# ---- design 1 ----
Fig. 1: design 1, clock routing
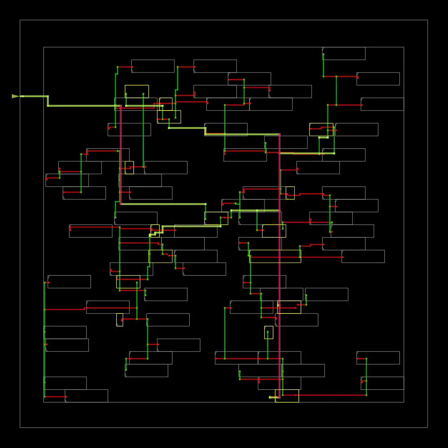

<file path="config.mk">
export PLATFORM = sky130hd
export DESIGN_NAME = pack_receiver
export DESIGN_NICKNAME = d
export VERILOG_FILES = /design/src/rtl/pack_receiver.sv
export SDC_FILE = /design/constraint.sdc
export NUM_CORES = 1
export LEC_CHECK = 0
export CAP_MARGIN = 25
export CORE_MARGIN = 5
export CORE_UTILIZATION = 55
export DETAILED_ROUTE_END_ITERATION = 7
export PLACE_DENSITY = 0.85
export SYNTH_ARGS = -nofsm -noshare
export SYNTH_HDL_FRONTEND = slang
export SYNTH_SLANG_ARGS = --single-unit
</file>
<file path="constraint.sdc">
create_clock -name clk -period 3.1 [get_ports clk]
set_clock_uncertainty 0.05 [all_clocks]
set_input_delay 0.465 -clock clk [delete_from_list [all_inputs] [get_ports clk]]
set_output_delay 0.465 -clock clk [all_outputs]
set_load 0.01 [all_outputs]
</file>
<file path="src/rtl/pack_receiver.sv">
// Packet sink for a switch local port: validates address, length and payload sequence, keeps statistics.
// Optional macro RECV_STALL_EN replaces the always-ready handshake with LFSR-driven backpressure.
module pack_receiver #(
  parameter int unsigned DATA_SIZE    = 8,
  parameter int unsigned ADDR_SIZE    = 4,
  parameter int unsigned ADDR         = 0,
  parameter int unsigned MAX_PACK_LEN = 4,
  parameter int unsigned CNT_SIZE     = 16,
  parameter int unsigned DEBUG        = 0
) (
  input  logic                          clk,
  input  logic                          a_rst,
  input  logic [DATA_SIZE+ADDR_SIZE:0]  data_i,
  input  logic                          in_w,
  output logic                          out_r,
  output logic [CNT_SIZE-1:0]           pack_cnt,
  output logic [CNT_SIZE-1:0]           flit_cnt,
  output logic [CNT_SIZE-1:0]           err_cnt,
  output logic                          err_addr,
  output logic                          err_len,
  output logic                          err_seq,
  output logic                          busy
);

  localparam int unsigned FLIT_SIZE = DATA_SIZE + ADDR_SIZE + 1;
  localparam int unsigned LEN_W     = $clog2(MAX_PACK_LEN + 2);

  typedef enum logic [1:0] {IDLE, RECV, DROP} state_t;

  state_t                state_q, state_d;
  logic [LEN_W-1:0]      len_q, len_d;
  logic [DATA_SIZE-1:0]  seq_q, seq_d;
  logic [CNT_SIZE-1:0]   pack_d, flit_d, err_d;
  logic                  err_addr_d, err_len_d, err_seq_d, busy_d;

  logic                  xfer, fl_tail, addr_bad, seq_bad, len_bad, pkt_bad;
  logic [ADDR_SIZE-1:0]  fl_addr;
  logic [DATA_SIZE-1:0]  fl_data;

  function automatic logic [CNT_SIZE-1:0] sat_inc(input logic [CNT_SIZE-1:0] v);
    return (&v) ? v : v + CNT_SIZE'(1);
  endfunction

  assign fl_tail = data_i[FLIT_SIZE-1];
  assign fl_addr = data_i[FLIT_SIZE-2 -: ADDR_SIZE];
  assign fl_data = data_i[DATA_SIZE-1:0];
  assign xfer    = in_w & out_r;

  // len_q counts flits already taken in the open packet; seq_q is the payload the next flit must carry
  assign addr_bad = (fl_addr != ADDR_SIZE'(ADDR));
  assign seq_bad  = (fl_data != seq_q);
  assign len_bad  = (len_q >= LEN_W'(MAX_PACK_LEN));
  assign pkt_bad  = addr_bad | seq_bad | len_bad | (state_q == DROP);

  always_comb begin
    state_d    = state_q;
    len_d      = len_q;
    seq_d      = seq_q;
    pack_d     = pack_cnt;
    flit_d     = flit_cnt;
    err_d      = err_cnt;
    err_addr_d = err_addr;
    err_len_d  = err_len;
    err_seq_d  = err_seq;
    if (xfer) begin
      flit_d     = sat_inc(flit_cnt);
      err_addr_d = err_addr | addr_bad;
      err_len_d  = err_len  | len_bad;
      err_seq_d  = err_seq  | seq_bad;
      if (fl_tail) begin
        state_d = IDLE;
        len_d   = '0;
        seq_d   = '0;
        if (pkt_bad) err_d  = sat_inc(err_cnt);
        else         pack_d = sat_inc(pack_cnt);
      end else begin
        state_d = pkt_bad ? DROP : RECV;
        seq_d   = seq_q + DATA_SIZE'(1);
        // hold at MAX+1 during long drops so the width stays bounded
        if (len_q <= LEN_W'(MAX_PACK_LEN)) len_d = len_q + LEN_W'(1);
      end
    end
    busy_d = (state_d != IDLE);
  end

  always_ff @(posedge clk or negedge a_rst) begin
    if (!a_rst) begin
      state_q  <= IDLE;
      len_q    <= '0;
      seq_q    <= '0;
      pack_cnt <= '0;
      flit_cnt <= '0;
      err_cnt  <= '0;
      err_addr <= 1'b0;
      err_len  <= 1'b0;
      err_seq  <= 1'b0;
      busy     <= 1'b0;
    end else begin
      state_q  <= state_d;
      len_q    <= len_d;
      seq_q    <= seq_d;
      pack_cnt <= pack_d;
      flit_cnt <= flit_d;
      err_cnt  <= err_d;
      err_addr <= err_addr_d;
      err_len  <= err_len_d;
      err_seq  <= err_seq_d;
      busy     <= busy_d;
    end
  end

`ifdef RECV_STALL_EN
  // Fibonacci LFSR, taps 16,14,13,11; ready follows the freshly shifted-in bit
  logic [15:0] lfsr_q, lfsr_d;

  assign lfsr_d = {lfsr_q[14:0], lfsr_q[15] ^ lfsr_q[13] ^ lfsr_q[12] ^ lfsr_q[10]};

  always_ff @(posedge clk or negedge a_rst) begin
    if (!a_rst) begin
      lfsr_q <= 16'hACE1 ^ 16'(ADDR);
      out_r  <= 1'b0;
    end else begin
      lfsr_q <= lfsr_d;
      out_r  <= lfsr_d[0];
    end
  end
`else
  always_ff @(posedge clk or negedge a_rst) begin
    if (!a_rst) out_r <= 1'b0;
    else        out_r <= 1'b1;
  end
`endif

  // Simulation-only trace of each completed packet
  generate
    if (DEBUG != 0) begin : g_debug
      always_ff @(posedge clk) begin
        if (a_rst && xfer && fl_tail)
          $display("pack_receiver: addr=%0d len=%0d status=%s",
                   fl_addr, 32'(len_q) + 32'd1, pkt_bad ? "bad" : "good");
      end
    end
  endgenerate

endmodule
</file>
# ---- design 2 ----
$ cat src/rtl/conv_pkg.sv
// Shared types, output-size helpers and parameter legality checks for the
// convolution stream controller.
package conv_pkg;

   typedef enum logic [1:0] {
      ST_IDLE,
      ST_FETCH,
      ST_DRAIN,
      ST_DONE
   } state_t;

   // Per-pixel tag travelling alongside the convolutor latency.
   typedef struct packed {
      logic        valid;
      logic        last;
      logic [15:0] row;
      logic [15:0] col;
      logic [15:0] chan;
   } tag_t;

   function automatic int out_dim(input int img, input int k, input int stride);
      return (img - k) / stride + 1;
   endfunction

   function automatic bit params_ok(input int w, input int h, input int k,
                                    input int stride, input int chans,
                                    input int addr_w, input int lat);
      return (k >= 1) && (k <= w) && (k <= h) &&
             (stride >= 1) && (stride <= k) &&
             (chans >= 1) && (lat >= 0) && (addr_w >= 1) && (addr_w <= 62) &&
             (longint'(w) * longint'(h) * longint'(chans) <= (longint'(1) << addr_w));
   endfunction

   // Stride phase down-counter: zero marks a sampled row/column.
   function automatic logic [15:0] mod_next(input logic [15:0] m, input int stride);
      return (m == 16'd0) ? 16'(stride - 1) : m - 16'd1;
   endfunction

endpackage

$ cat src/rtl/conv_tag_pipe.sv
// Delay line carrying window tags so they line up with the convolutor result.
// DEPTH = 0 is a plain passthrough.
module conv_tag_pipe
   import conv_pkg::*;
#(
   parameter int DEPTH = 1
) (
   input  logic clk,
   input  logic rst,
   input  tag_t head,
   output tag_t tail
);

   if (DEPTH == 0) begin : g_pass
      assign tail = head;
   end else begin : g_shift
      tag_t stage [DEPTH];

      always_ff @(posedge clk) begin
         stage[0] <= head;
         for (int i = 1; i < DEPTH; i++) begin
            stage[i] <= stage[i - 1];
         end
         // NOTE: only the valid bits are reset; payload is qualified by valid,
         // so clearing the whole delay line would buy nothing.
         if (!rst) begin
            for (int i = 0; i < DEPTH; i++) begin
               stage[i].valid <= 1'b0;
            end
         end
      end

      assign tail = stage[DEPTH - 1];
   end

endmodule

$ cat src/rtl/conv_stream_ctrl.sv
// Frame-level stream controller: raster-reads a multi-channel image, feeds the
// convolutor and tags its results with position, channel and last flag.
module conv_stream_ctrl
   import conv_pkg::*;
#(
   parameter int IMG_W      = 4,
   parameter int IMG_H      = 4,
   parameter int K_SIZE     = 3,
   parameter int STRIDE     = 1,
   parameter int CHANNELS   = 1,
   parameter int DATA_WIDTH = 16,
   parameter int ADDR_WIDTH = 14,
   parameter int CONV_LAT   = 1
) (
   input  logic                  clk,
   input  logic                  rst,
   input  logic                  start,
   output logic                  busy,
   output logic                  done,
   output logic                  mem_en,
   output logic [ADDR_WIDTH-1:0] mem_addr,
   input  logic [DATA_WIDTH-1:0] mem_data,
   output logic                  conv_en,
   output logic [DATA_WIDTH-1:0] conv_din,
   input  logic [DATA_WIDTH-1:0] conv_data_i,
   output logic [DATA_WIDTH-1:0] out_data,
   output logic                  out_valid,
   output logic [15:0]           out_row,
   output logic [15:0]           out_col,
   output logic [15:0]           out_chan,
   output logic                  out_last
);

   if (!params_ok(IMG_W, IMG_H, K_SIZE, STRIDE, CHANNELS, ADDR_WIDTH, CONV_LAT)) begin : g_param_check
      $error("conv_stream_ctrl: illegal parameter combination");
   end

   localparam int                  NPIX      = IMG_W * IMG_H * CHANNELS;
   localparam logic [ADDR_WIDTH-1:0] LAST_ADDR = ADDR_WIDTH'(NPIX - 1);
   localparam logic [15:0]         W1        = 16'(IMG_W - 1);
   localparam logic [15:0]         H1        = 16'(IMG_H - 1);
   localparam logic [15:0]         K1        = 16'(K_SIZE - 1);
   localparam logic [15:0]         K2        = 16'(K_SIZE - 2);
   localparam logic [15:0]         CH1       = 16'(CHANNELS - 1);
   localparam logic [15:0]         OH1       = 16'(out_dim(IMG_H, K_SIZE, STRIDE) - 1);
   localparam logic [15:0]         OW1       = 16'(out_dim(IMG_W, K_SIZE, STRIDE) - 1);

   state_t      state;
   logic [15:0] drain_cnt;
   logic [15:0] row, col, chan;
   logic [15:0] rmod, cmod, orow, ocol;
   logic [15:0] rmod_nx, cmod_nx;
   logic        frame_go;
   tag_t        tag_head, tag_tail;

   assign frame_go = (state == ST_IDLE) && start;
   assign conv_din = mem_data;

   // NOTE: every register below uses <= so all of them see the pre-edge
   // values of each other; blocking = here would create ordering races.
   always_ff @(posedge clk) begin
      if (!rst) begin
         state     <= ST_IDLE;
         busy      <= 1'b0;
         done      <= 1'b0;
         mem_en    <= 1'b0;
         mem_addr  <= '0;
         drain_cnt <= '0;
      end else begin
         done <= 1'b0;
         unique case (state)
            ST_IDLE: begin
               if (start) begin
                  state    <= ST_FETCH;
                  busy     <= 1'b1;
                  mem_en   <= 1'b1;
                  mem_addr <= '0;
               end
            end
            ST_FETCH: begin
               if (mem_addr == LAST_ADDR) begin
                  mem_en    <= 1'b0;
                  state     <= ST_DRAIN;
                  drain_cnt <= 16'(CONV_LAT + 1);
               end else begin
                  mem_addr <= mem_addr + 1'b1;
               end
            end
            // Wait for the final pixel's tag to reach the output registers.
            ST_DRAIN: begin
               if (drain_cnt == 16'd0) begin
                  state <= ST_DONE;
                  done  <= 1'b1;
                  busy  <= 1'b0;
               end else begin
                  drain_cnt <= drain_cnt - 16'd1;
               end
            end
            ST_DONE: state <= ST_IDLE;
            default: state <= ST_IDLE;
         endcase
      end
   end

   always_ff @(posedge clk) begin
      if (!rst) conv_en <= 1'b0;
      else      conv_en <= mem_en;
   end

   assign rmod_nx = mod_next(rmod, STRIDE);
   assign cmod_nx = mod_next(cmod, STRIDE);

   // Counters describe the pixel currently on conv_din; output coordinates
   // step only when the stride phase returns to zero.
   always_ff @(posedge clk) begin
      if (!rst || frame_go) begin
         row  <= '0;
         col  <= '0;
         chan <= '0;
         rmod <= '0;
         cmod <= '0;
         orow <= '0;
         ocol <= '0;
      end else if (conv_en) begin
         if (col == W1) begin
            col  <= '0;
            cmod <= '0;
            ocol <= '0;
            if (row == H1) begin
               row  <= '0;
               rmod <= '0;
               orow <= '0;
               chan <= chan + 16'd1;
            end else begin
               row <= row + 16'd1;
               if (K_SIZE > 1 && row == K2) begin
                  rmod <= '0;
                  orow <= '0;
               end else if (row >= K1) begin
                  rmod <= rmod_nx;
                  if (rmod_nx == 16'd0) orow <= orow + 16'd1;
               end
            end
         end else begin
            col <= col + 16'd1;
            if (K_SIZE > 1 && col == K2) begin
               cmod <= '0;
               ocol <= '0;
            end else if (col >= K1) begin
               cmod <= cmod_nx;
               if (cmod_nx == 16'd0) ocol <= ocol + 16'd1;
            end
         end
      end
   end

   assign tag_head.valid = conv_en && (row >= K1) && (col >= K1) &&
                           (rmod == 16'd0) && (cmod == 16'd0);
   assign tag_head.last  = (chan == CH1) && (orow == OH1) && (ocol == OW1);
   assign tag_head.row   = orow;
   assign tag_head.col   = ocol;
   assign tag_head.chan  = chan;

   conv_tag_pipe #(.DEPTH(CONV_LAT)) u_tag_pipe (
      .clk  (clk),
      .rst  (rst),
      .head (tag_head),
      .tail (tag_tail)
   );

   always_ff @(posedge clk) begin
      if (!rst) begin
         out_valid <= 1'b0;
         out_last  <= 1'b0;
         out_data  <= '0;
         out_row   <= '0;
         out_col   <= '0;
         out_chan  <= '0;
      end else begin
         out_valid <= tag_tail.valid;
         out_last  <= tag_tail.valid && tag_tail.last;
         if (tag_tail.valid) begin
            out_data <= conv_data_i;
            out_row  <= tag_tail.row;
            out_col  <= tag_tail.col;
            out_chan <= tag_tail.chan;
         end
      end
   end

endmodule

$ cat config.mk
export PLATFORM = sky130hd
export DESIGN_NAME = conv_stream_ctrl
export DESIGN_NICKNAME = d
export VERILOG_FILES = /design/src/rtl/conv_pkg.sv /design/src/rtl/conv_tag_pipe.sv /design/src/rtl/conv_stream_ctrl.sv
export SDC_FILE = /design/constraint.sdc
export NUM_CORES = 1
export LEC_CHECK = 0
export ABC_AREA = 1
export ABC_CLOCK_PERIOD_IN_PS = 5400
export CAP_MARGIN = 20
export CORE_ASPECT_RATIO = 1.25
export CORE_UTILIZATION = 42
export DETAILED_ROUTE_END_ITERATION = 12
export PLACE_DENSITY = 0.65
export RECOVER_POWER = 50
export SYNTH_ARGS = -nofsm -noshare
export SYNTH_HDL_FRONTEND = slang
export SYNTH_SLANG_ARGS = --single-unit
$ cat constraint.sdc
create_clock -name clk -period 5.4 [get_ports clk]
set_input_delay 0.81 -clock clk [delete_from_list [all_inputs] [get_ports clk]]
set_output_delay 0.81 -clock clk [all_outputs]
set_load 0.01 [all_outputs]
# ---- design 3 ----
$ cat config.mk
export PLATFORM = sky130hd
export DESIGN_NAME = alu_writeback_stage
export DESIGN_NICKNAME = d
export VERILOG_FILES = /design/src/rtl/alu_writeback_stage.sv
export SDC_FILE = /design/constraint.sdc
export NUM_CORES = 2
export LEC_CHECK = 0
export CORE_MARGIN = 1
export CORE_UTILIZATION = 60
export DETAILED_ROUTE_END_ITERATION = 12
export PLACE_DENSITY = 0.83
export SYNTH_ARGS = -nofsm -noshare
export SYNTH_HDL_FRONTEND = slang
export SYNTH_SLANG_ARGS = --single-unit
$ cat constraint.sdc
create_clock -name CLK -period 3.5 [get_ports CLK]
set_input_delay 0.35 -clock CLK [delete_from_list [all_inputs] [get_ports CLK]]
set_output_delay 0.35 -clock CLK [all_outputs]
set_load 0.005 [all_outputs]
$ cat src/rtl/alu_writeback_stage.sv
// Write-back stage behind the MIPS ALU: one-deep result register, 32x32 register
// file commit, bypassed A/B read ports, retired-write counter and sticky error flag.
module alu_writeback_stage #(
    parameter int unsigned NREGS = 32,
    parameter int unsigned CNT_W = 16
) (
    input  logic             CLK,
    input  logic             RESET,
    input  logic             InValid,
    input  logic [31:0]      ALUOut,
    input  logic             Zero,
    input  logic [4:0]       WriteReg,
    input  logic [3:0]       ALUCtl,
    input  logic [4:0]       ReadReg1,
    input  logic [4:0]       ReadReg2,
    output logic [31:0]      A,
    output logic [31:0]      B,
    output logic             RegWrite,
    output logic             ZeroLast,
    output logic [CNT_W-1:0] Retired,
    output logic             Error
);

    localparam int unsigned AW = 5;
    localparam int unsigned DW = 32;
    localparam logic [3:0]  ALUCTL_ILLEGAL = 4'd15;

    typedef struct packed {
        logic          valid;
        logic [AW-1:0] addr;
        logic [DW-1:0] data;
        logic          zero;
    } wb_entry_t;

    wb_entry_t     wb_q;
    logic [DW-1:0] regs_q [NREGS];
    logic          capture_c;
    logic          illegal_c;

    // Classify the incoming ALU result.
    always_comb begin
        capture_c = 1'b0;
        illegal_c = 1'b0;
        if (InValid) begin
            if (ALUCtl == ALUCTL_ILLEGAL) begin
                illegal_c = 1'b1;
            end else begin
                capture_c = 1'b1;
            end
        end
    end

    // WB stage register; payload only loads on a legal capture.
    always_ff @(posedge CLK) begin
        if (RESET) begin
            wb_q <= '0;
        end else begin
            wb_q.valid <= capture_c;
            if (capture_c) begin
                wb_q.addr <= WriteReg;
                wb_q.data <= ALUOut;
                wb_q.zero <= Zero;
            end
        end
    end

    // Commit into the array; a pending entry is dropped when reset hits.
    always_ff @(posedge CLK) begin
        if (RESET) begin
            for (int unsigned i = 0; i < NREGS; i++) begin
                regs_q[i] <= '0;
            end
            Retired  <= '0;
            ZeroLast <= 1'b0;
        end else if (wb_q.valid) begin
            regs_q[wb_q.addr] <= wb_q.data;
            Retired           <= Retired + CNT_W'(1);
            ZeroLast          <= wb_q.zero;
        end
    end

    always_ff @(posedge CLK) begin
        if (RESET) begin
            Error <= 1'b0;
        end else if (illegal_c) begin
            Error <= 1'b1;
        end
    end

    // Read ports forward the uncommitted WB result when the address matches.
    always_comb begin
        A        = regs_q[ReadReg1];
        B        = regs_q[ReadReg2];
        RegWrite = wb_q.valid;
        if (wb_q.valid && (wb_q.addr == ReadReg1)) begin
            A = wb_q.data;
        end
        if (wb_q.valid && (wb_q.addr == ReadReg2)) begin
            B = wb_q.data;
        end
    end

endmodule


## Gallery

Metal 1.
Supply wires on this layer in gray.
panel A
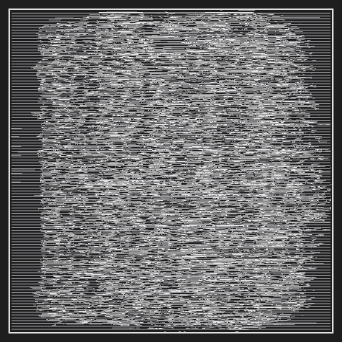
panel B
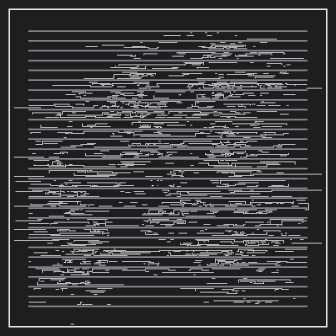
panel C
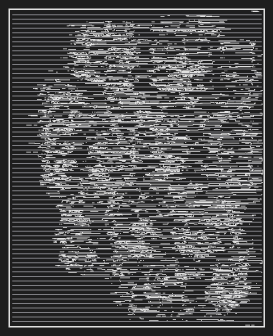
panel C: design 2
panel B: design 1
panel A: design 3

Fig. 2: design 1, met3 routing
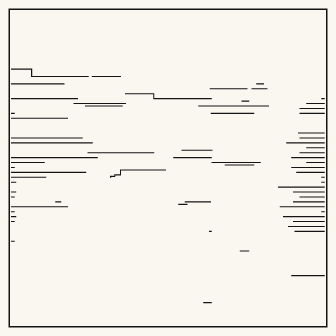
share of all routed wire: 7.9%
main direction: horizontal
nets with wire on the layer: 60
via count: 2,657
met3 usage: 0.0738
Total Wirelength: 7.33 mm

Fig. 3: design 1, routed metal per tile
The bar under the picture is 20 um long. 17 x 17 tiles, from dark purple (low) to yellow (high), scaled to the fullest tile. Values are wire area over tile area, all layers added.
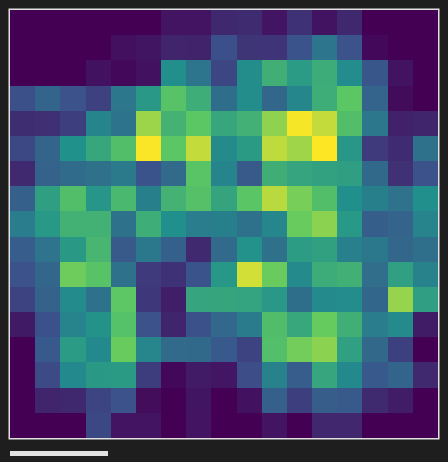
fullest tile: 0.44
tiles over half the peak: 30%
mean over tiles: 0.16
WL/cell: 15.7 um
GRT Total Usage: 0.211

## Picture notes: Fig. 1
clk pwr: 0.693 mW
number of clock sinks: 66
clk ins delay skew pair: 0.35 ns

==> flow_summary_export.csv, design 1 <==
group,metric,value,unit
status,outcome,"complete, no violations",
critical_path,crit_fanout,14,
yosys,ff_type,"dfrtp_1",
power_and_ir_drop,p_int,1.58,mW
layout,diodes,0,
final_timing,hold_violations,0,
layout,logic_area,1590,sq um
clock_network,cts_hold_buf,0,
yosys,yosys_area,3300,sq um
final_timing,max_freq,415,MHz
power_and_ir_drop,pg_comb,0.450,mW
final_timing,hold_ws,0.139,ns
critical_path,timing.rr.start,"seq_q[6]",
clock_network,ctsResizeCount,0,
yosys,ys_types,45,
final_timing,rsz0062_at_grt,"no",
place,dp_cells,452,
drt,ant_nets,0,
layout,instances_no_fill,468,
critical_path,cp_slowest_cell,"clkdlybuf4s50_1",
layout,finish.utilization,0.723,
global_route,grt_use_met2,0.303,
-- design 1: layout make-up --
class / instances / area share
multi-input combinational: 234 / 0.373
sequential: 66 / 0.388
inverter: 4 / 0.00353
clock buffer: 10 / 0.0300
timing repair buffer: 73 / 0.170
clock inverter: 6 / 0.0135
tap: 75 / 0.0220
-- design 1: logic make-up after synthesis --
logic type / count (synthesis) / synth area share
AOI/OAI and AO/OA: 21 / 0.0406
xor gates and xnor gates: 53 / 0.141
adders and majority gates: 6 / 0.0228
buffers and inverters: 13 / 0.0178
DFF: 66 / 0.501
muxes: 8 / 0.0269
other: 1 / 0.00114
and+or+nand+nor: 145 / 0.249
Fig. 4: design 2, clock routing
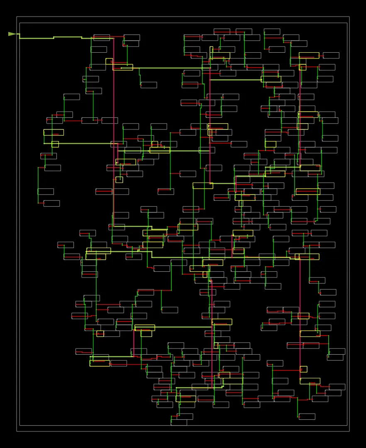
CTS buffer count: 27
number of clock sinks: 264

Fig. 5: design 2, met3 routing
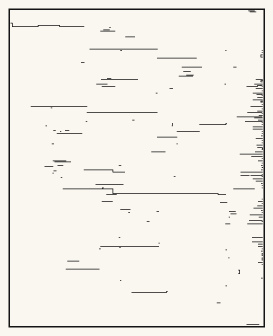
share of all routed wire: 3.4%
main direction: horizontal
longest straight run: 63.5 um
wire length on this layer: 950 um
via count: 10,729
Total Wirelength: 27.6 mm
met3 usage: 0.0230

==> flow_summary_export.csv, design 2 <==
group,metric,value,unit
yosys,ys_sh_aoi,0.106,
layout,layout_top_cell,"nor2_1",
clock_network,tritoncts,"done",
drt,vias_per_cell,5.08,
yosys,synth_warnings,0,
floorplan,placementRows,68,
clock_network,clock-root-buffer,"clkbuf_16",
layout,largest_register_ffs,50,
critical_path,cp-start-kind,"input port",
power_and_ir_drop,p_switching,1.24,mW
yosys,yosysTopAreaCellShare,0.442,
yosys,edf_count,0,
layout,signal_buffers,106,
final_timing,drv_slew,114,
yosys,xor_share,0.0147,
power_and_ir_drop,p_comb_frac,0.134,
layout,lay_top_cells,"nor2_1, nand2_1, dfxtp_1",
floorplan,die-area,29100,sq um
layout,n_clock_buffer,34,
min_path,min_delay_path_depth,0,
yosys,top_cell,"nor2_1",
layout,sh_comb_area,0.404,
yosys,synthTopCellsByArea,"dfxtp_1, nor2_1, nand2_1, inv_1, a21oi_1",
clock_network,cts_hold_buf,0,
layout,top_register,"u_tag_pipe.g_shift.stage",
run,cap_viol_max_count,2,
status,outcome,"finished, violations left",
layout,ff_count,264,
layout,fill_cells,2719,
min_path,hp-class,"reg -> reg",
yosys,synthSimpleGateAreaFrac,0.335,
min_path,hold_end,"u_tag_pipe.g_shift.stage[0][30]",
yosys,synthTopCellsByCount,"nor2_1, nand2_1, dfxtp_1",
yosys,yosys-stat-cells,1663,
global_route,grt_max_degree,73,
status,violations,"capacitance limit, slew limit",
global_route,gr-total-overflow,0,
layout,nNonClkInverters,171,
layout,seqCellArea,5290,sq um
drt,ant_nets,0,
layout,clk_share,0.0669,
[design 2: per-layer routing]
metal  track usage  share of wire
met2         0.343           0.49
met5             0              0
met1         0.227           0.45
met4        0.0726          0.031
met3        0.0230          0.034
[design 2: per-stage QoR]
stage / std cells / instance area (sq um) / setup WS [ns] / util
detailed placement: 2061 / 13100 / 2.09 / 0.471
finish: 2111 / 14000 / 1.48 / 0.504
global route: 2111 / 14000 / 1.20 / 0.504
global placement: 2061 / 13100 / 2.12 / 0.471
floorplan: 1663 / 11900 / 3.37 / -
CTS: 2110 / 14000 / 2.61 / 0.504
Fig. 6: design 3, signal wires on met2
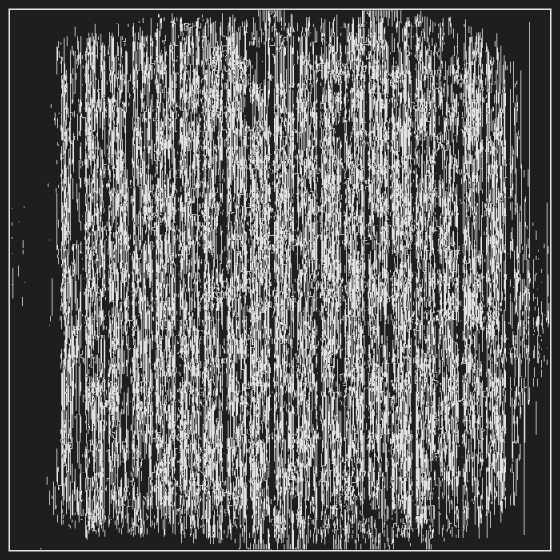
wire length on this layer: 84.5 mm
nets with wire on the layer: 3,760

==> flow_summary_export.csv, design 3 <==
group,metric,value,unit
global_route,grt_use_met1,0.538,
place,hpwl,126,mm
layout,layout_top_cell,"and2_1",
layout,top_regs,"regs_q (1024), wb_q (38), Retired (16)",
floorplan,initCoreUtil,0.609,
critical_path,crit_fanout,31,
drt,first_pass_iters,6,
status,outcome,"finished, violations left",
final_timing,fin_skew,0.0292,ns
global_route,antenna_found_initial,9,
place,place_congestion,0.986,
layout,fill_cells,5990,
critical_path,cp_slowest_cell,"or4_1",
clock_network,clkTransAtPathRegs,0.06,ns
final_timing,fin_setup_tns,-0.396,ns
drt,wl_per_cell,33.9,um
yosys,yosysTopAreaCell,"edfxtp_1",
drt,vias_per_cell,7.18,
global_route,first_global_vias,38158,
final_timing,worst_slack,-0.0666,ns
power_and_ir_drop,p_int,23.3,mW
status,violations,"setup timing",
global_route,grt_max_degree,68,
critical_path,cp-start-kind,"input port",
final_timing,finalSetupViolCount,18,
layout,largest_cell_class,"registers",
drt,wl_met1,65.4,mm
layout,logic_area,23400,sq um
place,dpl-instance-area,61200,sq um
final_timing,maxSlewHeadroom,0.114,
yosys,yosys-stat-cells,4130,
clock_network,cts_hold_buf,0,
power_and_ir_drop,leakage,24.0,nW
power_and_ir_drop,p_comb_frac,0.120,
yosys,synthTopCellsByCount,"and2_1, edfxtp_1, mux4_2",
power_and_ir_drop,clkPwrFrac,0.399,
final_timing,min_period,3.57,ns
drt,wl_met3,34.7,mm
layout,nNetsFinal,4311,
power_and_ir_drop,power_density,475,nW/um^2
power_and_ir_drop,pg_seq,14.9,mW
run,warnings,29,
min_path,hp-class,"in -> reg",
final_timing,hold_ws,0.186,ns
power_and_ir_drop,p_switching,7.66,mW
design 3: critical path, delay by kind of cell:
kind | cells | cell delay (ns)
compound gates | 2 | 0.61
simple gates | 3 | 0.84
buf+inv | 4 | 1.34
design 3: cells by family (layout without fill, tap and decap cells):
family | Yosys count | count (layout) | share of synthesized area
AOI/OAI and AO/OA | 463 | 463 | 0.0536
adders and majority gates | 1 | 1 | 0.000219
muxes | 675 | 675 | 0.199
buffers and inverters | 438 | 655 | 0.0369
DFF | 1081 | 1081 | 0.559
and+or+nand+nor | 1448 | 1448 | 0.148
other | 0 | 3 | 0
xor gates and xnor gates | 24 | 24 | 0.00368

# ---- design 4 ----
Fig. 7: design 4, clock routing
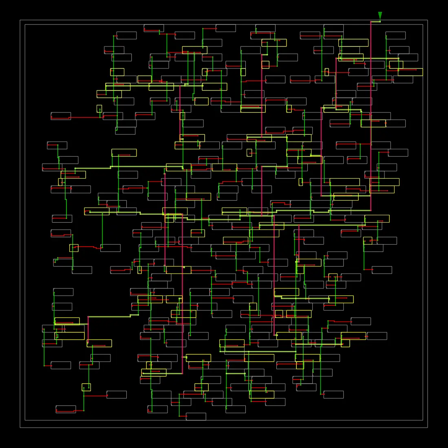

===== config.mk =====
export PLATFORM = sky130hd
export DESIGN_NAME = if_fetch_stage_flat
export DESIGN_NICKNAME = d
export VERILOG_FILES = /design/src/rtl/if_fetch_stage_pkg.sv /design/src/rtl/if_fetch_stage_if.sv /design/src/rtl/if_instr_buf.sv /design/src/rtl/if_fetch_stage.sv /design/src/flat_wrapper.sv
export SDC_FILE = /design/constraint.sdc
export NUM_CORES = 1
export LEC_CHECK = 0
export CORE_MARGIN = 1.5
export CORE_UTILIZATION = 45
export CTS_CLUSTER_DIAMETER = 30
export CTS_CLUSTER_SIZE = 25
export DETAILED_ROUTE_END_ITERATION = 10
export HOLD_SLACK_MARGIN = 0.12
export PLACE_DENSITY = 0.69
export SYNTH_ARGS = -nofsm -noshare
export SYNTH_HDL_FRONTEND = slang
export SYNTH_SLANG_ARGS = --single-unit
export TNS_END_PERCENT = 5

===== constraint.sdc =====
create_clock -name clk -period 4.15 [get_ports clk]
set_input_delay 0.415 -clock clk [delete_from_list [all_inputs] [get_ports clk]]
set_output_delay 0.415 -clock clk [all_outputs]
set_load 0.1 [all_outputs]

===== src/rtl/if_fetch_stage_pkg.sv =====
// Shared constants and FSM encoding for the b-risc instruction-fetch stage.
`ifndef INSTR_W
`define INSTR_W 32
`endif
`ifndef WORD_W
`define WORD_W 32
`endif

package if_fetch_stage_pkg;
    localparam int INSTR_W_DEF = `INSTR_W;
    localparam int WORD_W_DEF  = `WORD_W;
    localparam int IF_STATE_W  = 2;
    localparam int PC_INC      = 4;

    typedef enum logic [IF_STATE_W-1:0] {
        IF_S_BOOT  = 2'd0,
        IF_S_RUN   = 2'd1,
        IF_S_FLUSH = 2'd2
    } if_state_e;
endpackage


===== src/rtl/if_fetch_stage_if.sv =====
// Fetch-stage bus: imem request/response, redirect input and the ID-side handshake.
interface if_fetch_stage_if
    import if_fetch_stage_pkg::*;
#(
    parameter int INSTR_W = INSTR_W_DEF,
    parameter int WORD_W  = WORD_W_DEF
);
    logic               imem_req_valid;
    logic               imem_req_ready;
    logic [WORD_W-1:0]  imem_req_addr;
    logic               imem_resp_valid;
    logic [INSTR_W-1:0] imem_resp_data;
    logic               redirect_valid;
    logic [WORD_W-1:0]  redirect_pc;
    logic               id_valid;
    logic               id_ready;
    logic [INSTR_W-1:0] id_instr;
    logic [WORD_W-1:0]  id_pc;

    modport master (
        output imem_req_valid, imem_req_addr, id_valid, id_instr, id_pc,
        input  imem_req_ready, imem_resp_valid, imem_resp_data, redirect_valid, redirect_pc, id_ready
    );
    modport slave (
        input  imem_req_valid, imem_req_addr, id_valid, id_instr, id_pc,
        output imem_req_ready, imem_resp_valid, imem_resp_data, redirect_valid, redirect_pc, id_ready
    );
endinterface


===== src/rtl/if_instr_buf.sv =====
// Small synchronous FIFO with head peek and occupancy count; clear wins over push.
module if_instr_buf #(
    parameter int DW    = 64,
    parameter int DEPTH = 2
) (
    input  logic                         clk,
    input  logic                         rst,
    input  logic                         i_push,
    input  logic                         i_pop,
    input  logic                         i_clear,
    input  logic [DW-1:0]                i_data,
    output logic [DW-1:0]                o_head,
    output logic [$clog2(DEPTH+1)-1:0]   o_count
);
    localparam int PW = (DEPTH > 1) ? $clog2(DEPTH) : 1;
    localparam int CW = $clog2(DEPTH + 1);

    logic [DEPTH-1:0][DW-1:0] r_mem;
    logic [PW-1:0]            r_rd, r_wr;
    logic [CW-1:0]            r_count;
    logic                     w_do_pop, w_do_push;

    function automatic logic [PW-1:0] nxt(input logic [PW-1:0] p);
        return (p == PW'(DEPTH - 1)) ? '0 : p + PW'(1);
    endfunction

    assign w_do_pop  = i_pop && (r_count != '0);
    assign w_do_push = i_push && ((r_count != CW'(DEPTH)) || w_do_pop);
    assign o_head    = r_mem[r_rd];
    assign o_count   = r_count;

    always_ff @(posedge clk) begin
        if (rst) begin
            r_mem   <= '0;
            r_rd    <= '0;
            r_wr    <= '0;
            r_count <= '0;
        end else if (i_clear) begin
            r_rd    <= '0;
            r_wr    <= '0;
            r_count <= '0;
        end else begin
            if (w_do_push) begin
                r_mem[r_wr] <= i_data;
                r_wr        <= nxt(r_wr);
            end
            if (w_do_pop)
                r_rd <= nxt(r_rd);
            r_count <= r_count + CW'(w_do_push) - CW'(w_do_pop);
        end
    end
endmodule


===== src/rtl/if_fetch_stage.sv =====
// b-risc instruction fetch: PC, credit-limited imem requests, 2-entry buffer, redirect flush.
// Optional IF_PERF_CNT_EN adds fetch/stall/flush performance counters.
module if_fetch_stage
    import if_fetch_stage_pkg::*;
#(
    parameter int                INSTR_W   = INSTR_W_DEF,
    parameter int                WORD_W    = WORD_W_DEF,
    parameter logic [WORD_W-1:0] RESET_PC  = '0,
    parameter int                BUF_DEPTH = 2
) (
    input  logic              clk,
    input  logic              rst,
    if_fetch_stage_if.master  bus
`ifdef IF_PERF_CNT_EN
    ,
    output logic [WORD_W-1:0] perf_fetch_cnt,
    output logic [WORD_W-1:0] perf_stall_cnt,
    output logic [WORD_W-1:0] perf_flush_cnt
`endif
);
    localparam int CW = $clog2(BUF_DEPTH + 1);

    if_state_e                 r_state;
    logic [WORD_W-1:0]         r_pc;
    logic [CW-1:0]             r_drop_cnt;
    logic [CW-1:0]             w_outstanding, w_buf_cnt;
    logic [CW-1:0]             w_flush_left, w_redir_left;
    logic [WORD_W-1:0]         w_req_pc;
    logic [WORD_W+INSTR_W-1:0] w_head;
    logic                      w_pop, w_req_fire, w_resp, w_resp_run, w_redirect;

    assign w_redirect = bus.redirect_valid;
    assign w_resp     = bus.imem_resp_valid;
    assign w_pop      = bus.id_valid && bus.id_ready;
    assign w_req_fire = bus.imem_req_valid && bus.imem_req_ready;
    assign w_resp_run = w_resp && (r_state == IF_S_RUN) && !w_redirect;

    // Stale responses still owed after this cycle, in flush and on a fresh redirect.
    assign w_flush_left = (w_resp && r_drop_cnt != '0) ? r_drop_cnt - CW'(1) : r_drop_cnt;
    assign w_redir_left = (w_resp && w_outstanding != '0) ? w_outstanding - CW'(1) : w_outstanding;

    always_comb begin
        bus.imem_req_valid = 1'b0;
        if (r_state == IF_S_RUN && !w_redirect)
            bus.imem_req_valid = (int'(w_outstanding) + int'(w_buf_cnt) - int'(w_pop)) < BUF_DEPTH;
    end

    assign bus.imem_req_addr         = r_pc;
    assign bus.id_valid              = (w_buf_cnt != '0);
    assign {bus.id_pc, bus.id_instr} = w_head;

    // PC queue: its occupancy is the outstanding-request count.
    if_instr_buf #(.DW(WORD_W), .DEPTH(BUF_DEPTH)) u_pcq (
        .clk(clk), .rst(rst),
        .i_push(w_req_fire), .i_pop(w_resp_run), .i_clear(w_redirect),
        .i_data(r_pc), .o_head(w_req_pc), .o_count(w_outstanding)
    );

    if_instr_buf #(.DW(WORD_W + INSTR_W), .DEPTH(BUF_DEPTH)) u_ibuf (
        .clk(clk), .rst(rst),
        .i_push(w_resp_run), .i_pop(w_pop), .i_clear(w_redirect),
        .i_data({w_req_pc, bus.imem_resp_data}), .o_head(w_head), .o_count(w_buf_cnt)
    );

    always_ff @(posedge clk) begin
        if (rst) begin
            r_state    <= IF_S_BOOT;
            r_pc       <= RESET_PC;
            r_drop_cnt <= '0;
        end else begin
            if (w_redirect)
                r_pc <= bus.redirect_pc & ~WORD_W'(3);
            else if (w_req_fire)
                r_pc <= r_pc + WORD_W'(PC_INC);
            case (r_state)
                IF_S_BOOT, IF_S_RUN: begin
                    if (w_redirect) begin
                        r_drop_cnt <= w_redir_left;
                        r_state    <= (w_redir_left != '0) ? IF_S_FLUSH : IF_S_RUN;
                    end else begin
                        r_state <= IF_S_RUN;
                    end
                end
                IF_S_FLUSH: begin
                    r_drop_cnt <= w_flush_left;
                    if (w_flush_left == '0)
                        r_state <= IF_S_RUN;
                end
                default: r_state <= IF_S_BOOT;
            endcase
        end
    end

`ifdef IF_PERF_CNT_EN
    always_ff @(posedge clk) begin
        if (rst) begin
            perf_fetch_cnt <= '0;
            perf_stall_cnt <= '0;
            perf_flush_cnt <= '0;
        end else begin
            if (w_pop)
                perf_fetch_cnt <= perf_fetch_cnt + WORD_W'(1);
            if (bus.id_valid && !bus.id_ready)
                perf_stall_cnt <= perf_stall_cnt + WORD_W'(1);
            if (w_redirect)
                perf_flush_cnt <= perf_flush_cnt + WORD_W'(1);
        end
    end
`endif
endmodule


===== src/flat_wrapper.sv =====
// flat-port wrapper written by rule: the top's interface ports become plain ports
module if_fetch_stage_flat import if_fetch_stage_pkg::*;
#(
    parameter int                INSTR_W   = INSTR_W_DEF,
    parameter int                WORD_W    = WORD_W_DEF,
    parameter logic [WORD_W-1:0] RESET_PC  = '0,
    parameter int                BUF_DEPTH = 2
)
  (clk, rst, bus_imem_req_valid, bus_imem_req_addr, bus_id_valid, bus_id_instr, bus_id_pc, bus_imem_req_ready, bus_imem_resp_valid, bus_imem_resp_data, bus_redirect_valid, bus_redirect_pc, bus_id_ready);
  if_fetch_stage_if #(.INSTR_W(INSTR_W), .WORD_W(WORD_W)) bus_i ();
  input  logic clk;
  input  logic rst;
  output wire logic [$bits(bus_i.imem_req_valid)-1:0] bus_imem_req_valid;
  output wire logic [$bits(bus_i.imem_req_addr)-1:0] bus_imem_req_addr;
  output wire logic [$bits(bus_i.id_valid)-1:0] bus_id_valid;
  output wire logic [$bits(bus_i.id_instr)-1:0] bus_id_instr;
  output wire logic [$bits(bus_i.id_pc)-1:0] bus_id_pc;
  input wire logic [$bits(bus_i.imem_req_ready)-1:0] bus_imem_req_ready;
  input wire logic [$bits(bus_i.imem_resp_valid)-1:0] bus_imem_resp_valid;
  input wire logic [$bits(bus_i.imem_resp_data)-1:0] bus_imem_resp_data;
  input wire logic [$bits(bus_i.redirect_valid)-1:0] bus_redirect_valid;
  input wire logic [$bits(bus_i.redirect_pc)-1:0] bus_redirect_pc;
  input wire logic [$bits(bus_i.id_ready)-1:0] bus_id_ready;
  assign bus_imem_req_valid = bus_i.imem_req_valid;
  assign bus_imem_req_addr = bus_i.imem_req_addr;
  assign bus_id_valid = bus_i.id_valid;
  assign bus_id_instr = bus_i.id_instr;
  assign bus_id_pc = bus_i.id_pc;
  assign bus_i.imem_req_ready = bus_imem_req_ready;
  assign bus_i.imem_resp_valid = bus_imem_resp_valid;
  assign bus_i.imem_resp_data = bus_imem_resp_data;
  assign bus_i.redirect_valid = bus_redirect_valid;
  assign bus_i.redirect_pc = bus_redirect_pc;
  assign bus_i.id_ready = bus_id_ready;
  if_fetch_stage #(.INSTR_W(INSTR_W), .WORD_W(WORD_W), .RESET_PC(RESET_PC), .BUF_DEPTH(BUF_DEPTH)) u_core (.clk(clk), .rst(rst), .bus(bus_i));
endmodule

# ---- design 5 ----
<file path="src/rtl/regfile_pkg.sv">
// Shared encodings for the register-file micro-sequencer: function codes,
// read-select codes, opcodes and sequencer states.
package regfile_pkg;

  localparam logic [2:0] FUN_DEC  = 3'b000;
  localparam logic [2:0] FUN_INC  = 3'b001;
  localparam logic [2:0] FUN_LOAD = 3'b010;
  localparam logic [2:0] FUN_CLR  = 3'b011;

  localparam logic [2:0] SEL_R1 = 3'd0;
  localparam logic [2:0] SEL_R2 = 3'd1;
  localparam logic [2:0] SEL_R3 = 3'd2;
  localparam logic [2:0] SEL_R4 = 3'd3;
  localparam logic [2:0] SEL_S1 = 3'd4;
  localparam logic [2:0] SEL_S2 = 3'd5;
  localparam logic [2:0] SEL_S3 = 3'd6;
  localparam logic [2:0] SEL_S4 = 3'd7;

  typedef enum logic [2:0] {
    OP_CLR  = 3'b000,
    OP_INC  = 3'b001,
    OP_DEC  = 3'b010,
    OP_LDI  = 3'b011,
    OP_MOV  = 3'b100,
    OP_SWAP = 3'b101,
    OP_ADDK = 3'b110,
    OP_RSV  = 3'b111
  } op_e;

  typedef enum logic [2:0] {
    ST_IDLE,
    ST_EXEC,
    ST_SW1,
    ST_SW2,
    ST_SW3,
    ST_REP,
    ST_DONE
  } state_e;

  // Active-low enable with bit 3 mapping to register index 0 (R1/S1).
  function automatic logic [3:0] sel_low(input logic [1:0] idx);
    return ~(4'b1000 >> idx);
  endfunction

endpackage

</file>
<file path="src/rtl/rep_counter.sv">
// 4-bit loadable down-counter pacing ADDK; last_o flags the final repeat.
module rep_counter (
  input  logic       clk_i,
  input  logic       rst_i,
  input  logic       load_i,
  input  logic [3:0] load_val_i,
  input  logic       dec_i,
  output logic       last_o
);

  logic [3:0] cnt_q, cnt_d;

  always_comb begin
    cnt_d = cnt_q;
    if (load_i)
      cnt_d = load_val_i;
    else if (dec_i && cnt_q != 4'd0)
      cnt_d = cnt_q - 4'd1;
  end

  // NOTE: sequential state is updated with non-blocking assignments only, so
  // every flop samples the pre-edge value of every other flop.
  always_ff @(posedge clk_i or posedge rst_i) begin
    if (rst_i) cnt_q <= 4'd0;
    else       cnt_q <= cnt_d;
  end

  assign last_o = (cnt_q == 4'd1);

endmodule

</file>
<file path="src/rtl/regfile_sequencer.sv">
// Command-driven micro-sequencer driving the R1-R4/S1-S4 register-file
// select and function lines, one command at a time over valid/ready.
module regfile_sequencer
  import regfile_pkg::*;
#(
  parameter int IMM_W = 16
) (
  input  logic             Clock,
  input  logic             Reset,
  input  logic             cmd_valid,
  output logic             cmd_ready,
  input  logic [2:0]       cmd_op,
  input  logic [1:0]       cmd_dst,
  input  logic [1:0]       cmd_src,
  input  logic [3:0]       cmd_k,
  input  logic [IMM_W-1:0] cmd_imm,
  output logic             busy,
  output logic             done,
  output logic             err,
  output logic [2:0]       OutASel,
  output logic [2:0]       OutBSel,
  output logic [2:0]       FunSel,
  output logic [3:0]       RegSel,
  output logic [3:0]       ScrSel,
  output logic             ISel,
  output logic [IMM_W-1:0] Imm
);

  state_e           state_q, state_d;
  op_e              op_q;
  logic [1:0]       dst_q, src_q;
  logic [IMM_W-1:0] imm_q;
  logic             accept;
  logic             rep_dec;
  logic             rep_last;

  assign accept = cmd_valid && (state_q == ST_IDLE);

  rep_counter u_rep_counter (
    .clk_i      (Clock),
    .rst_i      (Reset),
    .load_i     (accept && (op_e'(cmd_op) == OP_ADDK)),
    .load_val_i (cmd_k),
    .dec_i      (rep_dec),
    .last_o     (rep_last)
  );

  always_ff @(posedge Clock or posedge Reset) begin
    if (Reset) begin
      state_q <= ST_IDLE;
      op_q    <= OP_CLR;
      dst_q   <= 2'd0;
      src_q   <= 2'd0;
      imm_q   <= '0;
    end else begin
      state_q <= state_d;
      if (accept) begin
        op_q  <= op_e'(cmd_op);
        dst_q <= cmd_dst;
        src_q <= cmd_src;
        imm_q <= cmd_imm;
      end
    end
  end

  // NOTE: every output of this block gets a default first, so no path through
  // the case statement can leave a value unassigned and infer a latch.
  always_comb begin
    state_d = state_q;
    FunSel  = FUN_DEC;
    OutASel = SEL_R1;
    ISel    = 1'b0;
    RegSel  = 4'b1111;
    ScrSel  = 4'b1111;
    done    = 1'b0;
    err     = 1'b0;
    rep_dec = 1'b0;

    case (state_q)
      ST_IDLE: begin
        if (accept) begin
          case (op_e'(cmd_op))
            OP_SWAP: state_d = ST_SW1;
            OP_ADDK: state_d = (cmd_k != 4'd0) ? ST_REP : ST_DONE;
            OP_RSV:  state_d = ST_DONE;
            default: state_d = ST_EXEC;
          endcase
        end
      end
      ST_EXEC: begin
        RegSel  = sel_low(dst_q);
        state_d = ST_DONE;
        case (op_q)
          OP_CLR: FunSel = FUN_CLR;
          OP_INC: FunSel = FUN_INC;
          OP_DEC: FunSel = FUN_DEC;
          OP_LDI: FunSel = FUN_LOAD;
          OP_MOV: begin
            FunSel  = FUN_LOAD;
            OutASel = {1'b0, src_q};
            ISel    = 1'b1;
          end
          default: FunSel = FUN_DEC;
        endcase
      end
      // SWAP parks dst in S1, copies src into dst, then restores S1 into src.
      ST_SW1: begin
        FunSel  = FUN_LOAD;
        OutASel = {1'b0, dst_q};
        ISel    = 1'b1;
        ScrSel  = 4'b0111;
        state_d = ST_SW2;
      end
      ST_SW2: begin
        FunSel  = FUN_LOAD;
        OutASel = {1'b0, src_q};
        ISel    = 1'b1;
        RegSel  = sel_low(dst_q);
        state_d = ST_SW3;
      end
      ST_SW3: begin
        FunSel  = FUN_LOAD;
        OutASel = SEL_S1;
        ISel    = 1'b1;
        RegSel  = sel_low(src_q);
        state_d = ST_DONE;
      end
      ST_REP: begin
        FunSel  = FUN_INC;
        RegSel  = sel_low(dst_q);
        rep_dec = 1'b1;
        if (rep_last) state_d = ST_DONE;
      end
      ST_DONE: begin
        done    = 1'b1;
        err     = (op_q == OP_RSV);
        state_d = ST_IDLE;
      end
      default: state_d = ST_IDLE;
    endcase
  end

  assign cmd_ready = (state_q == ST_IDLE);
  assign busy      = ~cmd_ready;
  assign OutBSel   = busy ? {1'b0, src_q} : 3'b000;
  assign Imm       = busy ? imm_q : '0;

endmodule

</file>
<file path="config.mk">
export PLATFORM = sky130hd
export DESIGN_NAME = regfile_sequencer
export DESIGN_NICKNAME = d
export VERILOG_FILES = /design/src/rtl/regfile_pkg.sv /design/src/rtl/rep_counter.sv /design/src/rtl/regfile_sequencer.sv
export SDC_FILE = /design/constraint.sdc
export NUM_CORES = 1
export LEC_CHECK = 0
export CAP_MARGIN = 40
export CORE_MARGIN = 2
export CORE_UTILIZATION = 43
export DETAILED_ROUTE_END_ITERATION = 10
export HOLD_SLACK_MARGIN = 0.1
export PLACE_DENSITY = 0.79
export SYNTH_ARGS = -nofsm -noshare
export SYNTH_HDL_FRONTEND = slang
export SYNTH_SLANG_ARGS = --single-unit
export TNS_END_PERCENT = 50
</file>
<file path="constraint.sdc">
create_clock -name Clock -period 2.1 [get_ports Clock]
set_input_delay 0.21 -clock Clock [delete_from_list [all_inputs] [get_ports Clock]]
set_output_delay 0.21 -clock Clock [all_outputs]
set_load 0.02 [all_outputs]
</file>
# ---- design 6 ----
### src/rtl/vga_timing_gen.sv
// VGA 640x480@60 raster timing generator.
// Divides the system clock by two and decodes syncs from the pixel counters.
module vga_timing_gen #(
  parameter int H_ACTIVE = 640,
  parameter int H_FP     = 16,
  parameter int H_SYNC   = 96,
  parameter int H_BP     = 48,
  parameter int V_ACTIVE = 480,
  parameter int V_FP     = 10,
  parameter int V_SYNC   = 2,
  parameter int V_BP     = 33
) (
  input  logic       clock_50M,
  input  logic       reset,
  output logic       clock_25M,
  output logic [9:0] sx,
  output logic [9:0] sy,
  output logic       hsync,
  output logic       vsync,
  output logic       de
);

  localparam int H_TOTAL = H_ACTIVE + H_FP + H_SYNC + H_BP;
  localparam int V_TOTAL = V_ACTIVE + V_FP + V_SYNC + V_BP;

  localparam logic [9:0] H_LAST   = 10'(H_TOTAL - 1);
  localparam logic [9:0] V_LAST   = 10'(V_TOTAL - 1);
  localparam logic [9:0] H_VIS    = 10'(H_ACTIVE);
  localparam logic [9:0] V_VIS    = 10'(V_ACTIVE);
  localparam logic [9:0] HS_START = 10'(H_ACTIVE + H_FP);
  localparam logic [9:0] HS_END   = 10'(H_ACTIVE + H_FP + H_SYNC - 1);
  localparam logic [9:0] VS_START = 10'(V_ACTIVE + V_FP);
  localparam logic [9:0] VS_END   = 10'(V_ACTIVE + V_FP + V_SYNC - 1);

  logic step;

  // Pixel steps happen on the edge where the divided clock rises.
  assign step = ~clock_25M;

  // Divide-by-two pixel clock.
  always_ff @(posedge clock_50M) begin
    if (reset) begin
      clock_25M <= 1'b0;
    end else begin
      clock_25M <= ~clock_25M;
    end
  end

  // Raster counters; sy advances when sx wraps.
  always_ff @(posedge clock_50M) begin
    if (reset) begin
      sx <= '0;
      sy <= '0;
    end else if (step) begin
      if (sx == H_LAST) begin
        sx <= '0;
        if (sy == V_LAST) begin
          sy <= '0;
        end else begin
          sy <= sy + 10'd1;
        end
      end else begin
        sx <= sx + 10'd1;
      end
    end
  end

  // Sync and enable decoded straight from the registered counters.
  always_comb begin
    hsync = ~((sx >= HS_START) && (sx <= HS_END));
    vsync = ~((sy >= VS_START) && (sy <= VS_END));
    de    = (sx < H_VIS) && (sy < V_VIS);
  end

endmodule

### config.mk
export PLATFORM = sky130hd
export DESIGN_NAME = vga_timing_gen
export DESIGN_NICKNAME = d
export VERILOG_FILES = /design/src/rtl/vga_timing_gen.sv
export SDC_FILE = /design/constraint.sdc
export NUM_CORES = 1
export LEC_CHECK = 0
export CORE_UTILIZATION = 42
export CTS_CLUSTER_SIZE = 8
export DETAILED_ROUTE_END_ITERATION = 16
export GPL_TIMING_DRIVEN = 0
export HOLD_SLACK_MARGIN = 0.15
export PLACE_DENSITY_LB_ADDON = 0.25
export SYNTH_ARGS = -nofsm -noshare
export SYNTH_HDL_FRONTEND = slang
export SYNTH_SLANG_ARGS = --single-unit
### constraint.sdc
create_clock -name clock_50M -period 1.58 [get_ports clock_50M]
set_clock_uncertainty 0.15 [all_clocks]
set_input_delay 0.316 -clock clock_50M [delete_from_list [all_inputs] [get_ports clock_50M]]
set_output_delay 0.316 -clock clock_50M [all_outputs]
set_load 0.005 [all_outputs]
# ---- design 7 ----
### config.mk
export PLATFORM = sky130hd
export DESIGN_NAME = lcd_fill_rect
export DESIGN_NICKNAME = d
export VERILOG_FILES = /design/src/rtl/lcd_fill_rect_pkg.sv /design/src/rtl/lcd_fill_rect.sv
export SDC_FILE = /design/constraint.sdc
export NUM_CORES = 1
export LEC_CHECK = 0
export CAP_MARGIN = 20
export CORE_ASPECT_RATIO = 1.25
export CORE_MARGIN = 5
export CORE_UTILIZATION = 52
export DETAILED_ROUTE_END_ITERATION = 7
export PLACE_DENSITY = 0.76
export SLEW_MARGIN = 20
export SYNTH_ARGS = -nofsm -noshare
export SYNTH_HDL_FRONTEND = slang
export SYNTH_SLANG_ARGS = --single-unit
### constraint.sdc
create_clock -name sys_clk -period 2.9 [get_ports sys_clk]
set_input_delay 0.58 -clock sys_clk [delete_from_list [all_inputs] [get_ports sys_clk]]
set_output_delay 0.58 -clock sys_clk [all_outputs]
set_load 0.02 [all_outputs]
### src/rtl/lcd_fill_rect_pkg.sv
// Shared definitions for the rectangle-fill word source: panel defaults,
// command bytes, dc flags and the FSM state type.
package lcd_fill_rect_pkg;

    localparam int unsigned H_RES_DEF     = 240;
    localparam int unsigned V_RES_DEF     = 320;
    localparam logic [7:0]  CMD_CASET_DEF = 8'h2A;
    localparam logic [7:0]  CMD_RASET_DEF = 8'h2B;
    localparam logic [7:0]  CMD_RAMWR_DEF = 8'h2C;
    localparam logic        DC_CMD        = 1'b0;
    localparam logic        DC_DAT        = 1'b1;
    localparam logic [3:0]  HDR_LAST      = 4'd10;

    typedef enum logic [1:0] {
        ST_IDLE,
        ST_ISSUE,
        ST_WAIT,
        ST_DONE
    } fill_state_t;

    function automatic logic [8:0] addr_hi(input logic [8:0] v);
        return {DC_DAT, 7'b0, v[8]};
    endfunction

    function automatic logic [8:0] addr_lo(input logic [8:0] v);
        return {DC_DAT, v[7:0]};
    endfunction

endpackage

### src/rtl/lcd_fill_rect.sv
// Fills an LCD window with one RGB565 colour: CASET/RASET/RAMWR header, then
// hi/lo pixel bytes, one word per en_write_fill/wr_done handshake.
module lcd_fill_rect
    import lcd_fill_rect_pkg::*;
#(
    parameter int unsigned H_RES     = H_RES_DEF,
    parameter int unsigned V_RES     = V_RES_DEF,
    parameter logic [7:0]  CMD_CASET = CMD_CASET_DEF,
    parameter logic [7:0]  CMD_RASET = CMD_RASET_DEF,
    parameter logic [7:0]  CMD_RAMWR = CMD_RAMWR_DEF
) (
    input  logic        sys_clk,
    input  logic        sys_rst,
    input  logic        start,
    input  logic [8:0]  x0,
    input  logic [8:0]  y0,
    input  logic [8:0]  x1,
    input  logic [8:0]  y1,
    input  logic [15:0] color,
    input  logic        wr_done,
    output logic [8:0]  fill_data,
    output logic        en_write_fill,
    output logic        busy,
    output logic        fill_done,
    output logic        fill_err
);

    fill_state_t state, state_n;
    logic [8:0]  x0_r, y0_r, x1_r, y1_r, x0_n, y0_n, x1_n, y1_n;
    logic [15:0] color_r, color_n;
    logic [3:0]  k_r, k_n;
    logic        pix_r, pix_n, hi_r, hi_n;
    logic [16:0] cnt_r, cnt_n;
    logic [8:0]  data_n;
    logic        en_n, busy_n, done_n, err_n;
    logic        valid;
    logic [8:0]  span_x, span_y;
    logic [16:0] area;

    assign valid  = (x0 <= x1) && (y0 <= y1) && (32'(x1) < H_RES) && (32'(y1) < V_RES);
    assign span_x = x1 - x0 + 9'd1;
    assign span_y = y1 - y0 + 9'd1;
    assign area   = 17'(span_x) * 17'(span_y);

    always_comb begin
        state_n = state;
        x0_n    = x0_r;
        y0_n    = y0_r;
        x1_n    = x1_r;
        y1_n    = y1_r;
        color_n = color_r;
        k_n     = k_r;
        pix_n   = pix_r;
        hi_n    = hi_r;
        cnt_n   = cnt_r;
        data_n  = fill_data;
        en_n    = 1'b0;
        busy_n  = busy;
        done_n  = 1'b0;
        err_n   = 1'b0;
        case (state)
            ST_IDLE: begin
                if (start) begin
                    if (valid) begin
                        x0_n    = x0;
                        y0_n    = y0;
                        x1_n    = x1;
                        y1_n    = y1;
                        color_n = color;
                        k_n     = '0;
                        pix_n   = 1'b0;
                        hi_n    = 1'b1;
                        cnt_n   = area;
                        busy_n  = 1'b1;
                        state_n = ST_ISSUE;
                    end else begin
                        err_n = 1'b1;
                    end
                end
            end
            ST_ISSUE: state_n = ST_WAIT;
            ST_WAIT: begin
                if (wr_done) begin
                    if (!pix_r) begin
                        if (k_r == HDR_LAST) pix_n = 1'b1;
                        else                 k_n   = k_r + 4'd1;
                        state_n = ST_ISSUE;
                    end else if (hi_r) begin
                        hi_n    = 1'b0;
                        state_n = ST_ISSUE;
                    end else begin
                        cnt_n = cnt_r - 17'd1;
                        hi_n  = 1'b1;
                        if (cnt_n == '0) begin
                            state_n = ST_DONE;
                            busy_n  = 1'b0;
                            done_n  = 1'b1;
                        end else begin
                            state_n = ST_ISSUE;
                        end
                    end
                end
            end
            ST_DONE: state_n = ST_IDLE;
            default: state_n = ST_IDLE;
        endcase

        // Word selection uses the next-cycle indices so the registered word and
        // en_write_fill line up with the ISSUE cycle.
        if (state_n == ST_ISSUE) begin
            en_n = 1'b1;
            if (pix_n) begin
                data_n = {DC_DAT, hi_n ? color_n[15:8] : color_n[7:0]};
            end else begin
                case (k_n)
                    4'd0:    data_n = {DC_CMD, CMD_CASET};
                    4'd1:    data_n = addr_hi(x0_n);
                    4'd2:    data_n = addr_lo(x0_n);
                    4'd3:    data_n = addr_hi(x1_n);
                    4'd4:    data_n = addr_lo(x1_n);
                    4'd5:    data_n = {DC_CMD, CMD_RASET};
                    4'd6:    data_n = addr_hi(y0_n);
                    4'd7:    data_n = addr_lo(y0_n);
                    4'd8:    data_n = addr_hi(y1_n);
                    4'd9:    data_n = addr_lo(y1_n);
                    default: data_n = {DC_CMD, CMD_RAMWR};
                endcase
            end
        end
    end

    always_ff @(posedge sys_clk or posedge sys_rst) begin
        if (sys_rst) begin
            state         <= ST_IDLE;
            x0_r          <= '0;
            y0_r          <= '0;
            x1_r          <= '0;
            y1_r          <= '0;
            color_r       <= '0;
            k_r           <= '0;
            pix_r         <= 1'b0;
            hi_r          <= 1'b0;
            cnt_r         <= '0;
            fill_data     <= '0;
            en_write_fill <= 1'b0;
            busy          <= 1'b0;
            fill_done     <= 1'b0;
            fill_err      <= 1'b0;
        end else begin
            state         <= state_n;
            x0_r          <= x0_n;
            y0_r          <= y0_n;
            x1_r          <= x1_n;
            y1_r          <= y1_n;
            color_r       <= color_n;
            k_r           <= k_n;
            pix_r         <= pix_n;
            hi_r          <= hi_n;
            cnt_r         <= cnt_n;
            fill_data     <= data_n;
            en_write_fill <= en_n;
            busy          <= busy_n;
            fill_done     <= done_n;
            fill_err      <= err_n;
        end
    end

endmodule


==> screenshots <==
Clock routing.
(a)
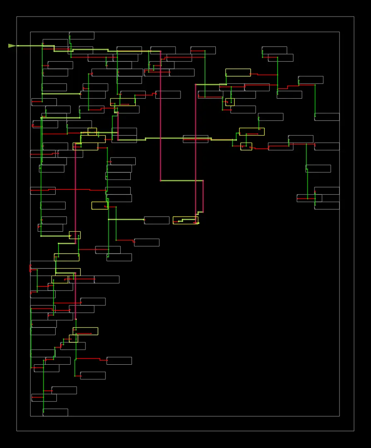
(b)
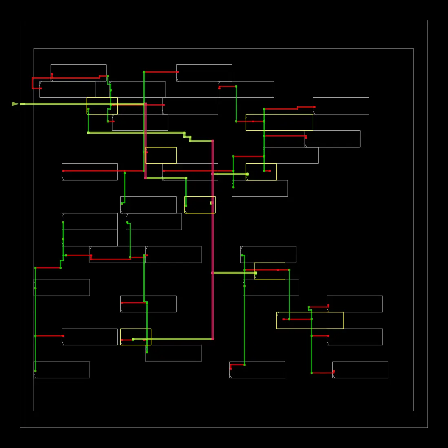
(c)
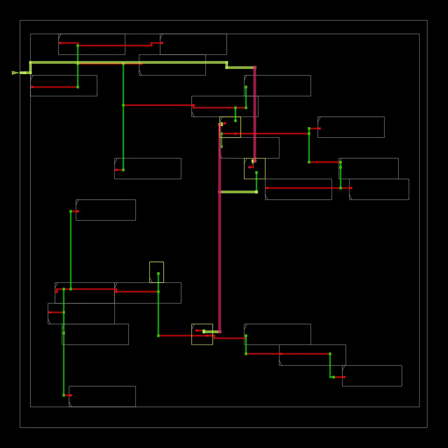
- design 6 = (c)
- design 5 = (b)
- design 7 = (a)

Fig. 8: design 6, met3 routing
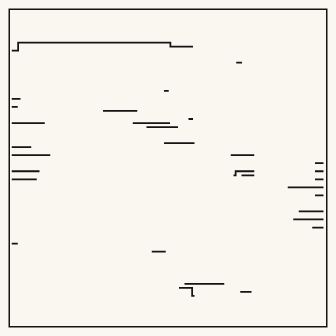
longest straight run: 25.8 um
wire length on this layer: 124 um
main direction: horizontal
share of all routed wire: 3.7%
nets with wire on the layer: 25
met3 usage: 0.0517
Total Wirelength: 3.33 mm
via count: 1,220

Fig. 9: design 6, routed metal per tile
The bar under the picture is 20 um long. 11 x 11 tiles, from dark purple (low) to yellow (high), scaled to the fullest tile. Values are wire area over tile area, all layers added.
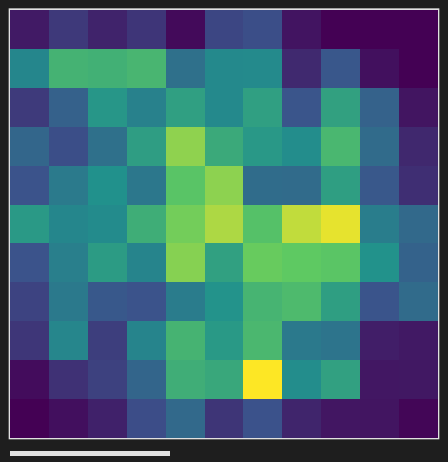
densest ninth of the die: center
fullest tile: 0.48
mean over tiles: 0.18
tiles over half the peak: 33%
nearly empty tiles: 5.0%
GRT Total Usage: 0.260
WL/cell: 15.0 um

==> flow_summary_export.csv, design 6 <==
group,metric,value,unit
yosys,synthMuxAreaShare,0.00900,
layout,largest_cell_class,"multi-input combinational cells",
final_timing,finalSetupViolCount,20,
final_timing,worst_slack,-0.527,ns
critical_path,critical_path.endpoint,"vsync",
floorplan,floorplan.tapcells,30,
critical_path,path_class,"reg -> out",
layout,nNonClkInverters,5,
status,violations,"setup timing",
floorplan,initCoreUtil,0.445,
critical_path,cp-start-kind,"flip-flop",
floorplan,die-area,2860,sq um
final_timing,drv_slew,0,
min_path,min_delay_path_depth,2,
status,outcome,"finished, violations left",
place,dp_cells,183,
design 6: critical path: stages (launching register included):
cell	delay (ns)
dfxtp_4	0.37
or4b_4	0.52
or3_1	0.30
buf_2	0.13
Fig. 10: design 5, signal wires on met2
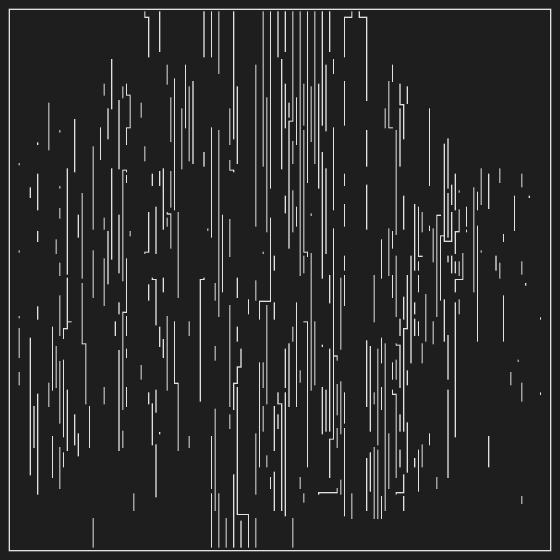
wire length on this layer: 1,890 um
share of all routed wire: 47%
met2 usage: 0.334
Total Wirelength: 3.98 mm
via count: 1,465

==> flow_summary_export.csv, design 5 <==
group,metric,value,unit
drt,first_pass_iters,4,
layout,layout_top_cell,"clkdlybuf4s50_1",
critical_path,cp.depth,5,
drt,drc,0,
yosys,synth_warnings,0,
yosys,xor_share,0.00510,
floorplan,io_pins,68,
layout,buf_share,0.270,
final_timing,fin_skew,0.00249,ns
yosys,synthSimpleGateAreaFrac,0.206,
global_route,gr-total-overflow,0,
yosys,yosysTopAreaCellShare,0.437,
final_timing,min_period,1.97,ns
status,outcome,"complete, no violations",
drt,wl_per_cell,13.6,um
final_timing,fin_crit_sh,0.939,
yosys,yosysTopAreaCell,"dfrtp_1",
final_timing,max_freq,507,MHz
yosys,netlist_area,1720,sq um
run,warnings,28,
floorplan,fp.coreArea,3740,sq um
clock_network,tritoncts,"done",
yosys,top_cell,"dfrtp_1",
clock_network,cts_made_buffers,5,
yosys,synthesis.instances,175,
drt,wl_met3,309,um
clock_network,clk_latency,0.28,ns
global_route,grt_pass1_wl,6.68,mm
==> design 5: per-stage QoR <==
stage | hold WS, ns | cells | setup WS (ns) | util
2_1_floorplan | 0.301 | 178 | 0.386 | -
6_report | 0.297 | 292 | 0.128 | 0.679
3_3_place_gp | 0.481 | 284 | 0.182 | 0.644
5_1_grt | 0.353 | 292 | -0.0127 | 0.679
3_5_place_dp | 0.487 | 284 | 0.155 | 0.644
4_1_cts | 0.308 | 292 | 0.00857 | 0.675
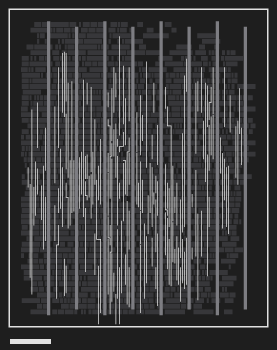
Fig. 11. Signal wires on met4 (design 7).
The bar under the picture is 20 um long. Supply wires on this layer in gray.
wire length on this layer: 3,950 um
nets with wire on the layer: 143
main direction: vertical
longest straight run: 89.1 um
share of all routed wire: 11%

==> flow_summary_export.csv, design 7 <==
group,metric,value,unit
place,place_congestion,0.936,
status,violations,"setup timing",
global_route,grt_use_met2,0.558,
critical_path,cp-start-kind,"input port",
critical_path,cp_slowest_cell,"fa_1",
final_timing,fin_crit_sh,2.23,
critical_path,critPathBufInv,5,
final_timing,worst_slack,-3.55,ns
final_timing,min_period,6.45,ns
final_timing,finalSetupViolCount,47,
layout,nNonClkInverters,131,
global_route,grt_max_degree,32,
status,outcome,"finished, violations left",
yosys,synthArstFlopShare,1.00,
[design 7: worst max-delay path by stage]
stage | start | to | depth (start not counted)
2_1_floorplan | y1[1] | cnt_r[16] | 27
4_1_cts | x1[1] | cnt_r[16] | 30
3_3_place_gp | y0[3] | cnt_r[16] | 26
5_1_grt | y0[1] | cnt_r[16] | 29
6_report | y0[1] | cnt_r[16] | 29
3_5_place_dp | x1[1] | cnt_r[16] | 25
[design 7: cells by family (layout without fill, tap and decap cells)]
group	count (synthesis)	in the layout
simple gates	358	358
compound gates	196	197
buf+inv	167	489
fa+ha+maj	137	137
flops	90	90
xor+xnor	41	41
mux	17	17
Fig. 12: design 4, metal 1
Supply wires on this layer in gray.
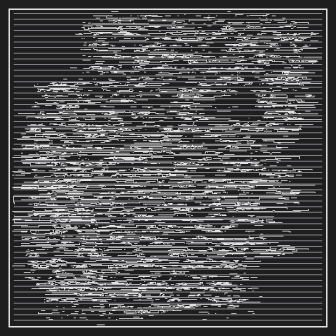
wire length on this layer: 12,300 um
longest straight run: 53.4 um
main direction: horizontal
share of all routed wire: 48%

About Fig. 7:
flop count: 226
number of clock sinks: 226

==> flow_summary_export.csv, design 4 <==
group,metric,value,unit
global_route,first_global_vias,8010,
yosys,ys_sh_aoi,0.162,
layout,diodes,0,
clock_network,cts_setup_buffers,0,
drt,vias,8679,
yosys,synthesis.instances,1179,
final_timing,maxSlewHeadroom,0.246,
status,outcome,"complete, no violations",
clock_network,cts_hold_buf,0,
drt,topRoutingLayerUsed,"met4",
final_timing,worst_slew_pin_slew,1.13,ns
yosys,ys_top_logic_family,"simple AND/OR/NAND/NOR gates",
critical_path,critical_path.endpoint,"u_core.u_pcq.r_mem[39]",
critical_path,critPathLaunch,"u_core.u_ibuf.o_count[0]",
drt,vias_per_cell,5.34,
global_route,grt_use_met3,0.0364,
global_route,grt_use_met1,0.324,
layout,sh_comb_area,0.373,
## design 4: state kept, by name (all words and copies together) (netlist names)
| name | count |
|---|---|
| u_core.u_pcq.r_rd | 1 |
| u_core.r_drop_cnt | 2 |
| u_core.u_ibuf.r_mem | 124 |
| u_core.u_pcq.r_wr | 1 |
| u_core.u_ibuf.o_count | 2 |
| u_core.u_ibuf.r_wr | 1 |
| u_core.r_state | 2 |
| u_core.u_pcq.o_count | 2 |
| u_core.u_pcq.r_mem | 60 |
| u_core.bus.imem_req_addr | 30 |
| u_core.u_ibuf.r_rd | 1 |


==> layout pictures side by side <==
Signal wires on met4.
image #1
The bar under the picture is 50 um long. Supply wires on this layer in gray.
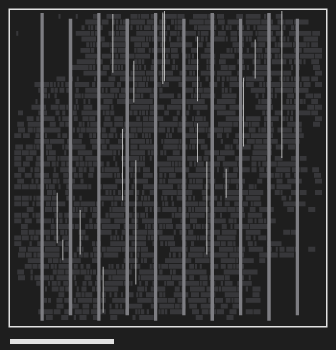
image #2
The bar under the picture is 100 um long. Supply wires on this layer in gray.
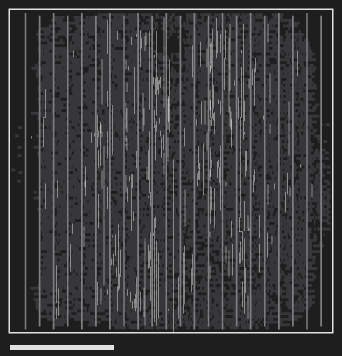
image #3
The bar under the picture is 50 um long. Supply wires on this layer in gray.
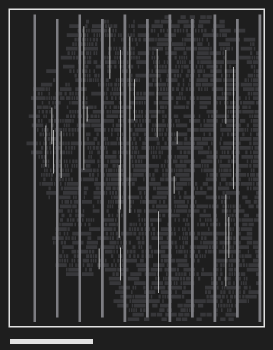
| picture | from |
|---|---|
| image #3 | design 2 |
| image #1 | design 4 |
| image #2 | design 3 |


## Gallery

Metal 1.
Supply wires on this layer in gray.
Plate I
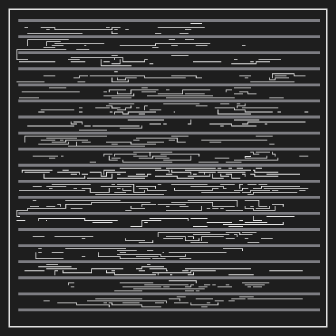
Plate II
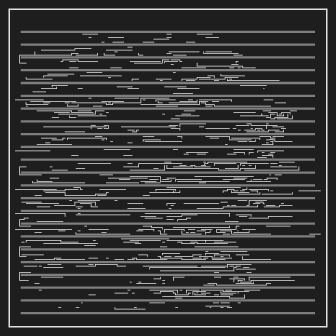
Plate III
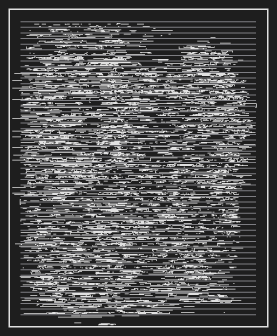
Plate III is design 7.
Plate I is design 6.
Plate II is design 5.

Key to Plate I:
main direction: horizontal
nets with wire on the layer: 171
wire length on this layer: 1,370 um
longest straight run: 13.8 um
share of all routed wire: 41%

Power and IR drop assume default switching activity.
